######## block 1 ########
**Block 1: layout detail**

Region (71, 71) to (91, 91) µm. Cells in grey, sequential cells in the stronger grey; small squares are vias.
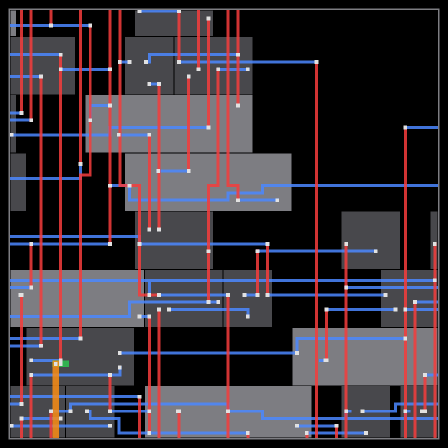
**Block 1: I/O nets highlighted**

Scale: 3 px per µm.
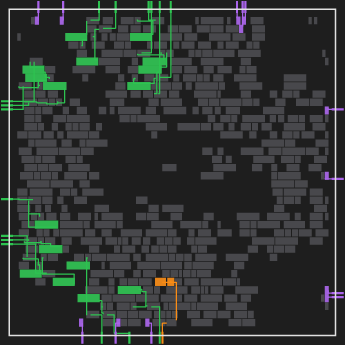
$ cat src/rtl/pi_math_seq_if.sv
// pi_math_seq_if: select/control bus between the PI sequencer (master) and
// the combinational PI ALU (slave).
//   src0sel/src1sel        operand selects
//   multiply..saturate     op controls
//   accum..icomp           working registers fed back as ALU operands
//   pterm/iterm            gain constants
//   a2d_res/fwd            sensor sample and setpoint, forwarded to the ALU
//   dst                    ALU result (signed)
interface pi_math_seq_if;
  logic [2:0]  src0sel, src1sel;
  logic        multiply, sub, mult2, mult4, saturate;
  logic [15:0] accum, pcomp;
  logic [11:0] error, intgrl, icomp;
  logic [13:0] pterm;
  logic [11:0] iterm;
  logic [11:0] a2d_res, fwd;
  logic [15:0] dst;

  modport master (
    output src0sel, src1sel, multiply, sub, mult2, mult4, saturate,
           accum, pcomp, error, intgrl, icomp, pterm, iterm, a2d_res, fwd,
    input  dst
  );
  modport slave (
    input  src0sel, src1sel, multiply, sub, mult2, mult4, saturate,
           accum, pcomp, error, intgrl, icomp, pterm, iterm, a2d_res, fwd,
    output dst
  );
endinterface

$ cat src/rtl/pi_math_seq.sv
// pi_math_seq: six-step microcoded PI sequencer driving the PI ALU.
//   clk, rst     clock, synchronous active-high reset
//   go_i         start request, sampled only in IDLE
//   a2d_res_i    sensor sample (held while busy)
//   fwd_i        forward-speed setpoint (held while busy)
//   alu          master side of the ALU select/control bus
//   result_o     signed 12-bit drive value
//   busy_o       high outside IDLE
//   done_o       one-cycle pulse after result_o updates
module pi_math_seq (
  input  logic        clk,
  input  logic        rst,
  input  logic        go_i,
  input  logic [11:0] a2d_res_i,
  input  logic [11:0] fwd_i,
  pi_math_seq_if.master alu,
  output logic [11:0] result_o,
  output logic        busy_o,
  output logic        done_o
);
  localparam logic [13:0] PTERM = 14'h3680;
  localparam logic [11:0] ITERM = 12'h0500;

  localparam logic [2:0] S0_A2D = 3'd0, S0_INTGRL = 3'd1, S0_ICOMP = 3'd2,
                         S0_PCOMP = 3'd3, S0_PTERM = 3'd4;
  localparam logic [2:0] S1_ACCUM = 3'd0, S1_ITERM = 3'd1, S1_ERR = 3'd2,
                         S1_ERR_TOP = 3'd3, S1_FWD = 3'd4;

  typedef enum logic [2:0] {
    S_IDLE, S_ERR, S_INT, S_ICMP, S_PCMP, S_ACC1, S_ACC2
  } state_e;

  typedef struct packed {
    logic [2:0] src0sel;
    logic [2:0] src1sel;
    logic       multiply;
    logic       sub;
    logic       saturate;
  } ctrl_t;

  // Microcode ROM: ALU setup for each step.
  function automatic ctrl_t decode(state_e s);
    ctrl_t c;
    c = '0;
    case (s)
      S_ERR:  begin c.src0sel = S0_A2D;    c.src1sel = S1_FWD;     c.sub = 1'b1; c.saturate = 1'b1; end
      S_INT:  begin c.src0sel = S0_INTGRL; c.src1sel = S1_ERR_TOP; c.saturate = 1'b1; end
      S_ICMP: begin c.src0sel = S0_INTGRL; c.src1sel = S1_ITERM;   c.multiply = 1'b1; end
      S_PCMP: begin c.src0sel = S0_PTERM;  c.src1sel = S1_ERR;     c.multiply = 1'b1; end
      S_ACC1: begin c.src0sel = S0_PCOMP;  c.src1sel = S1_FWD;     c.sub = 1'b1; end
      S_ACC2: begin c.src0sel = S0_ICOMP;  c.src1sel = S1_ACCUM;   c.saturate = 1'b1; end
      default: c = '0;
    endcase
    return c;
  endfunction

  state_e      state_q, state_d;
  ctrl_t       ctrl_q;
  logic [11:0] error_q, intgrl_q, icomp_q, result_q;
  logic [15:0] pcomp_q, accum_q;
  logic [1:0]  int_dec_q;
  logic        done_q;

  always_comb begin
    state_d = state_q;
    case (state_q)
      S_IDLE: if (go_i) state_d = S_ERR;
      S_ERR:  state_d = S_INT;
      S_INT:  state_d = S_ICMP;
      S_ICMP: state_d = S_PCMP;
      S_PCMP: state_d = S_ACC1;
      S_ACC1: state_d = S_ACC2;
      S_ACC2: state_d = S_IDLE;
      default: state_d = S_IDLE;
    endcase
  end

  // Controls are registered from the next state so they line up with state_q.
  always_ff @(posedge clk) begin
    if (rst) begin
      state_q   <= S_IDLE;
      ctrl_q    <= '0;
      error_q   <= '0;
      intgrl_q  <= '0;
      icomp_q   <= '0;
      pcomp_q   <= '0;
      accum_q   <= '0;
      result_q  <= '0;
      int_dec_q <= '0;
      done_q    <= 1'b0;
    end else begin
      state_q <= state_d;
      ctrl_q  <= decode(state_d);
      done_q  <= (state_q == S_ACC2);
      case (state_q)
        S_ERR:  error_q <= alu.dst[11:0];
        // Integrator only accumulates on every 4th computation.
        S_INT:  if (int_dec_q == 2'b11) intgrl_q <= alu.dst[11:0];
        S_ICMP: icomp_q <= alu.dst[11:0];
        S_PCMP: pcomp_q <= alu.dst;
        S_ACC1: accum_q <= alu.dst;
        S_ACC2: begin
          result_q  <= alu.dst[11:0];
          int_dec_q <= int_dec_q + 2'd1;
        end
        default: ;
      endcase
    end
  end

  assign alu.src0sel  = ctrl_q.src0sel;
  assign alu.src1sel  = ctrl_q.src1sel;
  assign alu.multiply = ctrl_q.multiply;
  assign alu.sub      = ctrl_q.sub;
  assign alu.saturate = ctrl_q.saturate;
  assign alu.mult2    = 1'b0;
  assign alu.mult4    = 1'b0;
  assign alu.accum    = accum_q;
  assign alu.pcomp    = pcomp_q;
  assign alu.error    = error_q;
  assign alu.intgrl   = intgrl_q;
  assign alu.icomp    = icomp_q;
  assign alu.pterm    = PTERM;
  assign alu.iterm    = ITERM;
  assign alu.a2d_res  = a2d_res_i;
  assign alu.fwd      = fwd_i;

  assign result_o = result_q;
  assign busy_o   = (state_q != S_IDLE);
  assign done_o   = done_q;
endmodule

$ cat src/flat_wrapper.sv
// flat-port wrapper written by rule: the top's interface ports become plain ports
module pi_math_seq_flat 
  (clk, rst, go_i, a2d_res_i, fwd_i, result_o, busy_o, done_o, alu_src0sel, alu_src1sel, alu_multiply, alu_sub, alu_mult2, alu_mult4, alu_saturate, alu_accum, alu_pcomp, alu_error, alu_intgrl, alu_icomp, alu_pterm, alu_iterm, alu_a2d_res, alu_fwd, alu_dst);
  pi_math_seq_if alu_i ();
  input  logic clk;
  input  logic rst;
  input  logic go_i;
  input  logic [11:0] a2d_res_i;
  input  logic [11:0] fwd_i;
  output logic [11:0] result_o;
  output logic busy_o;
  output logic done_o;
  output wire logic [$bits(alu_i.src0sel)-1:0] alu_src0sel;
  output wire logic [$bits(alu_i.src1sel)-1:0] alu_src1sel;
  output wire logic [$bits(alu_i.multiply)-1:0] alu_multiply;
  output wire logic [$bits(alu_i.sub)-1:0] alu_sub;
  output wire logic [$bits(alu_i.mult2)-1:0] alu_mult2;
  output wire logic [$bits(alu_i.mult4)-1:0] alu_mult4;
  output wire logic [$bits(alu_i.saturate)-1:0] alu_saturate;
  output wire logic [$bits(alu_i.accum)-1:0] alu_accum;
  output wire logic [$bits(alu_i.pcomp)-1:0] alu_pcomp;
  output wire logic [$bits(alu_i.error)-1:0] alu_error;
  output wire logic [$bits(alu_i.intgrl)-1:0] alu_intgrl;
  output wire logic [$bits(alu_i.icomp)-1:0] alu_icomp;
  output wire logic [$bits(alu_i.pterm)-1:0] alu_pterm;
  output wire logic [$bits(alu_i.iterm)-1:0] alu_iterm;
  output wire logic [$bits(alu_i.a2d_res)-1:0] alu_a2d_res;
  output wire logic [$bits(alu_i.fwd)-1:0] alu_fwd;
  input wire logic [$bits(alu_i.dst)-1:0] alu_dst;
  assign alu_src0sel = alu_i.src0sel;
  assign alu_src1sel = alu_i.src1sel;
  assign alu_multiply = alu_i.multiply;
  assign alu_sub = alu_i.sub;
  assign alu_mult2 = alu_i.mult2;
  assign alu_mult4 = alu_i.mult4;
  assign alu_saturate = alu_i.saturate;
  assign alu_accum = alu_i.accum;
  assign alu_pcomp = alu_i.pcomp;
  assign alu_error = alu_i.error;
  assign alu_intgrl = alu_i.intgrl;
  assign alu_icomp = alu_i.icomp;
  assign alu_pterm = alu_i.pterm;
  assign alu_iterm = alu_i.iterm;
  assign alu_a2d_res = alu_i.a2d_res;
  assign alu_fwd = alu_i.fwd;
  assign alu_i.dst = alu_dst;
  pi_math_seq u_core (.clk(clk), .rst(rst), .go_i(go_i), .a2d_res_i(a2d_res_i), .fwd_i(fwd_i), .alu(alu_i), .result_o(result_o), .busy_o(busy_o), .done_o(done_o));
endmodule
$ cat config.mk
export PLATFORM = sky130hd
export DESIGN_NAME = pi_math_seq_flat
export DESIGN_NICKNAME = d
export VERILOG_FILES = /design/src/rtl/pi_math_seq_if.sv /design/src/rtl/pi_math_seq.sv /design/src/flat_wrapper.sv
export SDC_FILE = /design/constraint.sdc
export NUM_CORES = 1
export LEC_CHECK = 0
export ABC_AREA = 0
export CAP_MARGIN = 30
export CORE_MARGIN = 2
export CORE_UTILIZATION = 38
export DETAILED_ROUTE_END_ITERATION = 12
export PLACE_DENSITY = 0.81
export SKIP_CTS_REPAIR_TIMING = 1
export SYNTH_ARGS = -nofsm -noshare
export SYNTH_HDL_FRONTEND = slang
export SYNTH_SLANG_ARGS = --single-unit
export TNS_END_PERCENT = 20
$ cat constraint.sdc
create_clock -name clk -period 1.2 [get_ports clk]
set_input_delay 0.18 -clock clk [delete_from_list [all_inputs] [get_ports clk]]
set_output_delay 0.18 -clock clk [all_outputs]
set_load 0.005 [all_outputs]
==> impl_metrics.yaml <==
# physical design summary
status:
  status: "finished, violations left"
  violations: "negative setup slack"
die:
  die_h_um: 108
  die_area_mm2: 0.0117
  rows: 38
  n_tap_cell: 140
yosys:
  async_flop_share: 0
  synth-main-ff-cell: "dfxtp_1"
  mux_area_frac: 0.199
  edf_count: 0
  largest_area_cell: "dfxtp_1"
  yosys.stat.seqShare: 0.460
  avgSynthCellArea_um2: 10.6
  yosysWarnings: 0
final_layout:
  comb_area_mm2: 0.00181
  dominant_cells: "registers"
setup_path:
  reg2reg_to: "u_core.alu.error[2]$_SDFFE_PP0P_"
  path_cells: "or3_1 -> clkbuf_2"
  max_stage_delay_ns: 0.36
grt:
  grt-ovfl-total: 0
  grt_util_met2: 0.250
  grtUsageMet1: 0.203
sta:
  setup_viol: 39
  worst_slack_ns: -0.155
  skew_ns: 0.00732
  drv_slew: 0
detailed_routing:
  top_layer_used: "met4"
clock_tree:
  clkLatencyLatePin_ns: 0.36
placement:
  post_dp_cell_area_mm2: 0.00519
Notes on 'layout detail' of block 1 above:
Key: green = metal 3; blue = metal 1; orange = metal 4; red = metal 2
Netlist names of flops here include u_core.alu.error (3), u_core.alu.icomp (2). 18 logic cells have their middle in the window. Most frequent: nand2b_1 (5), mux2i_1 (5), dfxtp_2 (3). Sequential cells in the window: 5.

Notes on 'I/O nets highlighted' of block 1 above:
Key: orange = go_i [bits 1, direction input, end cells 2, wire 22.6 µm]; purple = alu_iterm [bits 12, direction output, end cells 12, wire 40.7 µm]; green = alu_accum [bits 16, direction output, end cells 16, wire 431 µm]

[cells by family (layout without fill, tap and decap cells)]
family,after synthesis,count (layout)
AND/OR/NAND/NOR,124,124
other,2,28
flip-flops,95,95
multiplexers,82,82
AND-OR/OR-AND,6,6
adder cells (fa/ha/maj),1,1
buffers and inverters,80,153
XOR/XNOR,1,1
[report_power, final]
part	total, W	switching (W)	leakage [nW]	internal, W
clock network	0.00182	0.00102	0.0805	0.000801
logic	0.000690	0.000307	3.18	0.000383
registers	0.00328	0.0000425	0.795	0.00324
total	0.00579	0.00136	4.06	0.00442

######## block 2 ########
**Block 2: the metal 2 layer**

Scale: 2 px per µm.
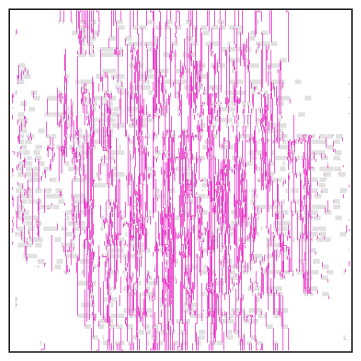
**Block 2: wiring by layer**

Scale: 3 px per µm. Only two layers are drawn.
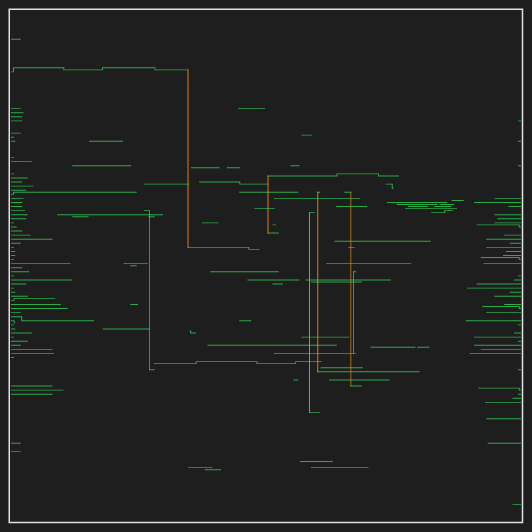
--- src/rtl/lsu_pkg.sv ---
// Shared definitions for the load/store unit: funct3 codes, FSM state type,
// default geometry and the request legality check.
package lsu_pkg;

  localparam int unsigned LSU_WIDTH  = 32;
  localparam int unsigned LSU_ADDR_W = 9;

  // RV32I load/store funct3 codes
  localparam logic [2:0] F3_B  = 3'b000;
  localparam logic [2:0] F3_H  = 3'b001;
  localparam logic [2:0] F3_W  = 3'b010;
  localparam logic [2:0] F3_BU = 3'b100;
  localparam logic [2:0] F3_HU = 3'b101;

  typedef enum logic [1:0] {
    IDLE = 2'd0,
    RD   = 2'd1,
    WR   = 2'd2,
    RESP = 2'd3
  } lsu_state_t;

  // True when a request must be rejected without touching memory:
  // illegal funct3, misaligned access, or address beyond the memory.
  function automatic logic lsu_req_err(
    input logic       is_store,
    input logic [2:0] funct3,
    input logic [1:0] lane,
    input logic       high_nz
  );
    logic bad_f3;
    logic misal;
    if (is_store) begin
      bad_f3 = (funct3 > F3_W);
    end else begin
      bad_f3 = (funct3 == 3'b011) || (funct3 == 3'b110) || (funct3 == 3'b111);
    end
    case (funct3)
      F3_H, F3_HU: misal = lane[0];
      F3_W:        misal = |lane;
      default:     misal = 1'b0;
    endcase
    return bad_f3 | misal | high_nz;
  endfunction

endpackage

--- src/rtl/lsu_lane_align.sv ---
// Combinational lane logic for the load/store unit.
//  lane         byte offset within the word (addr[1:0])
//  funct3       access size / signedness
//  old_word     word read from memory
//  wdata        store data (rs2)
//  load_data_c  selected lane, sign- or zero-extended
//  store_word_c old word with the store lane replaced (full wdata for SW)
module lsu_lane_align
  import lsu_pkg::*;
#(
  parameter int unsigned Width = LSU_WIDTH
) (
  input  logic [1:0]       lane,
  input  logic [2:0]       funct3,
  input  logic [Width-1:0] old_word,
  input  logic [Width-1:0] wdata,
  output logic [Width-1:0] load_data_c,
  output logic [Width-1:0] store_word_c
);

  logic [7:0]  byte_sel;
  logic [15:0] half_sel;

  // Load extraction and extension
  always_comb begin
    byte_sel = old_word[{lane, 3'b000} +: 8];
    half_sel = old_word[{lane[1], 4'b0000} +: 16];
    case (funct3)
      F3_B:    load_data_c = {{(Width-8){byte_sel[7]}}, byte_sel};
      F3_BU:   load_data_c = {{(Width-8){1'b0}}, byte_sel};
      F3_H:    load_data_c = {{(Width-16){half_sel[15]}}, half_sel};
      F3_HU:   load_data_c = {{(Width-16){1'b0}}, half_sel};
      default: load_data_c = old_word;
    endcase
  end

  // Store merge into the previously read word
  always_comb begin
    store_word_c = old_word;
    case (funct3)
      F3_B:    store_word_c[{lane, 3'b000} +: 8]      = wdata[7:0];
      F3_H:    store_word_c[{lane[1], 4'b0000} +: 16] = wdata[15:0];
      default: store_word_c = wdata;
    endcase
  end

endmodule

--- src/rtl/load_store_unit.sv ---
// Sequential load/store front-end for a word-wide data memory without byte
// enables. One request at a time; sub-word stores are read-modify-write.
//  clk, reset                  clock, synchronous active-high reset
//  req_valid/req_ready         request handshake (ready only in IDLE)
//  req_is_store/funct3/addr/wdata  request payload, latched on acceptance
//  resp_valid/resp_ready       response handshake, held until taken
//  resp_rdata/resp_err         extended load data / error flag
//  mem_read/mem_write          one-cycle memory strobes
//  mem_addr/mem_wdata          word index and write word to memory
//  mem_rdata                   combinational read data from memory
module load_store_unit
  import lsu_pkg::*;
#(
  parameter int unsigned Width  = LSU_WIDTH,
  parameter int unsigned ADDR_W = LSU_ADDR_W
) (
  input  logic             clk,
  input  logic             reset,
  input  logic             req_valid,
  output logic             req_ready,
  input  logic             req_is_store,
  input  logic [2:0]       req_funct3,
  input  logic [Width-1:0] req_addr,
  input  logic [Width-1:0] req_wdata,
  output logic             resp_valid,
  input  logic             resp_ready,
  output logic [Width-1:0] resp_rdata,
  output logic             resp_err,
  output logic             mem_read,
  output logic             mem_write,
  output logic [Width-1:0] mem_addr,
  output logic [Width-1:0] mem_wdata,
  input  logic [Width-1:0] mem_rdata
);

  lsu_state_t       state;
  logic [1:0]       lane_q;
  logic [2:0]       f3_q;
  logic             store_q;
  logic [Width-1:0] wdata_q;
  logic             mem_write_q;

  logic             high_nz_c;
  logic             req_err_c;
  logic [Width-1:0] word_idx_c;
  logic [Width-1:0] load_data_c;
  logic [Width-1:0] store_word_c;

  // Request decode
  always_comb begin
    high_nz_c  = |req_addr[Width-1:ADDR_W+2];
    req_err_c  = lsu_req_err(req_is_store, req_funct3, req_addr[1:0], high_nz_c);
    word_idx_c = Width'(req_addr[ADDR_W+1:2]);
  end

  // Lane logic works on the live memory word during RD
  lsu_lane_align #(
    .Width(Width)
  ) u_align (
    .lane        (lane_q),
    .funct3      (f3_q),
    .old_word    (mem_rdata),
    .wdata       (wdata_q),
    .load_data_c (load_data_c),
    .store_word_c(store_word_c)
  );

  // A reset arriving during WR must not let the write reach memory
  assign mem_write = mem_write_q & ~reset;

  // FSM with registered outputs
  always_ff @(posedge clk) begin
    if (reset) begin
      state       <= IDLE;
      req_ready   <= 1'b1;
      resp_valid  <= 1'b0;
      resp_err    <= 1'b0;
      resp_rdata  <= '0;
      mem_read    <= 1'b0;
      mem_write_q <= 1'b0;
      mem_addr    <= '0;
      mem_wdata   <= '0;
      lane_q      <= '0;
      f3_q        <= '0;
      store_q     <= 1'b0;
      wdata_q     <= '0;
    end else begin
      case (state)
        IDLE: begin
          if (req_valid && req_ready) begin
            lane_q    <= req_addr[1:0];
            f3_q      <= req_funct3;
            store_q   <= req_is_store;
            wdata_q   <= req_wdata;
            req_ready <= 1'b0;
            if (req_err_c) begin
              state      <= RESP;
              resp_valid <= 1'b1;
              resp_err   <= 1'b1;
              resp_rdata <= '0;
            end else if (!req_is_store || (req_funct3 != F3_W)) begin
              // loads and sub-word stores read the word first
              state    <= RD;
              mem_read <= 1'b1;
              mem_addr <= word_idx_c;
            end else begin
              state       <= WR;
              mem_write_q <= 1'b1;
              mem_addr    <= word_idx_c;
              mem_wdata   <= req_wdata;
            end
          end
        end
        RD: begin
          mem_read <= 1'b0;
          if (store_q) begin
            state       <= WR;
            mem_write_q <= 1'b1;
            mem_wdata   <= store_word_c;
          end else begin
            state      <= RESP;
            resp_valid <= 1'b1;
            resp_err   <= 1'b0;
            resp_rdata <= load_data_c;
          end
        end
        WR: begin
          mem_write_q <= 1'b0;
          mem_wdata   <= '0;
          state       <= RESP;
          resp_valid  <= 1'b1;
          resp_err    <= 1'b0;
          resp_rdata  <= '0;
        end
        RESP: begin
          if (resp_ready) begin
            state      <= IDLE;
            resp_valid <= 1'b0;
            req_ready  <= 1'b1;
          end
        end
        default: begin
          state     <= IDLE;
          req_ready <= 1'b1;
        end
      endcase
    end
  end

endmodule

--- config.mk ---
export PLATFORM = sky130hd
export DESIGN_NAME = load_store_unit
export DESIGN_NICKNAME = d
export VERILOG_FILES = /design/src/rtl/lsu_pkg.sv /design/src/rtl/lsu_lane_align.sv /design/src/rtl/load_store_unit.sv
export SDC_FILE = /design/constraint.sdc
export NUM_CORES = 1
export LEC_CHECK = 0
export CORE_MARGIN = 2
export CORE_UTILIZATION = 25
export DETAILED_ROUTE_END_ITERATION = 7
export PLACE_DENSITY = 0.44
export SKIP_CTS_REPAIR_TIMING = 1
export SLEW_MARGIN = 20
export SYNTH_ARGS = -nofsm -noshare
export SYNTH_HDL_FRONTEND = slang
export SYNTH_HIERARCHICAL = 1
export SYNTH_SLANG_ARGS = --single-unit
--- constraint.sdc ---
create_clock -name clk -period 4.4 [get_ports clk]
set_input_delay 1.1 -clock clk [delete_from_list [all_inputs] [get_ports clk]]
set_output_delay 1.1 -clock clk [all_outputs]
set_load 0.05 [all_outputs]
==> impl_metrics.yaml <==
# physical design summary
yosys:
  ys_area_mm2: 0.00694
  ys_sh_xor: 0
  adder_share: 0.0180
  ys_cells: 912
final_layout:
  seq_cell_count: 118
setup_path:
  cp-startpoint: "reset"
placement:
  pre_cts_ws_ns: 0.860
clock_tree:
  cts_tree: "yes"
power_and_ir_drop:
  power.net_switching_w: 0.00290
  power_w: 0.00633
sta:
  hold_violations: 0
  slew_headroom: 0.297
  finalCriticalPeriod_ns: 3.34
status:
  status: "finished, final reports clean"
hold_path:
  worstHoldPathCells: 2
## Picture notes: 'the metal 2 layer' of block 2
The wires run mostly vertical. The longest straight run is 96.5 µm. The layer holds 48% of the routed length. 938 nets have wire on it. The layer carries 12900 µm of wire.

## Picture notes: 'wiring by layer' of block 2
Key: orange = metal 4 [wire length 350 µm]; green = metal 3 [wire length 1640 µm]

[registers in the layout, indices dropped and copies added (netlist names)]
signal       count
f3_q             3
lane_q           2
mem_addr         9
mem_read         1
mem_wdata       32
mem_write_q      1
req_ready        1
resp_err         1
resp_rdata      32
resp_valid       1
state            2
store_q          1
wdata_q         32

######## block 3 ########
===== config.mk =====
export PLATFORM = sky130hd
export DESIGN_NAME = mem_wb_stage_n_flat
export DESIGN_NICKNAME = d
export VERILOG_FILES = /design/src/rtl/mem_wb_pkg.sv /design/src/rtl/mem_wb_stage_n_if.sv /design/src/rtl/mem_wb_lane_mask.sv /design/src/rtl/mem_wb_stage_n.sv /design/src/flat_wrapper.sv
export SDC_FILE = /design/constraint.sdc
export NUM_CORES = 2
export LEC_CHECK = 0
export CAP_MARGIN = 15
export CORE_AREA = 2 2 300 302
export CTS_CLUSTER_DIAMETER = 200
export DETAILED_ROUTE_END_ITERATION = 8
export DIE_AREA = 0 0 302 304
export SLEW_MARGIN = 20
export SYNTH_ARGS = -nofsm -noshare
export SYNTH_HDL_FRONTEND = slang
export SYNTH_HIERARCHICAL = 1
export SYNTH_SLANG_ARGS = --single-unit
export TNS_END_PERCENT = 1

===== constraint.sdc =====
create_clock -name clk -period 61 [get_ports clk]
set_input_delay 9.15 -clock clk [delete_from_list [all_inputs] [get_ports clk]]
set_output_delay 9.15 -clock clk [all_outputs]
set_load 0.005 [all_outputs]

===== src/rtl/mem_wb_pkg.sv =====
// Shared types, constants and helpers for the MEM->WB pipeline stage.
package mem_wb_pkg;

    localparam int MAX_LANES = 4;
    localparam int WB_DATA_W = 32;
    localparam int WB_REG_AW = 5;

    // Load/store tag carried with each lane.
    localparam logic [1:0] LS_NONE  = 2'b00;
    localparam logic [1:0] LS_LOAD  = 2'b01;
    localparam logic [1:0] LS_STORE = 2'b10;

    // One lane's writeback payload at the default widths.
    typedef struct packed {
        logic                 reg_we;
        logic [WB_REG_AW-1:0] reg_waddr;
        logic [WB_DATA_W-1:0] memout;
        logic [WB_DATA_W-1:0] aluout;
        logic [1:0]           ls;
        logic [1:0]           hilo_we;
        logic [63:0]          hilo_data;
        logic                 cp0_we;
        logic [7:0]           cp0_addr;
        logic [31:0]          pc;
    } wb_lane_t;

    // Lane index width; a single-lane build still carries a 1-bit index.
    function automatic int lane_w(input int lanes);
        return (lanes > 1) ? $clog2(lanes) : 1;
    endfunction

    // Width of a whole bundle flattened as {lane_valid, payload fields}.
    // Fixed per-lane bits: valid, reg_we, ls, hilo_we, hilo_data, cp0_we, cp0_addr, pc.
    function automatic int bundle_w(input int lanes, input int data_w, input int reg_aw);
        return lanes * (2 * data_w + reg_aw + 111);
    endfunction

    function automatic logic [2:0] popcount(input logic [MAX_LANES-1:0] v);
        logic [2:0] c;
        c = '0;
        for (int i = 0; i < MAX_LANES; i++) begin
            c = c + 3'(v[i]);
        end
        return c;
    endfunction

endpackage


===== src/rtl/mem_wb_stage_n_if.sv =====
// MEM->WB bundle interface: input bundle from MEM, exception/flush, output bundle to WB.
interface mem_wb_stage_n_if #(
    parameter int LANES  = 2,
    parameter int DATA_W = 32,
    parameter int REG_AW = 5
);
    import mem_wb_pkg::*;

    localparam int LW = lane_w(LANES);

    logic                       in_valid;
    logic                       in_ready;
    logic [LANES-1:0]           in_lane_valid;
    logic [LANES-1:0]           in_reg_we;
    logic [LANES*REG_AW-1:0]    in_reg_waddr;
    logic [LANES*DATA_W-1:0]    in_memout;
    logic [LANES*DATA_W-1:0]    in_aluout;
    logic [LANES*2-1:0]         in_ls;
    logic [LANES*2-1:0]         in_hilo_we;
    logic [LANES*64-1:0]        in_hilo_data;
    logic [LANES-1:0]           in_cp0_we;
    logic [LANES*8-1:0]         in_cp0_addr;
    logic [LANES*32-1:0]        in_pc;
    logic                       exc_valid;
    logic [LW-1:0]              exc_lane;
    logic                       flush;
    logic                       out_valid;
    logic                       out_ready;
    logic [LANES-1:0]           out_lane_valid;
    logic [LANES-1:0]           out_reg_we;
    logic [LANES*REG_AW-1:0]    out_reg_waddr;
    logic [LANES*DATA_W-1:0]    out_memout;
    logic [LANES*DATA_W-1:0]    out_aluout;
    logic [LANES*2-1:0]         out_ls;
    logic [LANES*2-1:0]         out_hilo_we;
    logic [LANES*64-1:0]        out_hilo_data;
    logic [LANES-1:0]           out_cp0_we;
    logic [LANES*8-1:0]         out_cp0_addr;
    logic [LANES*32-1:0]        out_pc;

    modport master (
        output in_valid, in_lane_valid, in_reg_we, in_reg_waddr, in_memout, in_aluout,
               in_ls, in_hilo_we, in_hilo_data, in_cp0_we, in_cp0_addr, in_pc,
               exc_valid, exc_lane, flush, out_ready,
        input  in_ready, out_valid, out_lane_valid, out_reg_we, out_reg_waddr, out_memout,
               out_aluout, out_ls, out_hilo_we, out_hilo_data, out_cp0_we, out_cp0_addr, out_pc
    );

    modport slave (
        input  in_valid, in_lane_valid, in_reg_we, in_reg_waddr, in_memout, in_aluout,
               in_ls, in_hilo_we, in_hilo_data, in_cp0_we, in_cp0_addr, in_pc,
               exc_valid, exc_lane, flush, out_ready,
        output in_ready, out_valid, out_lane_valid, out_reg_we, out_reg_waddr, out_memout,
               out_aluout, out_ls, out_hilo_we, out_hilo_data, out_cp0_we, out_cp0_addr, out_pc
    );

endinterface


===== src/rtl/mem_wb_lane_mask.sv =====
// Age-ordered exception kill and enable gating for one incoming bundle.
// Lanes at or beyond the excepting lane are killed; an out-of-range index kills none.
module mem_wb_lane_mask #(
    parameter int LANES  = 2,
    parameter int DATA_W = 32,
    parameter int REG_AW = 5,
    parameter int LW     = 1,
    parameter int BW     = 1
) (
    input  logic [LANES-1:0]        i_lane_valid,
    input  logic [LANES-1:0]        i_reg_we,
    input  logic [LANES*REG_AW-1:0] i_reg_waddr,
    input  logic [LANES*DATA_W-1:0] i_memout,
    input  logic [LANES*DATA_W-1:0] i_aluout,
    input  logic [LANES*2-1:0]      i_ls,
    input  logic [LANES*2-1:0]      i_hilo_we,
    input  logic [LANES*64-1:0]     i_hilo_data,
    input  logic [LANES-1:0]        i_cp0_we,
    input  logic [LANES*8-1:0]      i_cp0_addr,
    input  logic [LANES*32-1:0]     i_pc,
    input  logic                    i_exc_valid,
    input  logic [LW-1:0]           i_exc_lane,
    output logic [BW-1:0]           o_bundle,
    output logic                    o_any
);

    logic [LANES-1:0]        w_keep;
    logic [LANES-1:0]        w_lv;
    logic [LANES-1:0]        w_reg_we;
    logic [LANES*REG_AW-1:0] w_reg_waddr;
    logic [LANES*DATA_W-1:0] w_memout;
    logic [LANES*DATA_W-1:0] w_aluout;
    logic [LANES*2-1:0]      w_ls;
    logic [LANES*2-1:0]      w_hilo_we;
    logic [LANES*64-1:0]     w_hilo_data;
    logic [LANES-1:0]        w_cp0_we;
    logic [LANES*8-1:0]      w_cp0_addr;
    logic [LANES*32-1:0]     w_pc;

    // Per lane: compute keep bit, gate valid and enables, zero the data of killed lanes.
    always_comb begin
        // NOTE: every variable gets a default before the loop so no latch is inferred.
        w_keep      = '0;
        w_lv        = '0;
        w_reg_we    = '0;
        w_reg_waddr = '0;
        w_memout    = '0;
        w_aluout    = '0;
        w_ls        = '0;
        w_hilo_we   = '0;
        w_hilo_data = '0;
        w_cp0_we    = '0;
        w_cp0_addr  = '0;
        w_pc        = '0;
        for (int i = 0; i < LANES; i++) begin
            w_keep[i]                 = !(i_exc_valid && (i >= int'(i_exc_lane)));
            w_lv[i]                   = i_lane_valid[i] & w_keep[i];
            w_reg_we[i]               = i_reg_we[i] & w_lv[i];
            w_hilo_we[2*i +: 2]       = i_hilo_we[2*i +: 2] & {2{w_lv[i]}};
            w_cp0_we[i]               = i_cp0_we[i] & w_lv[i];
            if (w_keep[i]) begin
                w_reg_waddr[i*REG_AW +: REG_AW] = i_reg_waddr[i*REG_AW +: REG_AW];
                w_memout[i*DATA_W +: DATA_W]    = i_memout[i*DATA_W +: DATA_W];
                w_aluout[i*DATA_W +: DATA_W]    = i_aluout[i*DATA_W +: DATA_W];
                w_ls[2*i +: 2]                  = i_ls[2*i +: 2];
                w_hilo_data[64*i +: 64]         = i_hilo_data[64*i +: 64];
                w_cp0_addr[8*i +: 8]            = i_cp0_addr[8*i +: 8];
                w_pc[32*i +: 32]                = i_pc[32*i +: 32];
            end
        end
    end

    assign o_any    = |w_lv;
    assign o_bundle = {w_lv, w_reg_we, w_reg_waddr, w_memout, w_aluout, w_ls,
                       w_hilo_we, w_hilo_data, w_cp0_we, w_cp0_addr, w_pc};

endmodule


===== src/rtl/mem_wb_stage_n.sv =====
// N-issue MEM->WB pipeline register: main entry M drives WB, skid entry S absorbs
// one bundle while WB stalls. Flush drops both entries; retired_cnt counts committed lanes.
module mem_wb_stage_n
    import mem_wb_pkg::*;
#(
    parameter int LANES  = 2,
    parameter int DATA_W = 32,
    parameter int REG_AW = 5,
    parameter int CNT_W  = 32
) (
    input  logic              clk,
    input  logic              reset,
    mem_wb_stage_n_if.slave   bus,
    output logic [CNT_W-1:0]  retired_cnt
);

    localparam int LW = lane_w(LANES);
    localparam int BW = bundle_w(LANES, DATA_W, REG_AW);

    logic [BW-1:0]    w_bundle;
    logic             w_any;
    logic             w_accept;
    logic             w_store;
    logic             w_drain;
    logic             w_retire;
    logic             w_m_valid_nxt;
    logic             w_s_valid_nxt;
    logic             w_m_from_s;
    logic             w_m_from_in;
    logic             w_s_from_in;

    logic             r_m_valid;
    logic             r_s_valid;
    logic             r_in_ready;
    logic [BW-1:0]    r_m_data;
    logic [BW-1:0]    r_s_data;
    logic [CNT_W-1:0] r_retired;

    mem_wb_lane_mask #(
        .LANES (LANES),
        .DATA_W(DATA_W),
        .REG_AW(REG_AW),
        .LW    (LW),
        .BW    (BW)
    ) u_lane_mask (
        .i_lane_valid(bus.in_lane_valid),
        .i_reg_we    (bus.in_reg_we),
        .i_reg_waddr (bus.in_reg_waddr),
        .i_memout    (bus.in_memout),
        .i_aluout    (bus.in_aluout),
        .i_ls        (bus.in_ls),
        .i_hilo_we   (bus.in_hilo_we),
        .i_hilo_data (bus.in_hilo_data),
        .i_cp0_we    (bus.in_cp0_we),
        .i_cp0_addr  (bus.in_cp0_addr),
        .i_pc        (bus.in_pc),
        .i_exc_valid (bus.exc_valid),
        .i_exc_lane  (bus.exc_lane),
        .o_bundle    (w_bundle),
        .o_any       (w_any)
    );

    // An all-killed bundle is still accepted but never occupies an entry.
    assign w_accept = bus.in_valid && r_in_ready && !bus.flush;
    assign w_store  = w_accept && w_any;
    assign w_drain  = r_m_valid && bus.out_ready;
    assign w_retire = w_drain && !bus.flush;

    // Next occupancy of M/S and which source loads each entry; flush wins over everything.
    always_comb begin
        w_m_valid_nxt = r_m_valid;
        w_s_valid_nxt = r_s_valid;
        w_m_from_s    = 1'b0;
        w_m_from_in   = 1'b0;
        w_s_from_in   = 1'b0;
        if (bus.flush) begin
            w_m_valid_nxt = 1'b0;
            w_s_valid_nxt = 1'b0;
        end else if (!r_m_valid || w_drain) begin
            if (r_s_valid) begin
                w_m_from_s    = 1'b1;
                w_m_valid_nxt = 1'b1;
                w_s_from_in   = w_store;
                w_s_valid_nxt = w_store;
            end else begin
                w_m_from_in   = w_store;
                w_m_valid_nxt = w_store;
            end
        end else if (w_store) begin
            w_s_from_in   = 1'b1;
            w_s_valid_nxt = 1'b1;
        end
    end

    // Entry registers, registered in_ready and the retired-instruction counter.
    always_ff @(posedge clk or posedge reset) begin
        if (reset) begin
            // NOTE: payload registers are cleared too, so the out_* ports read zero in reset.
            r_m_valid  <= 1'b0;
            r_s_valid  <= 1'b0;
            r_in_ready <= 1'b0;
            r_m_data   <= '0;
            r_s_data   <= '0;
            r_retired  <= '0;
        end else begin
            // NOTE: non-blocking so M can load the old S while S loads new data in one edge.
            r_m_valid  <= w_m_valid_nxt;
            r_s_valid  <= w_s_valid_nxt;
            r_in_ready <= !w_s_valid_nxt;
            if (w_m_from_s) begin
                r_m_data <= r_s_data;
            end else if (w_m_from_in) begin
                r_m_data <= w_bundle;
            end
            if (w_s_from_in) begin
                r_s_data <= w_bundle;
            end
            if (w_retire) begin
                r_retired <= r_retired + CNT_W'(popcount(MAX_LANES'(bus.out_lane_valid)));
            end
        end
    end

    assign bus.in_ready  = r_in_ready;
    assign bus.out_valid = r_m_valid;
    assign {bus.out_lane_valid, bus.out_reg_we, bus.out_reg_waddr, bus.out_memout,
            bus.out_aluout, bus.out_ls, bus.out_hilo_we, bus.out_hilo_data,
            bus.out_cp0_we, bus.out_cp0_addr, bus.out_pc} = r_m_data;
    assign retired_cnt   = r_retired;

endmodule

===== src/flat_wrapper.sv =====
// flat-port wrapper written by rule: the top's interface ports become plain ports
module mem_wb_stage_n_flat import mem_wb_pkg::*;
#(
    parameter int LANES  = 2,
    parameter int DATA_W = 32,
    parameter int REG_AW = 5,
    parameter int CNT_W  = 32
)
  (clk, reset, retired_cnt, bus_in_valid, bus_in_lane_valid, bus_in_reg_we, bus_in_reg_waddr, bus_in_memout, bus_in_aluout, bus_in_ls, bus_in_hilo_we, bus_in_hilo_data, bus_in_cp0_we, bus_in_cp0_addr, bus_in_pc, bus_exc_valid, bus_exc_lane, bus_flush, bus_out_ready, bus_in_ready, bus_out_valid, bus_out_lane_valid, bus_out_reg_we, bus_out_reg_waddr, bus_out_memout, bus_out_aluout, bus_out_ls, bus_out_hilo_we, bus_out_hilo_data, bus_out_cp0_we, bus_out_cp0_addr, bus_out_pc);
  mem_wb_stage_n_if #(.LANES(LANES), .DATA_W(DATA_W), .REG_AW(REG_AW)) bus_i ();
  input  logic clk;
  input  logic reset;
  output logic [CNT_W-1:0] retired_cnt;
  input wire logic [$bits(bus_i.in_valid)-1:0] bus_in_valid;
  input wire logic [$bits(bus_i.in_lane_valid)-1:0] bus_in_lane_valid;
  input wire logic [$bits(bus_i.in_reg_we)-1:0] bus_in_reg_we;
  input wire logic [$bits(bus_i.in_reg_waddr)-1:0] bus_in_reg_waddr;
  input wire logic [$bits(bus_i.in_memout)-1:0] bus_in_memout;
  input wire logic [$bits(bus_i.in_aluout)-1:0] bus_in_aluout;
  input wire logic [$bits(bus_i.in_ls)-1:0] bus_in_ls;
  input wire logic [$bits(bus_i.in_hilo_we)-1:0] bus_in_hilo_we;
  input wire logic [$bits(bus_i.in_hilo_data)-1:0] bus_in_hilo_data;
  input wire logic [$bits(bus_i.in_cp0_we)-1:0] bus_in_cp0_we;
  input wire logic [$bits(bus_i.in_cp0_addr)-1:0] bus_in_cp0_addr;
  input wire logic [$bits(bus_i.in_pc)-1:0] bus_in_pc;
  input wire logic [$bits(bus_i.exc_valid)-1:0] bus_exc_valid;
  input wire logic [$bits(bus_i.exc_lane)-1:0] bus_exc_lane;
  input wire logic [$bits(bus_i.flush)-1:0] bus_flush;
  input wire logic [$bits(bus_i.out_ready)-1:0] bus_out_ready;
  output wire logic [$bits(bus_i.in_ready)-1:0] bus_in_ready;
  output wire logic [$bits(bus_i.out_valid)-1:0] bus_out_valid;
  output wire logic [$bits(bus_i.out_lane_valid)-1:0] bus_out_lane_valid;
  output wire logic [$bits(bus_i.out_reg_we)-1:0] bus_out_reg_we;
  output wire logic [$bits(bus_i.out_reg_waddr)-1:0] bus_out_reg_waddr;
  output wire logic [$bits(bus_i.out_memout)-1:0] bus_out_memout;
  output wire logic [$bits(bus_i.out_aluout)-1:0] bus_out_aluout;
  output wire logic [$bits(bus_i.out_ls)-1:0] bus_out_ls;
  output wire logic [$bits(bus_i.out_hilo_we)-1:0] bus_out_hilo_we;
  output wire logic [$bits(bus_i.out_hilo_data)-1:0] bus_out_hilo_data;
  output wire logic [$bits(bus_i.out_cp0_we)-1:0] bus_out_cp0_we;
  output wire logic [$bits(bus_i.out_cp0_addr)-1:0] bus_out_cp0_addr;
  output wire logic [$bits(bus_i.out_pc)-1:0] bus_out_pc;
  assign bus_i.in_valid = bus_in_valid;
  assign bus_i.in_lane_valid = bus_in_lane_valid;
  assign bus_i.in_reg_we = bus_in_reg_we;
  assign bus_i.in_reg_waddr = bus_in_reg_waddr;
  assign bus_i.in_memout = bus_in_memout;
  assign bus_i.in_aluout = bus_in_aluout;
  assign bus_i.in_ls = bus_in_ls;
  assign bus_i.in_hilo_we = bus_in_hilo_we;
  assign bus_i.in_hilo_data = bus_in_hilo_data;
  assign bus_i.in_cp0_we = bus_in_cp0_we;
  assign bus_i.in_cp0_addr = bus_in_cp0_addr;
  assign bus_i.in_pc = bus_in_pc;
  assign bus_i.exc_valid = bus_exc_valid;
  assign bus_i.exc_lane = bus_exc_lane;
  assign bus_i.flush = bus_flush;
  assign bus_i.out_ready = bus_out_ready;
  assign bus_in_ready = bus_i.in_ready;
  assign bus_out_valid = bus_i.out_valid;
  assign bus_out_lane_valid = bus_i.out_lane_valid;
  assign bus_out_reg_we = bus_i.out_reg_we;
  assign bus_out_reg_waddr = bus_i.out_reg_waddr;
  assign bus_out_memout = bus_i.out_memout;
  assign bus_out_aluout = bus_i.out_aluout;
  assign bus_out_ls = bus_i.out_ls;
  assign bus_out_hilo_we = bus_i.out_hilo_we;
  assign bus_out_hilo_data = bus_i.out_hilo_data;
  assign bus_out_cp0_we = bus_i.out_cp0_we;
  assign bus_out_cp0_addr = bus_i.out_cp0_addr;
  assign bus_out_pc = bus_i.out_pc;
  mem_wb_stage_n #(.LANES(LANES), .DATA_W(DATA_W), .REG_AW(REG_AW), .CNT_W(CNT_W)) u_core (.clk(clk), .reset(reset), .bus(bus_i), .retired_cnt(retired_cnt));
endmodule

**Block 3: clock nets**

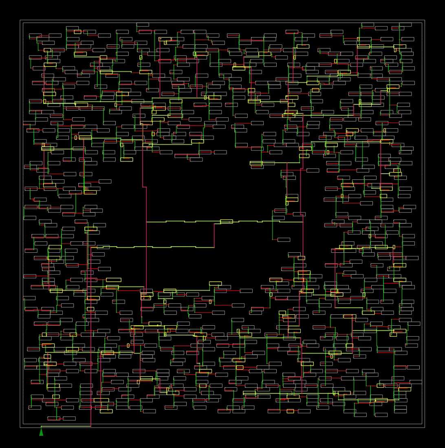
clkbuf count: 132
CTS Buf Count: 86
clk pwr: 0.000517 W
Late-Pin Clk Latency: 0.64 ns
Setup Skew: 0.0337 ns

**Block 3: the metal 2 layer**

Scale: 1 px per µm.
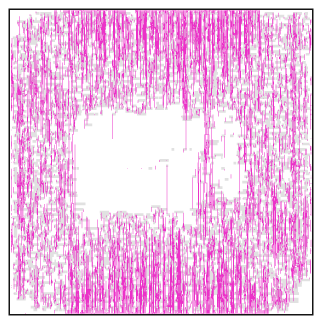
The wires run mostly vertical. The longest straight run is 100 µm. 3509 nets have wire on it. The layer holds 48% of the routed length.

==> impl_metrics.yaml <==
# physical design summary
final_layout:
  fin_cells: 5178
  final_util: 0.501
  drive_gt1_frac: 0.120
  sh_seq_area: 0.423
yosys:
  edf_count: 0
  topCellsByArea: "dfrtp_1, mux2_2, nand2_1"
  largest_area_cell: "dfrtp_1"
  synthesis.nets: 3644
  adder_share: 0.00126
clock_tree:
  holdBufCountCts: 0
  cts-resized-gates: 0
  clock-root-buffer: "clkbuf_16"
  post-cts-setup-buffers: 0
  htreeDepth: 3
setup_path:
  start_kind: "input pin"
  endpoint: "u_core/r_m_data[44]$_DFFE_PP0P_"
sta:
  rsz0062_at_grt: "no"
  max_freq_mhz: 70.9
  hold_violations: 0
grt:
  track_usage: 0.217
status:
  status: "finished, final reports clean"
die:
  n_tap_cell: 1176
  coreArea_mm2: 0.0890
  die_h_um: 304
  die_x_um: 302
run:
  warnings: 41
detailed_routing:
  detail_route.wl_per_cell_um: 19.7
  wirelength_mm: 102
-- power breakdown --
group	switching (W)	internal [W]
Combinational	0.000126	0.000185
Clock	0.000213	0.000304
Sequential	0.0000526	0.000598
-- metal layers --
metal	wire, µm	global-route usage	share of wire	up-vias
li1	-	-	-	12235
met1	41200	0.266	0.40	12522
met2	49200	0.354	0.48	671
met3	7700	0.0659	0.076	187
met4	3630	0.0918	0.036	24
met5	161	0	0.0016	-

######## block 4 ########
**Block 4: clock nets**

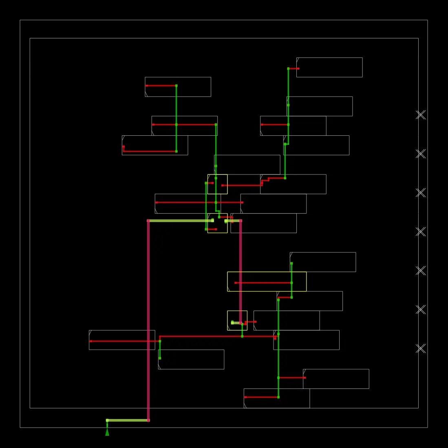
**Block 4: wiring by layer**

Scale: 10 px per µm. Only two layers are drawn.
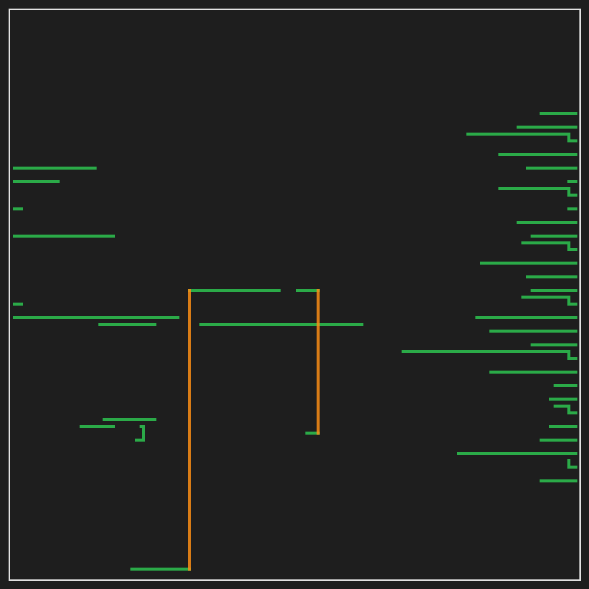
## src/rtl/fifo_port_arbiter.sv

```systemverilog
// Controller for a shared single-clock FIFO memory macro: sequences its reset,
// round-robin arbitrates two writers onto the write port and gates reads by occupancy.
module fifo_port_arbiter #(
    parameter int DEPTH      = 16,
    parameter int DATA_WIDTH = 8,
    parameter int ADDR_WIDTH = $clog2(DEPTH) + 1
) (
    input  logic                  clk,
    input  logic                  rst_n,
    input  logic                  flush,
    input  logic                  req0_valid,
    input  logic [DATA_WIDTH-1:0] req0_data,
    output logic                  req0_ready,
    input  logic                  req1_valid,
    input  logic [DATA_WIDTH-1:0] req1_data,
    output logic                  req1_ready,
    input  logic                  rd_req,
    output logic                  rd_ack,
    output logic                  rd_valid,
    output logic                  mem_rst,
    output logic                  mem_wr_en,
    output logic [DATA_WIDTH-1:0] mem_wr_data,
    output logic                  mem_rd_en,
    output logic [ADDR_WIDTH-1:0] count,
    output logic                  full,
    output logic                  empty,
    output logic                  last_grant
);

    typedef enum logic [1:0] {ST_INIT, ST_RUN, ST_FLUSH} state_t;

    state_t                  state_q, state_d;
    logic [ADDR_WIDTH-1:0]   count_q, count_d;
    logic [DATA_WIDTH-1:0]   wr_data_q, wr_data_d;
    logic                    wr_en_q, wr_en_d;
    logic                    rd_en_q, rd_en_d;
    logic                    rd_valid_q, rd_valid_d;
    logic                    last_grant_q, last_grant_d;
    logic                    rr_q, rr_d;
    logic                    run, full_w, empty_w, grant0, grant1, wr_acc, rd_acc;

    always_comb begin
        full_w  = (count_q == ADDR_WIDTH'(DEPTH));
        empty_w = (count_q == '0);
        // A flush request in RUN pre-empts every handshake in the same cycle.
        run     = (state_q == ST_RUN) && !flush;
        grant0  = run && !full_w && req0_valid && (!req1_valid || !rr_q);
        grant1  = run && !full_w && req1_valid && (!req0_valid || rr_q);
        wr_acc  = grant0 || grant1;
        rd_acc  = run && rd_req && !empty_w;

        state_d      = state_q;
        count_d      = count_q;
        wr_data_d    = wr_data_q;
        last_grant_d = last_grant_q;
        rr_d         = rr_q;
        wr_en_d      = wr_acc;
        rd_en_d      = rd_acc;
        // Kills a read already in flight when the flush is seen.
        rd_valid_d   = rd_en_q && run;

        case (state_q)
            ST_INIT:  state_d = ST_RUN;
            ST_RUN: begin
                if (flush) begin
                    state_d = ST_FLUSH;
                end else begin
                    if (wr_acc) begin
                        rr_d         = grant0;
                        last_grant_d = grant1;
                        wr_data_d    = grant1 ? req1_data : req0_data;
                    end
                    case ({wr_acc, rd_acc})
                        2'b10:   count_d = count_q + ADDR_WIDTH'(1);
                        2'b01:   count_d = count_q - ADDR_WIDTH'(1);
                        default: count_d = count_q;
                    endcase
                end
            end
            ST_FLUSH: begin
                state_d = ST_RUN;
                count_d = '0;
            end
            default:  state_d = ST_INIT;
        endcase
    end

    always_ff @(posedge clk or negedge rst_n) begin
        if (!rst_n) begin
            state_q      <= ST_INIT;
            count_q      <= '0;
            wr_data_q    <= '0;
            wr_en_q      <= 1'b0;
            rd_en_q      <= 1'b0;
            rd_valid_q   <= 1'b0;
            last_grant_q <= 1'b0;
            rr_q         <= 1'b0;
        end else begin
            state_q      <= state_d;
            count_q      <= count_d;
            wr_data_q    <= wr_data_d;
            wr_en_q      <= wr_en_d;
            rd_en_q      <= rd_en_d;
            rd_valid_q   <= rd_valid_d;
            last_grant_q <= last_grant_d;
            rr_q         <= rr_d;
        end
    end

    assign req0_ready  = grant0;
    assign req1_ready  = grant1;
    assign rd_ack      = rd_acc;
    assign rd_valid    = rd_valid_q;
    assign mem_rst     = (state_q != ST_RUN);
    assign mem_wr_en   = wr_en_q;
    assign mem_wr_data = wr_data_q;
    assign mem_rd_en   = rd_en_q;
    assign count       = count_q;
    assign full        = full_w;
    assign empty       = empty_w;
    assign last_grant  = last_grant_q;

endmodule

```

## config.mk

```make
export PLATFORM = sky130hd
export DESIGN_NAME = fifo_port_arbiter
export DESIGN_NICKNAME = d
export VERILOG_FILES = /design/src/rtl/fifo_port_arbiter.sv
export SDC_FILE = /design/constraint.sdc
export NUM_CORES = 1
export LEC_CHECK = 0
export CAP_MARGIN = 10
export CORE_UTILIZATION = 39
export CTS_CLUSTER_DIAMETER = 100
export DETAILED_ROUTE_END_ITERATION = 7
export PLACE_DENSITY = 0.75
export SKIP_LAST_GASP = 1
export SLEW_MARGIN = 20
export SYNTH_ARGS = -nofsm -noshare
export SYNTH_HDL_FRONTEND = slang
export SYNTH_SLANG_ARGS = --single-unit
export TNS_END_PERCENT = 20
```

## constraint.sdc

```tcl
create_clock -name clk -period 2.97 [get_ports clk]
set_input_delay 0.7425 -clock clk [delete_from_list [all_inputs] [get_ports clk]]
set_output_delay 0.7425 -clock clk [all_outputs]
set_load 0.01 [all_outputs]
```

==> impl_metrics.yaml <==
# physical design summary
power_and_ir_drop:
  p_seq_frac: 0.277
detailed_routing:
  drc: 14
  vias_per_cell: 5.26
  vias: 1152
setup_path:
  max_stage_delay_ns: 0.53
  reg2reg_to: "count[4]$_DFFE_PN0P_"
  start_kind: "input pin"
  endpoint: "req1_ready"
yosys:
  adder_share: 0.102
  largest_area_cell: "dfrtp_1"
  mux_area_frac: 0.0808
  yosysWarnings: 0
  synthCells: 122
  ys_cells: 122
  topCellsByArea: "dfrtp_1, ha_1, a21oi_1"
sta:
  period_used_share: 0.998
  max_freq_mhz: 338
final_layout:
  clkbuf_count: 3
  mostFrequentLayoutCells: "clkdlybuf4s50_1, buf_4, dfrtp_1"
  nFillCells: 229
grt:
  grt_util_met2: 0.368
  top_usage_layer: "met2"
  grt_pass1_wl_mm: 5.04
  track_usage: 0.201
placement:
  place.gp.congestion: 0.874
  hpwl_mm: 2.50
status:
  violations: "design-rule violations"
  status: "finished, violations left"
hold_path:
  hold_path_class: "flip-flop to flip-flop"
die:
  die_h_um: 56.9
Notes on 'clock nets' of block 4 above:
Late-Pin Clk Latency: 0.30 ns
flip-flops: 20
CTS Buf Count: 3

Notes on 'wiring by layer' of block 4 above:
Key: orange = metal 4 [wire length 42.2 µm]; green = metal 3 [wire length 253 µm]

[through the flow]
step	power, W	cells	area, µm²	setup WS (ns)
5_1_grt	0.00185	219	1870	-0.119
6_report	0.00171	219	1870	0.00731
4_1_cts	0.00172	218	1850	-0.0988
2_1_floorplan	0.000993	122	1180	0.0903
3_5_place_dp	0.00149	214	1790	-0.274
3_3_place_gp	0.00144	214	1790	-0.164
[critical path: cells and delay by family]
kind,cells,cell delay [ns]
AND-OR/OR-AND,1,0.14
buffers and inverters,2,0.95
AND/OR/NAND/NOR,2,0.39

######## block 5 ########
$ cat config.mk
export PLATFORM = sky130hd
export DESIGN_NAME = word_frame_tx_flat
export DESIGN_NICKNAME = d
export VERILOG_FILES = /design/src/rtl/word_frame_if.sv /design/src/rtl/word_frame_tx.sv /design/src/flat_wrapper.sv
export SDC_FILE = /design/constraint.sdc
export NUM_CORES = 1
export LEC_CHECK = 0
export CAP_MARGIN = 40
export CORE_ASPECT_RATIO = 0.6
export CORE_UTILIZATION = 57
export CTS_BUF_LIST = sky130_fd_sc_hd__clkbuf_16
export CTS_CLUSTER_SIZE = 28
export DETAILED_ROUTE_END_ITERATION = 16
export PLACE_DENSITY = 0.77
export SYNTH_ARGS = -nofsm -noshare
export SYNTH_HDL_FRONTEND = slang
export SYNTH_SLANG_ARGS = --single-unit
$ cat constraint.sdc
create_clock -name CLK -period 2.55 [get_ports CLK]
set_input_delay 0.3825 -clock CLK [delete_from_list [all_inputs] [get_ports CLK]]
set_output_delay 0.3825 -clock CLK [all_outputs]
set_load 0.02 [all_outputs]
$ cat src/rtl/word_frame_if.sv
// Payload-side and serializer-side signals of the transmit framer.
// The slave modport is the framer's own view of these signals.
interface word_frame_if;
    logic        DIPUSH;
    logic [63:0] DIN;
    logic        DIFULL;
    logic        OVERFLOW;
    logic        DOREQ;
    logic        DOPUSH;
    logic [63:0] DOUT;
    logic        SYNC_DONE;

    modport master (
        output DIPUSH, DIN, DOREQ,
        input  DIFULL, OVERFLOW, DOPUSH, DOUT, SYNC_DONE
    );

    modport slave (
        input  DIPUSH, DIN, DOREQ,
        output DIFULL, OVERFLOW, DOPUSH, DOUT, SYNC_DONE
    );
endinterface

$ cat src/rtl/word_frame_tx.sv
// Transmit framer: emits a sync-word burst after link init, then forwards
// buffered payload words, with the idle word filling any gaps.
module word_frame_tx #(
    parameter logic [63:0] SYNC_WORD  = 64'hF731_8CEF_137F_FEC8,
    parameter int          SYNC_COUNT = 4,
    parameter logic [63:0] IDLE_WORD  = 64'h0000_0000_0000_0000,
    parameter int          FIFO_AW    = 2
) (
    input  logic          CLK,
    input  logic          RSTX,
    input  logic          PHY_INIT,
    word_frame_if.slave   bus
);
    localparam int                 DEPTH     = 1 << FIFO_AW;
    localparam logic [FIFO_AW:0]   FULL_CNT  = {1'b1, {FIFO_AW{1'b0}}};
    localparam logic [FIFO_AW:0]   EMPTY_CNT = {(FIFO_AW+1){1'b0}};
    localparam logic [7:0]         SYNC_LAST = 8'(SYNC_COUNT - 1);

    typedef enum logic [1:0] {
        ST_INIT = 2'd0,
        ST_SYNC = 2'd1,
        ST_DATA = 2'd2
    } state_t;

    state_t             r_state;
    state_t             w_state_nxt;
    logic [7:0]         r_sync_cnt;
    logic [7:0]         w_sync_cnt_nxt;
    logic [FIFO_AW-1:0] r_wptr;
    logic [FIFO_AW-1:0] r_rptr;
    logic [FIFO_AW:0]   r_count;
    logic [63:0]        r_mem [DEPTH];
    logic               r_overflow;
    logic               r_dopush;
    logic [63:0]        r_dout;
    logic [63:0]        w_dout_nxt;
    logic               w_full;
    logic               w_empty;
    logic               w_push;
    logic               w_drop;
    logic               w_pop;

    assign w_full  = (r_count == FULL_CNT);
    assign w_empty = (r_count == EMPTY_CNT);
    // A push against a full FIFO is lost even if a pop frees a slot this cycle.
    assign w_push  = bus.DIPUSH & ~w_full & ~PHY_INIT;
    assign w_drop  = bus.DIPUSH &  w_full & ~PHY_INIT;

    // Next-state, sync counter, next output word and FIFO pop decision.
    always_comb begin
        w_state_nxt    = r_state;
        w_sync_cnt_nxt = r_sync_cnt;
        w_dout_nxt     = r_dout;
        w_pop          = 1'b0;
        if (PHY_INIT) begin
            w_state_nxt    = ST_INIT;
            w_sync_cnt_nxt = 8'd0;
            if (bus.DOREQ) begin
                w_dout_nxt = IDLE_WORD;
            end else begin
                w_dout_nxt = r_dout;
            end
        end else begin
            case (r_state)
                ST_INIT: begin
                    w_state_nxt = ST_SYNC;
                    if (bus.DOREQ) begin
                        w_dout_nxt = IDLE_WORD;
                    end else begin
                        w_dout_nxt = r_dout;
                    end
                end
                ST_SYNC: begin
                    if (bus.DOREQ) begin
                        w_dout_nxt = SYNC_WORD;
                        if (r_sync_cnt == SYNC_LAST) begin
                            w_state_nxt    = ST_DATA;
                            w_sync_cnt_nxt = 8'd0;
                        end else begin
                            w_sync_cnt_nxt = r_sync_cnt + 8'd1;
                        end
                    end else begin
                        w_dout_nxt = r_dout;
                    end
                end
                ST_DATA: begin
                    if (bus.DOREQ && !w_empty) begin
                        w_dout_nxt = r_mem[r_rptr];
                        w_pop      = 1'b1;
                    end else if (bus.DOREQ) begin
                        w_dout_nxt = IDLE_WORD;
                    end else begin
                        w_dout_nxt = r_dout;
                    end
                end
                default: begin
                    w_state_nxt    = ST_INIT;
                    w_sync_cnt_nxt = 8'd0;
                end
            endcase
        end
    end

    // State register and sync-word counter.
    always_ff @(posedge CLK or negedge RSTX) begin
        if (!RSTX) begin
            r_state    <= ST_INIT;
            r_sync_cnt <= 8'd0;
        end else begin
            r_state    <= w_state_nxt;
            r_sync_cnt <= w_sync_cnt_nxt;
        end
    end

    // FIFO pointers, occupancy and sticky overflow; PHY_INIT flushes them all.
    always_ff @(posedge CLK or negedge RSTX) begin
        if (!RSTX) begin
            r_wptr     <= {FIFO_AW{1'b0}};
            r_rptr     <= {FIFO_AW{1'b0}};
            r_count    <= EMPTY_CNT;
            r_overflow <= 1'b0;
        end else if (PHY_INIT) begin
            r_wptr     <= {FIFO_AW{1'b0}};
            r_rptr     <= {FIFO_AW{1'b0}};
            r_count    <= EMPTY_CNT;
            r_overflow <= 1'b0;
        end else begin
            if (w_push) r_wptr <= r_wptr + {{(FIFO_AW-1){1'b0}}, 1'b1};
            if (w_pop)  r_rptr <= r_rptr + {{(FIFO_AW-1){1'b0}}, 1'b1};
            case ({w_push, w_pop})
                2'b10:   r_count <= r_count + {{FIFO_AW{1'b0}}, 1'b1};
                2'b01:   r_count <= r_count - {{FIFO_AW{1'b0}}, 1'b1};
                default: r_count <= r_count;
            endcase
            if (w_drop) r_overflow <= 1'b1;
        end
    end

    // FIFO storage.
    always_ff @(posedge CLK or negedge RSTX) begin
        if (!RSTX) begin
            for (int i = 0; i < DEPTH; i++) r_mem[i] <= 64'd0;
        end else if (w_push) begin
            r_mem[r_wptr] <= bus.DIN;
        end
    end

    // Registered serializer-side outputs.
    always_ff @(posedge CLK or negedge RSTX) begin
        if (!RSTX) begin
            r_dopush <= 1'b0;
            r_dout   <= 64'd0;
        end else begin
            r_dopush <= bus.DOREQ;
            r_dout   <= w_dout_nxt;
        end
    end

    assign bus.DOPUSH    = r_dopush;
    assign bus.DOUT      = r_dout;
    assign bus.DIFULL    = w_full;
    assign bus.OVERFLOW  = r_overflow;
    assign bus.SYNC_DONE = (r_state == ST_DATA);
endmodule

$ cat src/flat_wrapper.sv
// flat-port wrapper written by rule: the top's interface ports become plain ports
module word_frame_tx_flat 
#(
    parameter logic [63:0] SYNC_WORD  = 64'hF731_8CEF_137F_FEC8,
    parameter int          SYNC_COUNT = 4,
    parameter logic [63:0] IDLE_WORD  = 64'h0000_0000_0000_0000,
    parameter int          FIFO_AW    = 2
)
  (CLK, RSTX, PHY_INIT, bus_DIPUSH, bus_DIN, bus_DOREQ, bus_DIFULL, bus_OVERFLOW, bus_DOPUSH, bus_DOUT, bus_SYNC_DONE);
  word_frame_if bus_i ();
  input  logic CLK;
  input  logic RSTX;
  input  logic PHY_INIT;
  input wire logic [$bits(bus_i.DIPUSH)-1:0] bus_DIPUSH;
  input wire logic [$bits(bus_i.DIN)-1:0] bus_DIN;
  input wire logic [$bits(bus_i.DOREQ)-1:0] bus_DOREQ;
  output wire logic [$bits(bus_i.DIFULL)-1:0] bus_DIFULL;
  output wire logic [$bits(bus_i.OVERFLOW)-1:0] bus_OVERFLOW;
  output wire logic [$bits(bus_i.DOPUSH)-1:0] bus_DOPUSH;
  output wire logic [$bits(bus_i.DOUT)-1:0] bus_DOUT;
  output wire logic [$bits(bus_i.SYNC_DONE)-1:0] bus_SYNC_DONE;
  assign bus_i.DIPUSH = bus_DIPUSH;
  assign bus_i.DIN = bus_DIN;
  assign bus_i.DOREQ = bus_DOREQ;
  assign bus_DIFULL = bus_i.DIFULL;
  assign bus_OVERFLOW = bus_i.OVERFLOW;
  assign bus_DOPUSH = bus_i.DOPUSH;
  assign bus_DOUT = bus_i.DOUT;
  assign bus_SYNC_DONE = bus_i.SYNC_DONE;
  word_frame_tx #(.SYNC_WORD(SYNC_WORD), .SYNC_COUNT(SYNC_COUNT), .IDLE_WORD(IDLE_WORD), .FIFO_AW(FIFO_AW)) u_core (.CLK(CLK), .RSTX(RSTX), .PHY_INIT(PHY_INIT), .bus(bus_i));
endmodule
**Block 5: clock nets**

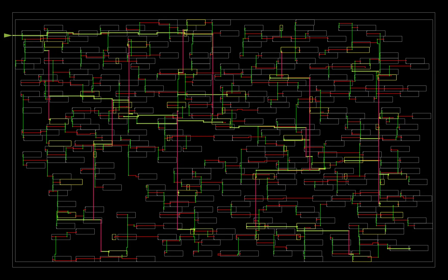
clkbuf count: 31
CTS Buf Count: 31

**Block 5: I/O nets highlighted**

Scale: 2 px per µm.
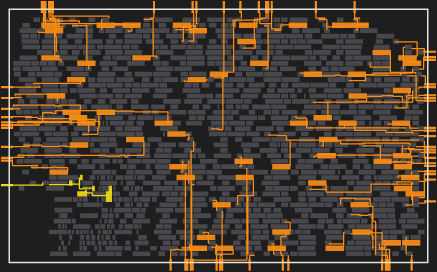
Key: orange = bus_DOUT [bits 64, direction output, end cells 64, wire 2740 µm]; yellow = bus_DIPUSH [bits 1, direction input, end cells 8, wire 71.6 µm]

==> impl_metrics.yaml <==
# physical design summary
status:
  status: "finished, final reports clean"
yosys:
  ys_sh_aoi: 0.0536
  ys_sh_xor: 0.00240
  edf_count: 0
  mux_area_frac: 0.298
  topCellsByArea: "dfrtp_1, mux2_2, mux4_2"
  most_common_cell: "dfrtp_1"
  synthCells: 898
  avgSynthCellArea_um2: 16.2
setup_path:
  reg2reg_depth: 8
  path_cells: "or3b_4 -> inv_1 -> dlygate4sd2_1"
  required_ns: 2.17
  endpoint_kind: "output port"
power_and_ir_drop:
  p_seq_frac: 0.503
clock_tree:
  post-cts-setup-buffers: 0
  clk_pin_slew_ns: 0.06
  cts_sinks: 339
  cts_buffer_depth: 3
run:
  warnings: 32
hold_path:
  hold_path_class: "input pin to asynchronous set/reset pin"
placement:
  post_dp_cell_area_mm2: 0.0165
die:
  n_tap_cell: 322
  rows: 44
grt:
  grt_pass1_vias: 9051
detailed_routing:
  wl_met1_mm: 15.1
final_layout:
  buffer_area_frac: 0.110
  sh_comb_area: 0.324
[cells in the final DEF, fill, tap and decap left out, types with 4 or more instances in the layout]
cell type / count
mux2_2: 256
ha_1: 9
o21ai_0: 7
nand2_1: 13
a221o_1: 39
dfrtp_1: 337
clkinv_1: 6
nand2_4: 4
clkbuf_16: 31
or3_1: 5
clkdlybuf4s50_1: 133
a21oi_1: 11
buf_4: 20
buf_12: 20
bufinv_16: 5
nor2_1: 9
mux4_2: 64
inv_1: 18
clkinv_2: 4
a22o_1: 24
[timing repair]
action	in CTS	in global routing
resized	1	1
setup endpoints to repair	1	1
endpoints found under the hold margin	73	0
hold buffers	1	0

######## block 6 ########
**Block 6: layout detail**

Region (44, 57) to (64, 77) µm. Cells in grey, sequential cells in the stronger grey; small squares are vias.
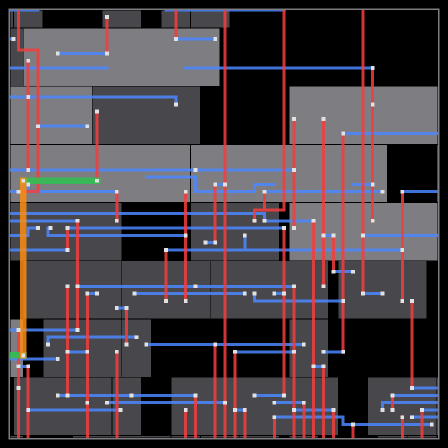
**Block 6: I/O nets highlighted**

Scale: 4 px per µm.
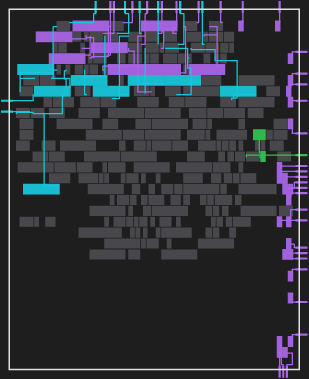
**config.mk**
```make
export PLATFORM = sky130hd
export DESIGN_NAME = svc_soc_io_periph
export DESIGN_NICKNAME = d
export VERILOG_FILES = /design/src/rtl/svc_soc_io_periph_pkg.sv /design/src/rtl/svc_soc_io_uart_tx.sv /design/src/rtl/svc_soc_io_periph.sv
export SDC_FILE = /design/constraint.sdc
export NUM_CORES = 1
export LEC_CHECK = 0
export CORE_ASPECT_RATIO = 1.25
export CORE_UTILIZATION = 36
export DETAILED_ROUTE_END_ITERATION = 16
export HOLD_SLACK_MARGIN = 0.12
export PLACE_DENSITY = 0.81
export SLEW_MARGIN = 20
export SYNTH_ARGS = -nofsm -noshare
export SYNTH_HDL_FRONTEND = slang
export SYNTH_SLANG_ARGS = --single-unit
```
**constraint.sdc**
```tcl
create_clock -name clk -period 2.2 [get_ports clk]
set_input_delay 0.22 -clock clk [delete_from_list [all_inputs] [get_ports clk]]
set_output_delay 0.22 -clock clk [all_outputs]
set_load 0.01 [all_outputs]
```
**src/rtl/svc_soc_io_periph_pkg.sv**
```systemverilog
// Shared register map and UART transmitter state encoding for the SoC I/O bank.
package svc_soc_io_periph_pkg;

  localparam logic [3:0] IO_LED         = 4'h0;
  localparam logic [3:0] IO_GPIO        = 4'h4;
  localparam logic [3:0] IO_UART_TX     = 4'h8;
  localparam logic [3:0] IO_UART_STATUS = 4'hC;

  // Word-select values; only addr[3:2] participates in the decode.
  localparam logic [1:0] SEL_LED         = IO_LED[3:2];
  localparam logic [1:0] SEL_GPIO        = IO_GPIO[3:2];
  localparam logic [1:0] SEL_UART_TX     = IO_UART_TX[3:2];
  localparam logic [1:0] SEL_UART_STATUS = IO_UART_STATUS[3:2];

  typedef enum logic [1:0] {
    UART_IDLE,
    UART_START,
    UART_DATA,
    UART_STOP
  } uart_state_e;

endpackage

```
**src/rtl/svc_soc_io_uart_tx.sv**
```systemverilog
// 8N1 UART transmitter: one byte per accepted valid, busy for the whole frame.
module svc_soc_io_uart_tx
  import svc_soc_io_periph_pkg::*;
#(
  parameter int CLOCK_FREQ = 100_000_000,
  parameter int BAUD_RATE  = 115_200
) (
  input  logic       clk,
  input  logic       rst,
  input  logic       valid,
  input  logic [7:0] data,
  output logic       busy,
  output logic       txd
);

  localparam int BIT_CLKS = CLOCK_FREQ / BAUD_RATE;
  localparam int CNT_W    = $clog2(BIT_CLKS);
  localparam logic [CNT_W-1:0] CNT_LAST = CNT_W'(BIT_CLKS - 1);

  uart_state_e      state;
  logic [CNT_W-1:0] cnt;
  logic [2:0]       idx;
  logic [7:0]       shreg;
  logic             bit_end;

  assign bit_end = (cnt == CNT_LAST);
  // Derived from the state register only, so it toggles cleanly on clock edges.
  assign busy    = (state != UART_IDLE);

  always_ff @(posedge clk or posedge rst) begin
    if (rst) begin
      state <= UART_IDLE;
      cnt   <= '0;
      idx   <= '0;
      shreg <= '0;
      txd   <= 1'b1;
    end else begin
      cnt <= bit_end ? '0 : cnt + CNT_W'(1);
      case (state)
        UART_IDLE: begin
          cnt <= '0;
          if (valid) begin
            shreg <= data;
            txd   <= 1'b0;
            state <= UART_START;
          end
        end
        UART_START: if (bit_end) begin
          txd   <= shreg[0];
          shreg <= shreg >> 1;
          idx   <= '0;
          state <= UART_DATA;
        end
        UART_DATA: if (bit_end) begin
          if (idx == 3'd7) begin
            txd   <= 1'b1;
            state <= UART_STOP;
          end else begin
            txd   <= shreg[0];
            shreg <= shreg >> 1;
            idx   <= idx + 3'd1;
          end
        end
        UART_STOP: if (bit_end) state <= UART_IDLE;
        default: state <= UART_IDLE;
      endcase
    end
  end

endmodule

```
**src/rtl/svc_soc_io_periph.sv**
```systemverilog
// Memory-mapped I/O bank on the CPU io_* port: LED, GPIO, UART TX data and status.
module svc_soc_io_periph
  import svc_soc_io_periph_pkg::*;
#(
  parameter int CLOCK_FREQ = 100_000_000,
  parameter int BAUD_RATE  = 115_200
) (
  input  logic        clk,
  input  logic        rst,
  input  logic        io_wen,
  input  logic [31:0] io_waddr,
  input  logic [31:0] io_wdata,
  input  logic [3:0]  io_wstrb,
  input  logic        io_ren,
  input  logic [31:0] io_raddr,
  output logic [31:0] io_rdata,
  output logic        led,
  output logic [7:0]  gpio,
  output logic        uart_tx
);

  logic [1:0] wsel, rsel;
  logic       wr_en, uart_wr, uart_busy;
  logic       unused_ok;

  assign wsel    = io_waddr[3:2];
  assign rsel    = io_raddr[3:2];
  assign wr_en   = io_wen & io_wstrb[0];
  assign uart_wr = wr_en && (wsel == SEL_UART_TX);

  assign unused_ok = ^{io_waddr[31:4], io_waddr[1:0], io_wdata[31:8],
                       io_wstrb[3:1], io_raddr[31:4], io_raddr[1:0]};

  // Read mux samples pre-edge register values, so a same-cycle write is not visible.
  always_ff @(posedge clk or posedge rst) begin
    if (rst) begin
      led      <= 1'b0;
      gpio     <= '0;
      io_rdata <= '0;
    end else begin
      if (wr_en) begin
        case (wsel)
          SEL_LED:  led  <= io_wdata[0];
          SEL_GPIO: gpio <= io_wdata[7:0];
          default: ;
        endcase
      end
      if (io_ren) begin
        case (rsel)
          SEL_LED:         io_rdata <= {31'b0, led};
          SEL_GPIO:        io_rdata <= {24'b0, gpio};
          SEL_UART_STATUS: io_rdata <= {31'b0, uart_busy};
          default:         io_rdata <= '0;
        endcase
      end
    end
  end

  svc_soc_io_uart_tx #(
    .CLOCK_FREQ (CLOCK_FREQ),
    .BAUD_RATE  (BAUD_RATE)
  ) u_uart_tx (
    .clk   (clk),
    .rst   (rst),
    .valid (uart_wr),
    .data  (io_wdata[7:0]),
    .busy  (uart_busy),
    .txd   (uart_tx)
  );

endmodule

```
==> impl_metrics.yaml <==
# physical design summary
grt:
  grt_pass1_wl_mm: 6.00
  antenna_found_initial: 0
yosys:
  ys_area_mm2: 0.00221
  adder_share: 0.0452
  ys_sh_xor: 0.0317
status:
  status: "finished, final reports clean"
die:
  coreArea_mm2: 0.00586
  io_pins: 146
  die_h_um: 89.7
  fp_util: 0.378
clock_tree:
  post-cts-setup-buffers: 0
  htreeDepth: 2
  clkLatencyLatePin_ns: 0.29
  cts_tree: "yes"
sta:
  slew_headroom: 0.663
  max_freq_mhz: 510
detailed_routing:
  drt_iter0_markers: 66
  vias_per_cell: 4.48
setup_path:
  crit_buf_inv: 1
  endpoint: "u_uart_tx.shreg[6]$_DFFE_PP0P_"
final_layout:
  sh_comb_area: 0.384
  fin_nets: 356
  antennaDiodeCount: 0
power_and_ir_drop:
  pg_comb_w: 0.000264
hold_path:
  hold_path_class: "input pin to asynchronous set/reset pin"
About 'layout detail' of block 6:
Key: red = metal 2; orange = metal 4; green = metal 3; blue = metal 1
19 logic cells have their middle in the window. Netlist names of flops here include u_uart_tx.shreg (2). Most frequent: dfrtp_1 (5), mux2_2 (3). Sequential cells in the window: 5.

About 'I/O nets highlighted' of block 6:
Key: green = io_wen [bits 1, direction input, end cells 2, wire 17.7 µm]; purple = io_rdata [bits 32, direction output, end cells 32, wire 239 µm]; cyan = gpio [bits 8, direction output, end cells 8, wire 266 µm]

registers in the layout, summed over array words and instances, names as in the netlist:
signal	count
u_uart_tx.cnt	10
gpio	8
u_uart_tx.txd	1
u_uart_tx.idx	3
u_uart_tx.state	2
io_rdata	8
led	1
u_uart_tx.shreg	8
metrics by stage:
stage               setup WS (ns)  instance area, µm²  hold slack, ns  total power, W
floorplan                   0.388                2300           0.371        0.000999
global placement            0.299                2550           0.471         0.00112
detailed placement          0.260                2550           0.481         0.00112
CTS                         0.240                2660           0.367         0.00170
global route                0.119                2660           0.413         0.00175
finish                      0.240                2660           0.355         0.00168

######## block 7 ########
**Block 7: the metal 2 layer**

Scale: 2 px per µm.
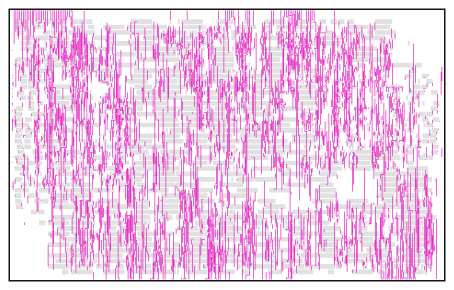
**Block 7: layout detail**

Region (153, 91) to (173, 111) µm. Cells in grey, sequential cells in the stronger grey; small squares are vias.
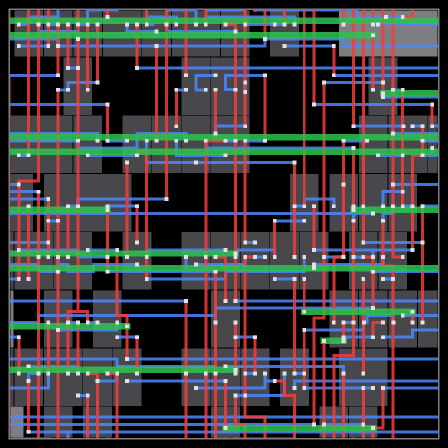
File: config.mk
export PLATFORM = sky130hd
export DESIGN_NAME = ifetch_queue
export DESIGN_NICKNAME = d
export VERILOG_FILES = /design/src/rtl/ifetch_queue.sv
export SDC_FILE = /design/constraint.sdc
export NUM_CORES = 1
export LEC_CHECK = 0
export ABC_AREA = 1
export ABC_CLOCK_PERIOD_IN_PS = 8200
export CORE_AREA = 2 2 215 133
export DETAILED_ROUTE_END_ITERATION = 6
export DIE_AREA = 0 0 217 135
export PLACE_DENSITY_LB_ADDON = 0.3
export SLEW_MARGIN = 40
export SYNTH_ARGS = -nofsm -noshare
export SYNTH_HDL_FRONTEND = slang
export SYNTH_SLANG_ARGS = --single-unit
File: constraint.sdc
create_clock -name clock -period 8.2 [get_ports clock]
set_input_delay 2.46 -clock clock [delete_from_list [all_inputs] [get_ports clock]]
set_output_delay 2.46 -clock clock [all_outputs]
set_load 0.02 [all_outputs]
File: src/rtl/ifetch_queue.sv
// Instruction-fetch unit with a decoupling queue.
// Owns the fetch PC, issues word reads to a synchronous instruction ROM with
// one cycle of read latency, and buffers each returned {instr, pc} pair in a
// small circular queue that decode drains through a valid/ready handshake.
// A redirect from execute restarts fetch at a new target and discards every
// queued entry and any read still in flight.
module ifetch_queue #(
    parameter int              XLEN     = 32,
    parameter int              ADDR_W   = 14,
    parameter logic [XLEN-1:0] RESET_PC = 32'h0000_0000,
    parameter int              QDEPTH   = 4
) (
    input  logic                       clock,
    input  logic                       reset,
    // Instruction ROM
    output logic                       imem_req,
    output logic [ADDR_W-1:0]          imem_addr,
    input  logic [XLEN-1:0]            imem_rdata,
    // Redirect from execute
    input  logic                       redirect_valid,
    input  logic [XLEN-1:0]            redirect_target,
    // Decode side
    output logic                       out_valid,
    input  logic                       out_ready,
    output logic [XLEN-1:0]            out_instr,
    output logic [XLEN-1:0]            out_pc,
    output logic [XLEN-1:0]            out_link,
    // Observability
    output logic [XLEN-1:0]            fetch_pc,
    output logic [$clog2(QDEPTH):0]    q_count
);

    localparam int PTR_W = $clog2(QDEPTH);
    localparam int CNT_W = PTR_W + 1;

    // Occupancy limits at the two widths they are compared at.
    localparam logic [CNT_W-1:0] DEPTH_CNT = CNT_W'(QDEPTH);
    localparam logic [CNT_W:0]   DEPTH_LIM = (CNT_W + 1)'(QDEPTH);

    // Sequential PC step; wraps modulo 2^XLEN.
    function automatic logic [XLEN-1:0] pc_next(input logic [XLEN-1:0] pc);
        return pc + XLEN'(4);
    endfunction

    // Fetch-side state
    logic                  inflight;       // a read was issued last cycle
    logic                  inflight_kill;  // that read belongs to a flushed stream
    logic [XLEN-1:0]       inflight_pc;    // PC of the read whose data returns now

    // Queue state
    logic [PTR_W-1:0]      wr_ptr;
    logic [PTR_W-1:0]      rd_ptr;
    logic [CNT_W-1:0]      count;
    logic [XLEN-1:0]       q_instr [QDEPTH];
    logic [XLEN-1:0]       q_pc    [QDEPTH];

    // Per-cycle decisions
    logic [CNT_W:0]        occupancy;
    logic                  has_room;
    logic                  issue;
    logic                  push;
    logic                  pop;
    logic [XLEN-1:0]       target_aligned;
    logic                  unused_target_bits;

    // Redirect targets are word aligned; the low two bits are dropped.
    assign target_aligned     = {redirect_target[XLEN-1:2], 2'b00};
    assign unused_target_bits = ^redirect_target[1:0];

    // Entries already queued plus the one possibly returning this cycle must
    // leave a free slot. The registered count is used, so a pop happening in
    // this same cycle does not earn extra credit; that keeps the request path
    // free of the decode-side ready.
    assign occupancy = {1'b0, count} + {{CNT_W{1'b0}}, inflight};
    assign has_room  = (occupancy < DEPTH_LIM);
    assign issue     = !reset && !redirect_valid && has_room;

    assign imem_req  = issue;
    assign imem_addr = fetch_pc[ADDR_W+1:2];

    // A returning read is kept unless it was killed or a redirect flushes now.
    assign push      = inflight && !inflight_kill && !redirect_valid;

    assign out_valid = (count != '0);

    // A redirect discards the head, so a simultaneous handshake is ignored.
    assign pop       = out_valid && out_ready && !redirect_valid;

    assign q_count   = count;

    // Head entry drives decode; all head outputs read as zero when empty.
    always_comb begin
        out_instr = '0;
        out_pc    = '0;
        out_link  = '0;
        if (out_valid) begin
            out_instr = q_instr[rd_ptr];
            out_pc    = q_pc[rd_ptr];
            out_link  = pc_next(q_pc[rd_ptr]);
        end
    end

    // Fetch PC and in-flight tracking; redirect overrides sequential issue.
    always_ff @(posedge clock or posedge reset) begin
        if (reset) begin
            fetch_pc      <= RESET_PC;
            inflight      <= 1'b0;
            inflight_kill <= 1'b0;
        end else if (redirect_valid) begin
            // No issue happens in a redirect cycle; anything still marked
            // in flight from here on belongs to the old stream.
            fetch_pc      <= target_aligned;
            inflight      <= 1'b0;
            inflight_kill <= 1'b1;
        end else begin
            inflight      <= issue;
            inflight_kill <= 1'b0;
            if (issue) begin
                fetch_pc <= pc_next(fetch_pc);
            end
        end
    end

    // PC of the outstanding read, carried alongside the ROM latency.
    always_ff @(posedge clock) begin
        if (issue) begin
            inflight_pc <= fetch_pc;
        end
    end

    // Queue pointers and occupancy; a redirect empties the queue outright.
    always_ff @(posedge clock or posedge reset) begin
        if (reset) begin
            wr_ptr <= '0;
            rd_ptr <= '0;
            count  <= '0;
        end else if (redirect_valid) begin
            wr_ptr <= '0;
            rd_ptr <= '0;
            count  <= '0;
        end else begin
            if (push) begin
                wr_ptr <= wr_ptr + 1'b1;
            end
            if (pop) begin
                rd_ptr <= rd_ptr + 1'b1;
            end
            case ({push, pop})
                2'b10:   count <= count + 1'b1;
                2'b01:   count <= count - 1'b1;
                default: count <= count;
            endcase
        end
    end

    // Queue storage: the returning ROM word is paired with its PC.
    always_ff @(posedge clock) begin
        if (push) begin
            q_instr[wr_ptr] <= imem_rdata;
            q_pc[wr_ptr]    <= inflight_pc;
        end
    end

    // The issue rule reserves a slot for every read, so a push into a full
    // queue without a matching pop means the credit accounting is broken.
    always_ff @(posedge clock) begin
        if (!reset) begin
            assert (!(push && !pop && (count == DEPTH_CNT)));
        end
    end

endmodule

==> impl_metrics.yaml <==
# physical design summary
clock_tree:
  clkLatencyLatePin_ns: 0.58
  holdBufCountCts: 0
  cts_sinks: 317
setup_path:
  start_kind: "flip-flop"
  critPathTopFamily: "simple AND/OR/NAND/NOR gates"
  r2r_setup_slack_ns: 5.58
  critPathMaxFanout: 131
  reg2reg_to: "q_instr[3][1]$_DFFE_PP_"
  slowest_stage: "dfrtp_4"
die:
  die_h_um: 135
  io_pins: 215
  die_area_mm2: 0.0293
yosys:
  simple_gate_share: 0.231
  syn_area_mm2: 0.0148
  synth_cell_type_count: 40
  top_cells_by_count: "nand2_1, edfxtp_1, nor2_1"
  ys_cells: 1539
  adder_share: 0.00642
  yosys.area.top_type_share: 0.564
final_layout:
  mostFrequentLayoutCells: "nand2_1, edfxtp_1, nor2_1"
  num-nonclk-buffers: 223
grt:
  antenna_found_initial: 0
  track_usage: 0.259
  grt-ovfl-total: 0
run:
  warnings: 33
sta:
  setup_viol: 0
  finalSetupTns_ns: 0
detailed_routing:
  drt_iter0_markers: 1094
  dr.pass1.iters: 7
status:
  status: "finished, final reports clean"
About 'the metal 2 layer' of block 7:
The layer carries 16100 µm of wire. The layer holds 43% of the routed length. The longest straight run is 59.5 µm.

About 'layout detail' of block 7:
Key: blue = metal 1; red = metal 2; green = metal 3
Most frequent: nand2_1 (29), nor2_1 (15), nand3_1 (4). 55 logic cells have their middle in the window. Sequential cells in the window: 0.

per-layer routing:
layer | GRT usage | up-vias | wire length, µm
li1 | - | 5467 | -
met1 | 0.411 | 5319 | 17800
met2 | 0.377 | 466 | 16100
met3 | 0.0459 | 47 | 3300
met4 | 0.0411 | 0 | 518
met5 | 0 | - | 0
power breakdown:
part | switching [W] | leakage (nW) | internal, W
logic | 0.00143 | 3.48 | 0.000899
clock network | 0.000581 | 0.441 | 0.000698
registers | 0.000151 | 2.99 | 0.00186

######## block 8 ########
[src/rtl/button_conditioner_pkg.sv]
// Shared board timing constants and button FSM encoding for all push-button-driven display blocks.
package button_conditioner_pkg;

   localparam int CLK_HZ           = 100_000_000;
   localparam int DEBOUNCE_DEFAULT = 1_000_000;   // 10 ms
   localparam int LONG_DEFAULT     = 100_000_000; // 1 s
   localparam int REPEAT_DEFAULT   = 20_000_000;  // 200 ms

   typedef enum logic [1:0] {
      IDLE   = 2'd0,
      HELD   = 2'd1,
      REPEAT = 2'd2
   } btn_state_e;

endpackage

[src/rtl/button_conditioner_sync_2ff.sv]
// Two-flop synchroniser for one asynchronous bit; 2-cycle latency, no flow control.
module sync_2ff (
   input  logic clk,
   input  logic rst,
   input  logic d,
   output logic q
);

   logic s1_q, s1_d;
   logic s2_q, s2_d;

   always_comb begin
      s1_d = d;
      s2_d = s1_q;
   end

   always_ff @(posedge clk or posedge rst) begin
      if (rst) begin
         s1_q <= 1'b0;
         s2_q <= 1'b0;
      end else begin
         s1_q <= s1_d;
         s2_q <= s2_d;
      end
   end

   assign q = s2_q;

endmodule

[src/rtl/button_conditioner.sv]
// Synchronise, debounce and classify a raw button into press/release/long/repeat pulses.
// level and flag rise DEBOUNCE_CYCLES+1 edges after btn is first sampled high; no backpressure.
module button_conditioner
   import button_conditioner_pkg::*;
#(
   parameter int DEBOUNCE_CYCLES = DEBOUNCE_DEFAULT,
   parameter int LONG_CYCLES     = LONG_DEFAULT,
   parameter int REPEAT_CYCLES   = REPEAT_DEFAULT,
   parameter int CNT_W           = 32
) (
   input  logic clk,
   input  logic rst,
   input  logic btn,
   output logic level,
   output logic flag,
   output logic release_flag,
   output logic long_flag,
   output logic repeat_flag
);

   localparam logic [CNT_W-1:0] DB_LAST     = CNT_W'(DEBOUNCE_CYCLES - 1);
   localparam logic [CNT_W-1:0] LONG_LAST   = CNT_W'(LONG_CYCLES - 1);
   localparam logic [CNT_W-1:0] REPEAT_LAST = CNT_W'(REPEAT_CYCLES - 1);

   logic             btn_s;
   logic             level_q, level_d;
   logic [CNT_W-1:0] db_cnt_q, db_cnt_d;
   logic [CNT_W-1:0] hold_q, hold_d;
   btn_state_e       state_q, state_d;
   logic             flag_q, flag_d;
   logic             release_flag_q, release_flag_d;
   logic             long_flag_q, long_flag_d;
   logic             repeat_flag_q, repeat_flag_d;
   logic             rise, fall;

   sync_2ff u_sync (
      .clk (clk),
      .rst (rst),
      .d   (btn),
      .q   (btn_s)
   );

   // Debounce: any agreeing cycle restarts the stability window.
   always_comb begin
      level_d  = level_q;
      db_cnt_d = db_cnt_q;
      if (btn_s == level_q) begin
         db_cnt_d = '0;
      end else if (db_cnt_q == DB_LAST) begin
         level_d  = ~level_q;
         db_cnt_d = '0;
      end else begin
         db_cnt_d = db_cnt_q + 1'b1;
      end
      rise = level_d & ~level_q;
      fall = ~level_d & level_q;
   end

   // Flags are launched from the same edge that updates level, so they line up with it.
   always_comb begin
      state_d        = state_q;
      hold_d         = hold_q;
      flag_d         = 1'b0;
      release_flag_d = 1'b0;
      long_flag_d    = 1'b0;
      repeat_flag_d  = 1'b0;
      case (state_q)
         IDLE: begin
            if (rise) begin
               state_d = HELD;
               hold_d  = '0;
               flag_d  = 1'b1;
            end
         end
         HELD: begin
            if (fall) begin
               state_d        = IDLE;
               hold_d         = '0;
               release_flag_d = 1'b1;
            end else if (hold_q == LONG_LAST) begin
               state_d     = REPEAT;
               hold_d      = '0;
               long_flag_d = 1'b1;
            end else begin
               hold_d = hold_q + 1'b1;
            end
         end
         REPEAT: begin
            if (fall) begin
               state_d        = IDLE;
               hold_d         = '0;
               release_flag_d = 1'b1;
            end else if (hold_q == REPEAT_LAST) begin
               hold_d        = '0;
               repeat_flag_d = 1'b1;
            end else begin
               hold_d = hold_q + 1'b1;
            end
         end
         default: begin
            state_d = IDLE;
            hold_d  = '0;
         end
      endcase
   end

   always_ff @(posedge clk or posedge rst) begin
      if (rst) begin
         level_q        <= 1'b0;
         db_cnt_q       <= '0;
         hold_q         <= '0;
         state_q        <= IDLE;
         flag_q         <= 1'b0;
         release_flag_q <= 1'b0;
         long_flag_q    <= 1'b0;
         repeat_flag_q  <= 1'b0;
      end else begin
         level_q        <= level_d;
         db_cnt_q       <= db_cnt_d;
         hold_q         <= hold_d;
         state_q        <= state_d;
         flag_q         <= flag_d;
         release_flag_q <= release_flag_d;
         long_flag_q    <= long_flag_d;
         repeat_flag_q  <= repeat_flag_d;
      end
   end

   assign level        = level_q;
   assign flag         = flag_q;
   assign release_flag = release_flag_q;
   assign long_flag    = long_flag_q;
   assign repeat_flag  = repeat_flag_q;

endmodule

[config.mk]
export PLATFORM = sky130hd
export DESIGN_NAME = button_conditioner
export DESIGN_NICKNAME = d
export VERILOG_FILES = /design/src/rtl/button_conditioner_pkg.sv /design/src/rtl/button_conditioner_sync_2ff.sv /design/src/rtl/button_conditioner.sv
export SDC_FILE = /design/constraint.sdc
export NUM_CORES = 1
export LEC_CHECK = 0
export ABC_AREA = 1
export CAP_MARGIN = 20
export CORE_MARGIN = 4
export CORE_UTILIZATION = 50
export DETAILED_ROUTE_END_ITERATION = 10
export GPL_ROUTABILITY_DRIVEN = 0
export PLACE_DENSITY = 0.72
export SLEW_MARGIN = 20
export SYNTH_ARGS = -nofsm -noshare
export SYNTH_HDL_FRONTEND = slang
export SYNTH_SLANG_ARGS = --single-unit
[constraint.sdc]
create_clock -name clk -period 2.5 [get_ports clk]
set_input_delay 0.5 -clock clk [delete_from_list [all_inputs] [get_ports clk]]
set_output_delay 0.5 -clock clk [all_outputs]
set_load 0.01 [all_outputs]
**Block 8: I/O nets highlighted**

Scale: 4 px per µm.
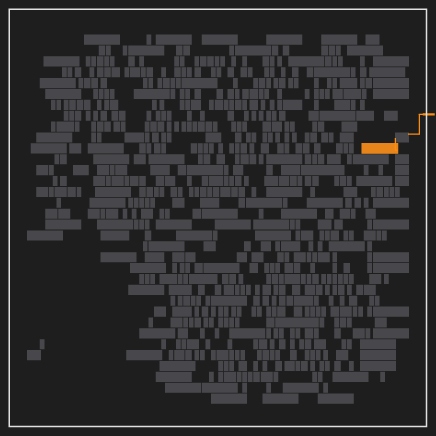
Key: orange = flag [bits 1, direction output, end cells 1, wire 12.4 µm]

**Block 8: the metal 2 layer**

Scale: 4 px per µm.
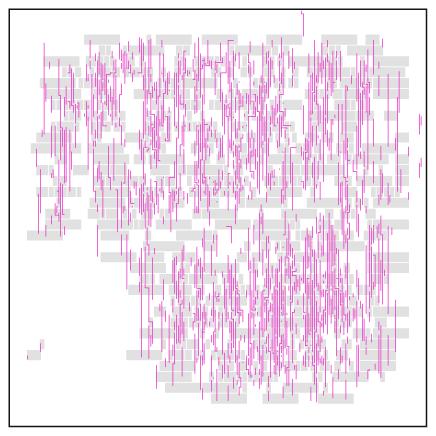
The wires run mostly vertical. 523 nets have wire on it. The layer holds 44% of the routed length. The longest straight run is 27.2 µm.

==> impl_metrics.yaml <==
# physical design summary
clock_tree:
  clock-root-buffer: "clkbuf_8"
  post-cts-setup-buffers: 0
detailed_routing:
  vias: 4210
  dr.pass1.iters: 5
yosys:
  avgSynthCellArea_um2: 7.11
  most_common_cell: "nand2_1"
  yosysWarnings: 0
power_and_ir_drop:
  p_seq_frac: 0.523
  vdd_drop_max_uv: 248
  power.net_switching_w: 0.000513
status:
  status: "finished, final reports clean"
final_layout:
  fin_cells: 777
  logic_gate_count: 482
  nFillCells: 834
  top_regs: "db_cnt_q x32, hold_q x32, state_q x2"
setup_path:
  cp_common_cell: "nand2_4"
  max_stage_delay_ns: 0.39
  critPathTopFamily: "simple AND/OR/NAND/NOR gates"
  r2r_setup_slack_ns: 0.47
sta:
  worst_pin_slew_ns: 0.450
  max_freq_mhz: 493
  hold_violations: 0
grt:
  grt_pass1_wl_mm: 18.8
placement:
  io_buffers: 7
**Block 8: wiring by layer**

Scale: 6 px per µm. Only two layers are drawn.
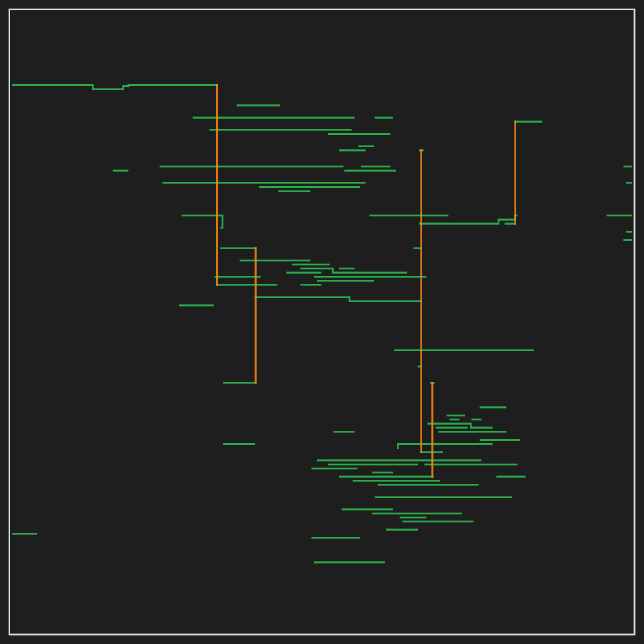
Key: orange = metal 4 [wire length 139 µm]; green = metal 3 [wire length 706 µm]

-- per-layer routing --
metal	vias up	wire (µm)	global-route usage
li1	2102	-	-
met1	1949	5190	0.304
met2	145	4680	0.311
met3	14	705	0.0354
met4	0	138	0.0684
met5	-	0	0
-- cells by family (layout without fill, tap and decap cells) --
kind of cell,Yosys count,count (layout),synth area share
AND/OR/NAND/NOR,387,387,0.377
adder cells (fa/ha/maj),5,5,0.0136
buffers and inverters,93,114,0.0848
flip-flops,73,73,0.397
AND-OR/OR-AND,64,64,0.0785
XOR/XNOR,26,26,0.0495

######## block 9 ########
**Block 9: clock nets**

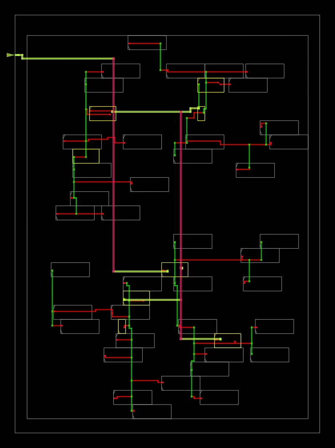
**Block 9: layout detail**

Region (34, 50) to (54, 70) µm. Cells in grey, sequential cells in the stronger grey; small squares are vias.
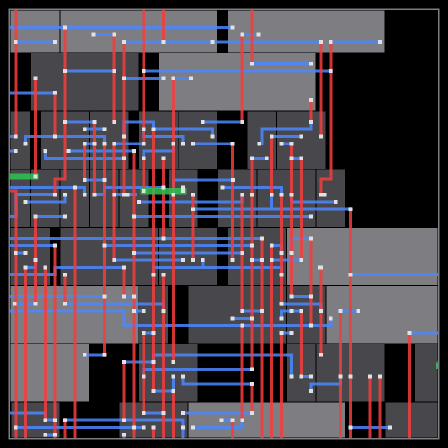
===== config.mk =====
export PLATFORM = sky130hd
export DESIGN_NAME = traffic_phase_controller
export DESIGN_NICKNAME = d
export VERILOG_FILES = /design/src/rtl/traffic_phase_controller.sv
export SDC_FILE = /design/constraint.sdc
export NUM_CORES = 1
export LEC_CHECK = 0
export CAP_MARGIN = 15
export CORE_ASPECT_RATIO = 1.4
export CORE_MARGIN = 2
export CORE_UTILIZATION = 46
export DETAILED_ROUTE_END_ITERATION = 10
export PLACE_DENSITY = 0.76
export SETUP_SLACK_MARGIN = 0.4
export SYNTH_ARGS = -nofsm -noshare
export SYNTH_HDL_FRONTEND = slang
export SYNTH_SLANG_ARGS = --single-unit
export TNS_END_PERCENT = 50

===== constraint.sdc =====
create_clock -name clk -period 3.1 [get_ports clk]
set_clock_uncertainty 0.2 [all_clocks]
set_input_delay 0.31 -clock clk [delete_from_list [all_inputs] [get_ports clk]]
set_output_delay 0.31 -clock clk [all_outputs]
set_load 0.005 [all_outputs]

===== src/rtl/traffic_phase_controller.sv =====
// rtl/traffic_phase_controller.sv - intersection phase sequencer driving countdown, lamps and walk signal
// Optional pedestrian walk phase is built when PED_WALK_EN is defined.
module traffic_phase_controller #(
  parameter int CLK_DIV      = 50000000,
  parameter int GREEN_TIME   = 15,
  parameter int YELLOW_TIME  = 3,
  parameter int ALL_RED_TIME = 1,
  parameter int WALK_TIME    = 9
) (
  input  logic       clk,
  input  logic       reset,
  input  logic       ped_req,
  output logic [3:0] count,
  output logic [2:0] ns_light,
  output logic [2:0] ew_light,
  output logic [2:0] phase,
  output logic       phase_start,
  output logic       ped_walk,
  output logic       ped_ack
);

  localparam int PW = (CLK_DIV > 1) ? $clog2(CLK_DIV) : 1;
  localparam logic [PW-1:0] PRESC_MAX = PW'(CLK_DIV - 1);
  localparam logic [3:0] G_T = 4'(GREEN_TIME);
  localparam logic [3:0] Y_T = 4'(YELLOW_TIME);
  localparam logic [3:0] R_T = 4'(ALL_RED_TIME);
  localparam logic [3:0] W_T = 4'(WALK_TIME);
  localparam logic [2:0] L_RED = 3'b100;
  localparam logic [2:0] L_YEL = 3'b010;
  localparam logic [2:0] L_GRN = 3'b001;

  typedef enum logic [2:0] {
    NS_GREEN  = 3'd0,
    NS_YELLOW = 3'd1,
    ALL_RED_A = 3'd2,
    EW_GREEN  = 3'd3,
    EW_YELLOW = 3'd4,
    ALL_RED_B = 3'd5,
    PED_WALK  = 3'd6
  } state_e;

  logic [PW-1:0] presc_q, presc_d;
  state_e        state_q, state_d, next_state;
  logic [3:0]    count_q, count_d;
  logic [2:0]    ns_light_q, ns_light_d, ew_light_q, ew_light_d;
  logic          phase_start_q, phase_start_d;
  logic          tick, legal;

  function automatic logic [3:0] phase_time(input state_e s);
    case (s)
      NS_GREEN, EW_GREEN:   phase_time = G_T;
      NS_YELLOW, EW_YELLOW: phase_time = Y_T;
      ALL_RED_A, ALL_RED_B: phase_time = R_T;
      PED_WALK:             phase_time = W_T;
      default:              phase_time = G_T;
    endcase
  endfunction

  assign tick = (presc_q == PRESC_MAX);

`ifdef PED_WALK_EN
  logic pending_q, pending_d, ped_walk_q, ped_walk_d, ped_ack_q, ped_ack_d, grant;
  assign legal = (state_q != 3'd7);
`else
  logic unused_ped_req;
  assign unused_ped_req = ped_req;
  assign legal = (state_q inside {NS_GREEN, NS_YELLOW, ALL_RED_A, EW_GREEN, EW_YELLOW, ALL_RED_B});
`endif

  always_comb begin
    next_state = NS_GREEN;
    case (state_q)
      NS_GREEN:  next_state = NS_YELLOW;
      NS_YELLOW: next_state = ALL_RED_A;
      ALL_RED_A: next_state = EW_GREEN;
      EW_GREEN:  next_state = EW_YELLOW;
      EW_YELLOW: next_state = ALL_RED_B;
`ifdef PED_WALK_EN
      ALL_RED_B: next_state = pending_q ? PED_WALK : NS_GREEN;
`else
      ALL_RED_B: next_state = NS_GREEN;
`endif
      default:   next_state = NS_GREEN;
    endcase
  end

  always_comb begin
    presc_d       = tick ? '0 : presc_q + 1'b1;
    state_d       = state_q;
    count_d       = count_q;
    phase_start_d = 1'b0;
    // An unreachable encoding is forced back to the start of the cycle.
    if (!legal) begin
      state_d       = NS_GREEN;
      count_d       = G_T;
      phase_start_d = 1'b1;
    end else if (tick) begin
      if (count_q != 4'd0) begin
        count_d = count_q - 4'd1;
      end else begin
        state_d       = next_state;
        count_d       = phase_time(next_state);
        phase_start_d = 1'b1;
      end
    end

    ns_light_d = L_RED;
    ew_light_d = L_RED;
    case (state_d)
      NS_GREEN:  ns_light_d = L_GRN;
      NS_YELLOW: ns_light_d = L_YEL;
      EW_GREEN:  ew_light_d = L_GRN;
      EW_YELLOW: ew_light_d = L_YEL;
      default:   ;
    endcase
  end

`ifdef PED_WALK_EN
  assign grant = tick && legal && (count_q == 4'd0) && (state_q == ALL_RED_B) && pending_q;

  // Clearing on grant beats a request arriving in the same cycle.
  always_comb begin
    pending_d = pending_q;
    if (grant)
      pending_d = 1'b0;
    else if (ped_req && (state_q != PED_WALK))
      pending_d = 1'b1;
    ped_ack_d  = grant;
    ped_walk_d = (state_d == PED_WALK);
  end

  always_ff @(posedge clk) begin
    if (reset) begin
      pending_q  <= 1'b0;
      ped_walk_q <= 1'b0;
      ped_ack_q  <= 1'b0;
    end else begin
      pending_q  <= pending_d;
      ped_walk_q <= ped_walk_d;
      ped_ack_q  <= ped_ack_d;
    end
  end

  assign ped_walk = ped_walk_q;
  assign ped_ack  = ped_ack_q;
`else
  assign ped_walk = 1'b0;
  assign ped_ack  = 1'b0;
`endif

  always_ff @(posedge clk) begin
    if (reset) begin
      presc_q       <= '0;
      state_q       <= NS_GREEN;
      count_q       <= G_T;
      ns_light_q    <= L_GRN;
      ew_light_q    <= L_RED;
      phase_start_q <= 1'b0;
    end else begin
      presc_q       <= presc_d;
      state_q       <= state_d;
      count_q       <= count_d;
      ns_light_q    <= ns_light_d;
      ew_light_q    <= ew_light_d;
      phase_start_q <= phase_start_d;
    end
  end

  assign count       = count_q;
  assign ns_light    = ns_light_q;
  assign ew_light    = ew_light_q;
  assign phase       = state_q;
  assign phase_start = phase_start_q;

endmodule

==> impl_metrics.yaml <==
# physical design summary
placement:
  io_buffers: 15
setup_path:
  required_ns: 3.08
final_layout:
  inv_count: 6
  sh_comb_area: 0.470
  nFillCells: 356
yosys:
  synthCells: 216
  adder_share: 0.0197
  yosysWarnings: 0
  top_logic_kind: "simple AND/OR/NAND/NOR gates"
  yosys.area.top_type_share: 0.421
sta:
  period_used_share: 0.806
  max_freq_mhz: 400
status:
  status: "finished, final reports clean"
grt:
  grt_max_degree: 26
  top_usage_layer: "met2"
die:
  io_pins: 19
Notes on 'clock nets' of block 9 above:
Late-Pin Clk Latency: 0.29 ns
flip-flops: 40
clkbuf count: 8
clk pwr: 0.000348 W
clock tree sinks: 40

Notes on 'layout detail' of block 9 above:
Key: blue = metal 1; red = metal 2; green = metal 3
38 logic cells have their middle in the window. Sequential cells in the window: 8. Most frequent: dfxtp_1 (8). Netlist names of flops here include count (4), presc_q (2).

Yosys cell counts, types with 2 or more instances:
master and instances:
dfxtp_1 40, nor2_1 37, xor2_1 15, nand3_1 14, nand2_1 12, xnor2_1 12
nand4_1 8, a21oi_1 7, inv_1 6, nor4_1 6, and3_1 5, nor3_1 5
clkbuf_1 3, ha_1 3, nand2b_1 3, a211o_1 2, and2_1 2, and4_1 2
buf_4 2, buf_8 2, nand3b_1 2, nor3_4 2, nor3b_1 2, nor4b_1 2
o21a_1 2, o21ai_1 2, or4_1 2, or4b_1 2

######## block 10 ########
**Block 10: wiring by layer**

Scale: 8 px per µm. Only two layers are drawn.
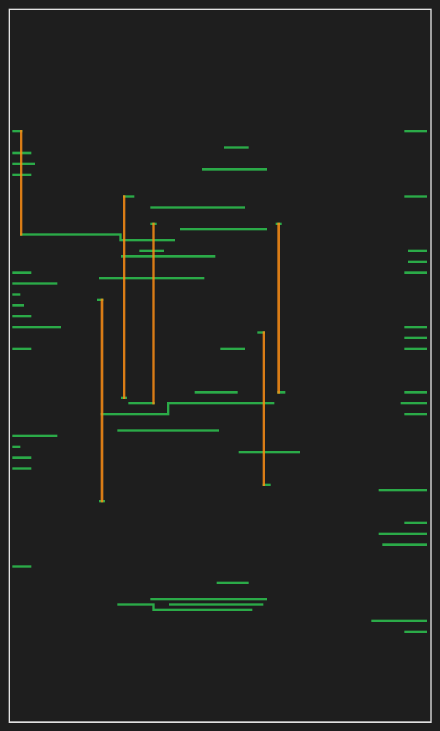
<file path="config.mk">
export PLATFORM = sky130hd
export DESIGN_NAME = quantum_timer_flat
export DESIGN_NICKNAME = d
export VERILOG_FILES = /design/src/rtl/quantum_timer_pkg.sv /design/src/rtl/quantum_timer_if.sv /design/src/rtl/quantum_timer_counter.sv /design/src/rtl/quantum_timer.sv /design/src/flat_wrapper.sv
export SDC_FILE = /design/constraint.sdc
export NUM_CORES = 1
export LEC_CHECK = 0
export CAP_MARGIN = 15
export CORE_ASPECT_RATIO = 1.75
export CORE_MARGIN = 2
export CORE_UTILIZATION = 55
export CTS_CLUSTER_SIZE = 16
export DETAILED_ROUTE_END_ITERATION = 16
export PLACE_DENSITY_LB_ADDON = 0.12
export SLEW_MARGIN = 20
export SYNTH_ARGS = -nofsm -noshare
export SYNTH_HDL_FRONTEND = slang
export SYNTH_SLANG_ARGS = --single-unit
export TNS_END_PERCENT = 1
</file>
<file path="constraint.sdc">
create_clock -name clock -period 6.5 [get_ports clock]
set_input_delay 0.65 -clock clock [delete_from_list [all_inputs] [get_ports clock]]
set_output_delay 0.65 -clock clock [all_outputs]
set_load 0.02 [all_outputs]
</file>
<file path="src/rtl/quantum_timer_pkg.sv">
// Shared types and default constants for the preemption time-slice timer.
package quantum_timer_pkg;

    localparam int QT_QUANTUM_WIDTH   = 16;
    localparam int QT_DEFAULT_QUANTUM = 100;
    localparam int QT_PCOUNT_WIDTH    = 8;

    // Timer FSM states
    typedef enum logic [1:0] {
        IDLE        = 2'd0,
        COUNT       = 2'd1,
        FIRE        = 2'd2,
        WAIT_KERNEL = 2'd3
    } qt_state_e;

    // A slice may only start for a user process with a non-zero quantum
    function automatic logic slice_can_start(input logic enable,
                                             input logic region,
                                             input logic quantum_nonzero);
        return enable && region && quantum_nonzero;
    endfunction

endpackage

</file>
<file path="src/rtl/quantum_timer_if.sv">
// Bundle of OS/controller-facing signals of the quantum timer.
// master = OS / interruption controller side, slave = timer side.
interface quantum_timer_if
    import quantum_timer_pkg::*;
#(
    parameter int QUANTUM_WIDTH = QT_QUANTUM_WIDTH,
    parameter int PCOUNT_WIDTH  = QT_PCOUNT_WIDTH
);

    logic                     enable;
    logic                     region;
    logic                     changeContext;
    logic                     loadQuantum;
    logic [QUANTUM_WIDTH-1:0] quantumIn;
    logic                     timerInt;
    logic [QUANTUM_WIDTH-1:0] count;
    logic [PCOUNT_WIDTH-1:0]  preemptCount;
    logic                     busy;

    modport master (
        output enable,
        output region,
        output changeContext,
        output loadQuantum,
        output quantumIn,
        input  timerInt,
        input  count,
        input  preemptCount,
        input  busy
    );

    modport slave (
        input  enable,
        input  region,
        input  changeContext,
        input  loadQuantum,
        input  quantumIn,
        output timerInt,
        output count,
        output preemptCount,
        output busy
    );

endinterface

</file>
<file path="src/rtl/quantum_timer_counter.sv">
// Loadable down-counter for the remaining slice length.
// Priority: clear > load > dec. Decrement stops at zero so it never wraps.
module quantum_counter
    import quantum_timer_pkg::*;
#(
    parameter int WIDTH = QT_QUANTUM_WIDTH
) (
    input  logic             clock,
    input  logic             reset_n,
    input  logic             load,
    input  logic [WIDTH-1:0] value,
    input  logic             dec,
    input  logic             clear,
    output logic [WIDTH-1:0] count,
    output logic             is_one
);

    // Remaining-cycle register with saturating decrement
    always_ff @(posedge clock or negedge reset_n) begin
        if (!reset_n) begin
            count <= '0;
        end else if (clear) begin
            count <= '0;
        end else if (load) begin
            count <= value;
        end else if (dec && (count != '0)) begin
            count <= count - WIDTH'(1);
        end
    end

    assign is_one = (count == WIDTH'(1));

endmodule

</file>
<file path="src/rtl/quantum_timer.sv">
// Preemption time-slice timer: counts a programmable quantum while a user
// process runs and raises a one-cycle timerInt, then waits for the
// interruption controller to return to the kernel region before re-arming.
module quantum_timer
    import quantum_timer_pkg::*;
#(
    parameter int QUANTUM_WIDTH   = QT_QUANTUM_WIDTH,
    parameter int DEFAULT_QUANTUM = QT_DEFAULT_QUANTUM,
    parameter int PCOUNT_WIDTH    = QT_PCOUNT_WIDTH
) (
    input logic            clock,
    input logic            reset_n,
    quantum_timer_if.slave bus
);

    qt_state_e                state;
    qt_state_e                next_state;
    logic [QUANTUM_WIDTH-1:0] quantum;
    logic [PCOUNT_WIDTH-1:0]  preempt_cnt;
    logic                     timer_int_q;
    logic                     busy_q;

    logic                     cnt_load;
    logic                     cnt_dec;
    logic                     cnt_clear;
    logic [QUANTUM_WIDTH-1:0] cnt_count;
    logic                     cnt_is_one;

    // Slice counter; the reload value is the quantum register as it was
    // before any same-edge write, so a new quantum only affects later reloads.
    quantum_counter #(
        .WIDTH (QUANTUM_WIDTH)
    ) u_counter (
        .clock   (clock),
        .reset_n (reset_n),
        .load    (cnt_load),
        .value   (quantum),
        .dec     (cnt_dec),
        .clear   (cnt_clear),
        .count   (cnt_count),
        .is_one  (cnt_is_one)
    );

    // Quantum register, written by the OS
    always_ff @(posedge clock or negedge reset_n) begin
        if (!reset_n) begin
            quantum <= QUANTUM_WIDTH'(DEFAULT_QUANTUM);
        end else if (bus.loadQuantum) begin
            quantum <= bus.quantumIn;
        end
    end

    // Next-state decode and counter strobes; in COUNT the kernel/disable
    // exits win over a context switch, which wins over expiry.
    always_comb begin
        next_state = state;
        cnt_load   = 1'b0;
        cnt_dec    = 1'b0;
        cnt_clear  = 1'b0;
        case (state)
            IDLE: begin
                if (slice_can_start(bus.enable, bus.region, quantum != '0)) begin
                    next_state = COUNT;
                    cnt_load   = 1'b1;
                end
            end
            COUNT: begin
                if (!bus.enable || !bus.region) begin
                    next_state = IDLE;
                    cnt_clear  = 1'b1;
                end else if (bus.changeContext) begin
                    cnt_load   = 1'b1;
                end else if (cnt_is_one) begin
                    next_state = FIRE;
                    cnt_clear  = 1'b1;
                end else begin
                    cnt_dec    = 1'b1;
                end
            end
            FIRE: begin
                next_state = bus.enable ? WAIT_KERNEL : IDLE;
            end
            WAIT_KERNEL: begin
                // No re-fire here: only a kernel return or disable re-arms
                if (!bus.region || !bus.enable) begin
                    next_state = IDLE;
                end
            end
            default: begin
                next_state = IDLE;
            end
        endcase
    end

    // FSM state with registered Moore outputs and the expiry counter
    always_ff @(posedge clock or negedge reset_n) begin
        if (!reset_n) begin
            state       <= IDLE;
            timer_int_q <= 1'b0;
            busy_q      <= 1'b0;
            preempt_cnt <= '0;
        end else begin
            state       <= next_state;
            timer_int_q <= (next_state == FIRE);
            busy_q      <= (next_state != IDLE);
            if (state == FIRE) begin
                preempt_cnt <= preempt_cnt + PCOUNT_WIDTH'(1);
            end
        end
    end

    assign bus.timerInt     = timer_int_q;
    assign bus.count        = cnt_count;
    assign bus.preemptCount = preempt_cnt;
    assign bus.busy         = busy_q;

endmodule

</file>
<file path="src/flat_wrapper.sv">
// flat-port wrapper written by rule: the top's interface ports become plain ports
module quantum_timer_flat import quantum_timer_pkg::*;
#(
    parameter int QUANTUM_WIDTH   = QT_QUANTUM_WIDTH,
    parameter int DEFAULT_QUANTUM = QT_DEFAULT_QUANTUM,
    parameter int PCOUNT_WIDTH    = QT_PCOUNT_WIDTH
)
  (clock, reset_n, bus_enable, bus_region, bus_changeContext, bus_loadQuantum, bus_quantumIn, bus_timerInt, bus_count, bus_preemptCount, bus_busy);
  quantum_timer_if #(.QUANTUM_WIDTH(QUANTUM_WIDTH), .PCOUNT_WIDTH(PCOUNT_WIDTH)) bus_i ();
  input logic clock;
  input logic reset_n;
  input wire logic [$bits(bus_i.enable)-1:0] bus_enable;
  input wire logic [$bits(bus_i.region)-1:0] bus_region;
  input wire logic [$bits(bus_i.changeContext)-1:0] bus_changeContext;
  input wire logic [$bits(bus_i.loadQuantum)-1:0] bus_loadQuantum;
  input wire logic [$bits(bus_i.quantumIn)-1:0] bus_quantumIn;
  output wire logic [$bits(bus_i.timerInt)-1:0] bus_timerInt;
  output wire logic [$bits(bus_i.count)-1:0] bus_count;
  output wire logic [$bits(bus_i.preemptCount)-1:0] bus_preemptCount;
  output wire logic [$bits(bus_i.busy)-1:0] bus_busy;
  assign bus_i.enable = bus_enable;
  assign bus_i.region = bus_region;
  assign bus_i.changeContext = bus_changeContext;
  assign bus_i.loadQuantum = bus_loadQuantum;
  assign bus_i.quantumIn = bus_quantumIn;
  assign bus_timerInt = bus_i.timerInt;
  assign bus_count = bus_i.count;
  assign bus_preemptCount = bus_i.preemptCount;
  assign bus_busy = bus_i.busy;
  quantum_timer #(.QUANTUM_WIDTH(QUANTUM_WIDTH), .DEFAULT_QUANTUM(DEFAULT_QUANTUM), .PCOUNT_WIDTH(PCOUNT_WIDTH)) u_core (.clock(clock), .reset_n(reset_n), .bus(bus_i));
endmodule
</file>
==> impl_metrics.yaml <==
# physical design summary
status:
  status: "finished, final reports clean"
setup_path:
  endpoint_kind: "flip-flop"
  max_stage_delay_ns: 0.51
  required_ns: 6.69
  start_kind: "flip-flop"
  critPathArrivalTime_ns: 2.60
  cp-startpoint: "u_core.u_counter.count[0]$_DFFE_PN0P_"
  critPathMaxFanout: 16
  rr_startpoint: "u_core.u_counter.count[0]$_DFFE_PN0P_"
detailed_routing:
  wl_met1_mm: 1.93
  ant_nets: 0
sta:
  max_freq_mhz: 415
power_and_ir_drop:
  pwr-share-clk: 0.226
  swShare: 0.345
  p_seq_frac: 0.477
yosys:
  edf_count: 0
  synthCells: 211
  yosys.area.top_type_share: 0.453
  ys.flops: 44
run:
  maxCapViolCount: 0
die:
  rows: 30
placement:
  placed_cells: 297
  post_dp_cell_area_mm2: 0.00275
clock_tree:
  cts-buffers-inserted: 5
hold_path:
  min_to: "u_core.bus.preemptCount[7]$_DFFE_PN0N_"
Notes on 'wiring by layer' of block 10 above:
Key: orange = metal 4 [wire length 126 µm]; green = metal 3 [wire length 279 µm]

==> power by group through the flow <==
stage                     Combinational (W)  Clock, W  Sequential (W)
after CTS                          0.000231  0.000181        0.000369
after global placement             0.000228         0        0.000373
final                              0.000230  0.000175        0.000370
after global routing               0.000252  0.000191        0.000377
after floorplan                    0.000127         0        0.000379
after detailed placement           0.000230         0        0.000374
==> layer usage <==
layer / global-route usage / up-vias
li1: - / 880
met1: 0.289 / 878
met2: 0.398 / 78
met3: 0.0452 / 13
met4: 0.119 / 0
met5: 0 / -

######## block 11 ########
**Block 11: wiring by layer**

Scale: 4 px per µm. Only two layers are drawn.
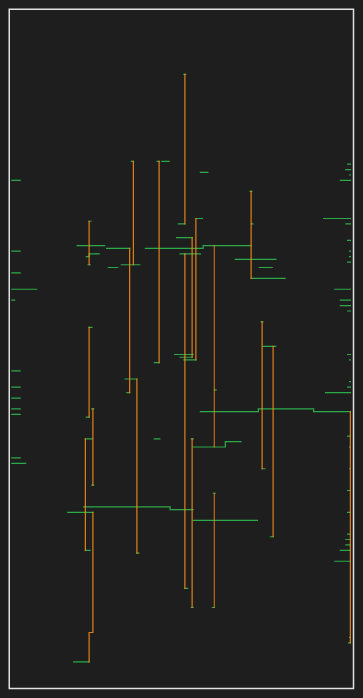
**Block 11: the metal 2 layer**

Scale: 3 px per µm.
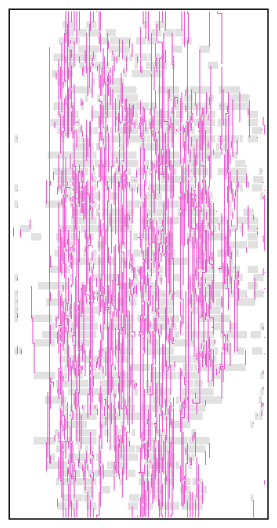
**Block 11: layout detail**

Region (54, 117) to (74, 137) µm. Cells in grey, sequential cells in the stronger grey; small squares are vias.
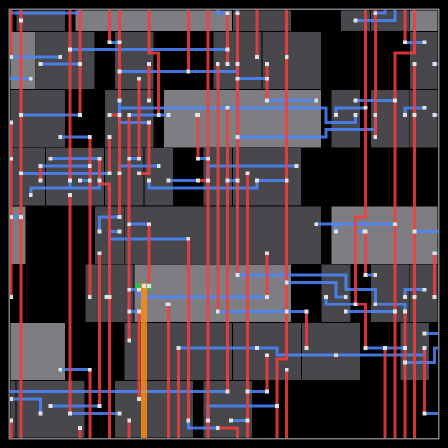
==> config.mk <==
export PLATFORM = sky130hd
export DESIGN_NAME = imem_loader
export DESIGN_NICKNAME = d
export VERILOG_FILES = /design/src/rtl/imem_loader_pkg.sv /design/src/rtl/imem_loader_byte_assembler.sv /design/src/rtl/imem_loader.sv
export SDC_FILE = /design/constraint.sdc
export NUM_CORES = 1
export LEC_CHECK = 0
export CORE_ASPECT_RATIO = 2
export CORE_UTILIZATION = 35
export CTS_CLUSTER_DIAMETER = 120
export DETAILED_ROUTE_END_ITERATION = 10
export SLEW_MARGIN = 20
export SYNTH_ARGS = -nofsm -noshare
export SYNTH_HDL_FRONTEND = slang
export SYNTH_SLANG_ARGS = --single-unit
==> constraint.sdc <==
create_clock -name clk -period 2.35 [get_ports clk]
set_input_delay 0.47 -clock clk [delete_from_list [all_inputs] [get_ports clk]]
set_output_delay 0.47 -clock clk [all_outputs]
set_load 0.01 [all_outputs]
==> src/rtl/imem_loader_pkg.sv <==
// imem_loader_pkg: shared constants for the instruction-memory loader.
//   - FSM state encoding (LEN/DATA/WRITE/DONE/ERR)
//   - BYTES_PER_WORD: stream bytes per memory word
//   - CNT_W: width of the words-written counter
package imem_loader_pkg;

  localparam logic [2:0] ST_LEN   = 3'd0;
  localparam logic [2:0] ST_DATA  = 3'd1;
  localparam logic [2:0] ST_WRITE = 3'd2;
  localparam logic [2:0] ST_DONE  = 3'd3;
  localparam logic [2:0] ST_ERR   = 3'd4;

  localparam int BYTES_PER_WORD = 4;
  localparam int CNT_W          = 11;

endpackage

==> src/rtl/imem_loader_byte_assembler.sv <==
// byte_assembler: gathers big-endian bytes into a 32-bit word.
// Ports:
//   clk, reset      clock and synchronous active-high reset
//   clear           drop any partial word (state entry)
//   load            a byte is accepted this cycle
//   byte_in         the accepted byte
//   word            assembled word including the byte being loaded now
//   word_complete   high while the 4th byte of a word is being loaded
module byte_assembler
  import imem_loader_pkg::*;
(
  input  logic        clk,
  input  logic        reset,
  input  logic        clear,
  input  logic        load,
  input  logic [7:0]  byte_in,
  output logic [31:0] word,
  output logic        word_complete
);

  // Only the first three bytes need storage; the fourth is taken straight
  // from byte_in so the full word is usable on the accepting edge.
  logic [23:0] shreg;
  logic [1:0]  cnt;

  assign word          = {shreg, byte_in};
  assign word_complete = load && (cnt == 2'(BYTES_PER_WORD - 1));

  always_ff @(posedge clk) begin
    if (reset || clear) begin
      shreg <= '0;
      cnt   <= '0;
    end else if (load) begin
      shreg <= {shreg[15:0], byte_in};
      cnt   <= cnt + 2'd1;
    end
  end

endmodule

==> src/rtl/imem_loader.sv <==
// imem_loader: writes a length-prefixed big-endian byte stream into the
// instruction memory and holds the core in reset until the image is loaded.
// Ports:
//   clk, reset                 clock, synchronous active-high reset
//   byte_valid/byte_data/byte_ready   valid/ready byte source
//   mem_write/mem_address/mem_write_data   memory write port
//   cpu_reset                  core reset, high until load completes
//   done / error               load finished / length header too large
//   words_written              words written so far
module imem_loader
  import imem_loader_pkg::*;
#(
  parameter logic [31:0] BASE_ADDR = 32'h0000_0000,
  parameter int          MEM_WORDS = 1024
) (
  input  logic             clk,
  input  logic             reset,
  input  logic             byte_valid,
  input  logic [7:0]       byte_data,
  output logic             byte_ready,
  output logic             mem_write,
  output logic [31:0]      mem_address,
  output logic [31:0]      mem_write_data,
  output logic             cpu_reset,
  output logic             done,
  output logic             error,
  output logic [CNT_W-1:0] words_written
);

  logic [2:0]       state, state_next;
  logic [31:0]      len;
  logic [31:0]      word;
  logic             word_complete;
  logic             xfer;
  logic [CNT_W-1:0] ww_inc;

  assign xfer   = byte_valid && byte_ready;
  assign ww_inc = words_written + 1'b1;

  // One assembler serves both the length header and the data words; it is
  // cleared whenever the FSM changes state.
  byte_assembler u_asm (
    .clk           (clk),
    .reset         (reset),
    .clear         (state_next != state),
    .load          (xfer),
    .byte_in       (byte_data),
    .word          (word),
    .word_complete (word_complete)
  );

  always_comb begin
    state_next = state;
    case (state)
      ST_LEN:
        if (word_complete) begin
          if (word == 32'd0)                 state_next = ST_DONE;
          else if (word > 32'(MEM_WORDS))    state_next = ST_ERR;
          else                               state_next = ST_DATA;
        end
      ST_DATA:
        if (word_complete) state_next = ST_WRITE;
      ST_WRITE:
        state_next = (32'(ww_inc) == len) ? ST_DONE : ST_DATA;
      default:
        state_next = state;
    endcase
  end

  // All outputs are registered from the next state so they line up with
  // the state they describe.
  always_ff @(posedge clk) begin
    if (reset) begin
      state          <= ST_LEN;
      len            <= '0;
      byte_ready     <= 1'b0;
      mem_write      <= 1'b0;
      mem_address    <= BASE_ADDR;
      mem_write_data <= '0;
      cpu_reset      <= 1'b1;
      done           <= 1'b0;
      error          <= 1'b0;
      words_written  <= '0;
    end else begin
      state      <= state_next;
      byte_ready <= (state_next == ST_LEN) || (state_next == ST_DATA);
      mem_write  <= (state_next == ST_WRITE);
      done       <= (state_next == ST_DONE);
      error      <= (state_next == ST_ERR);
      cpu_reset  <= (state_next != ST_DONE);
      if (state == ST_LEN && word_complete)
        len <= word;
      // Address/data only move when entering WRITE, so they stay stable
      // for the whole write cycle and in between.
      if (state == ST_DATA && word_complete) begin
        mem_write_data <= word;
        mem_address    <= BASE_ADDR + 32'({words_written, 2'b00});
      end
      if (state == ST_WRITE)
        words_written <= ww_inc;
    end
  end

endmodule
==> impl_metrics.yaml <==
# physical design summary
status:
  status: "finished, final reports clean"
yosys:
  simple_gate_share: 0.241
  synth-main-ff-cell: "dfxtp_1"
  yosys.area.top_type_share: 0.490
detailed_routing:
  detail_route.wl_per_cell_um: 15.2
  dr.pass1.iters: 5
  top_layer_used: "met4"
  route.met2.wl_mm: 8.28
clock_tree:
  post-cts-setup-buffers: 0
  clock-root-buffer: "clkbuf_16"
  cts_tree: "yes"
final_layout:
  fin_nets: 741
  drive_gt1_frac: 0.128
setup_path:
  cp.depth: 6
  r2r_setup_slack_ns: 0.1
grt:
  grt_util_met2: 0.409
hold_path:
  worstHoldPathCells: 2
sta:
  period_used_share: 0.959
  max_freq_mhz: 444
power_and_ir_drop:
  pg_seq_w: 0.00206
  internal_power_w: 0.00380
  power.density_mw_per_mm2: 734
placement:
  hpwl_mm: 10.6
Notes on 'wiring by layer' of block 11 above:
Key: orange = metal 4 [wire length 746 µm]; green = metal 3 [wire length 297 µm]

Notes on 'the metal 2 layer' of block 11 above:
609 nets have wire on it. The longest straight run is 138 µm. The layer carries 8280 µm of wire. The wires run mostly vertical. The layer holds 59% of the routed length.

Notes on 'layout detail' of block 11 above:
Key: red = metal 2; green = metal 3; blue = metal 1; orange = metal 4
Most frequent: nand2_1 (7). Netlist names of flops here include words_written (2), mem_address (1). 31 logic cells have their middle in the window. Sequential cells in the window: 3.

## placed cells by master, fill, tap and decap left out, drive strengths merged, types with 7 or more instances in the layout
cell type,synthesis,routed
clkdlybuf4s50,0,67
or3,7,7
nor4,14,14
o21ai,7,7
nor2,19,19
clkbuf,41,21
conb,1,21
nand4,9,9
nand2,213,213
a21oi,109,109
xor2,8,8
buf,22,52
xnor2,14,14
dfxtp,120,120
## flip-flops by register name, indices dropped and copies added (netlist names)
name	flops
byte_ready	1
cpu_reset	1
done	1
error	1
len	32
mem_address	11
mem_write	1
mem_write_data	32
state	3
u_asm.cnt	2
u_asm.shreg	24
words_written	11


==> screenshots <==
Clock nets.
(a)
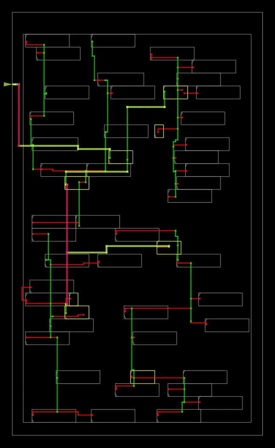
(b)
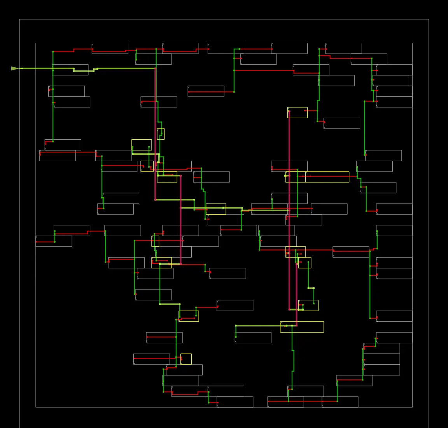
(c)
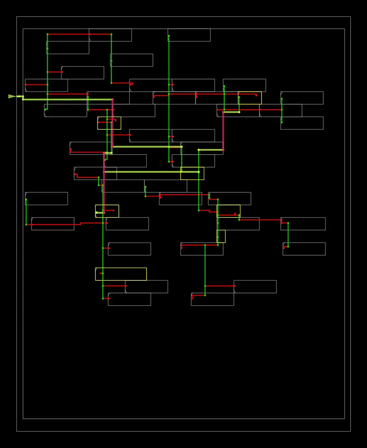
(d)
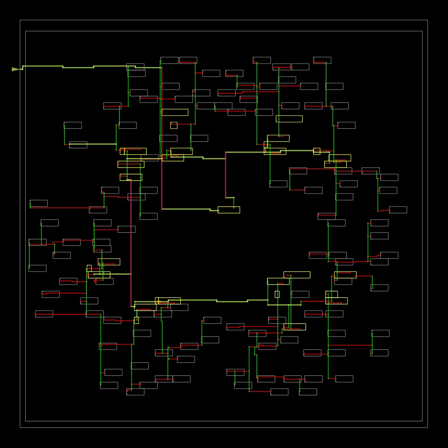
(e)
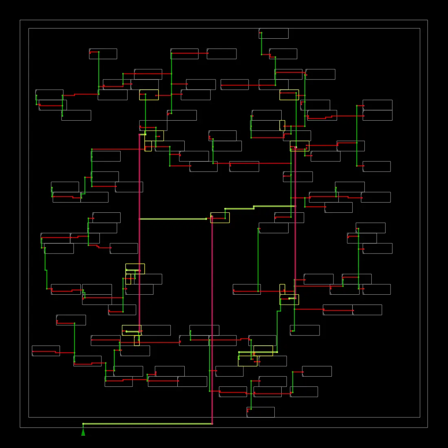
(f)
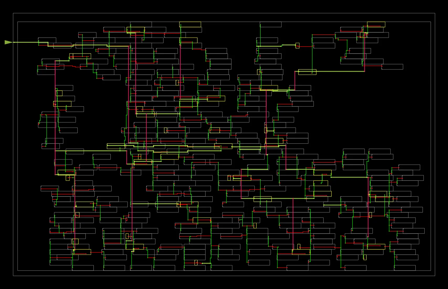
(d): block 2
(e): block 1
(b): block 8
(c): block 6
(a): block 10
(f): block 7
The one with the most clock buffers is (f).
The one with the most sequential cells is (f).


==> layout pictures side by side <==
I/O nets highlighted.
Plate I
Scale: 2 px per µm.
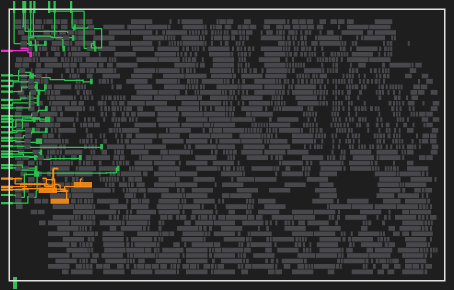
Plate II
Scale: 4 px per µm.
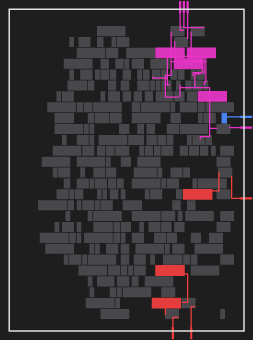
Plate III
Scale: 1 px per µm.
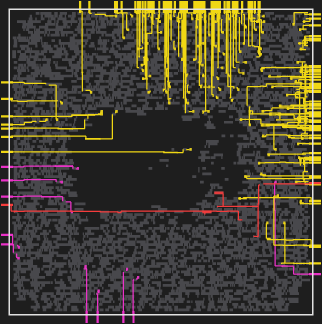
Plate IV
Scale: 6 px per µm.
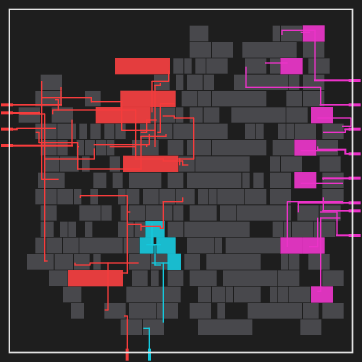
Plate V
Scale: 2 px per µm.
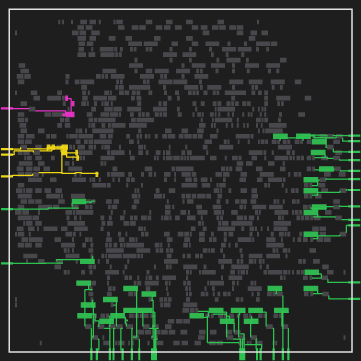
Plate VI
Scale: 6 px per µm.
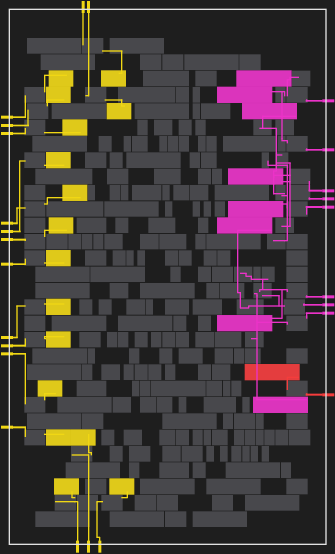
| from | picture |
|---|---|
| block 3 | Plate III |
| block 10 | Plate VI |
| block 2 | Plate V |
| block 9 | Plate II |
| block 7 | Plate I |
| block 4 | Plate IV |
Of these, smallest die: Plate IV
Of these, fewest cells: Plate IV

No activity file was given, so power comes from the tool's default toggle rates.
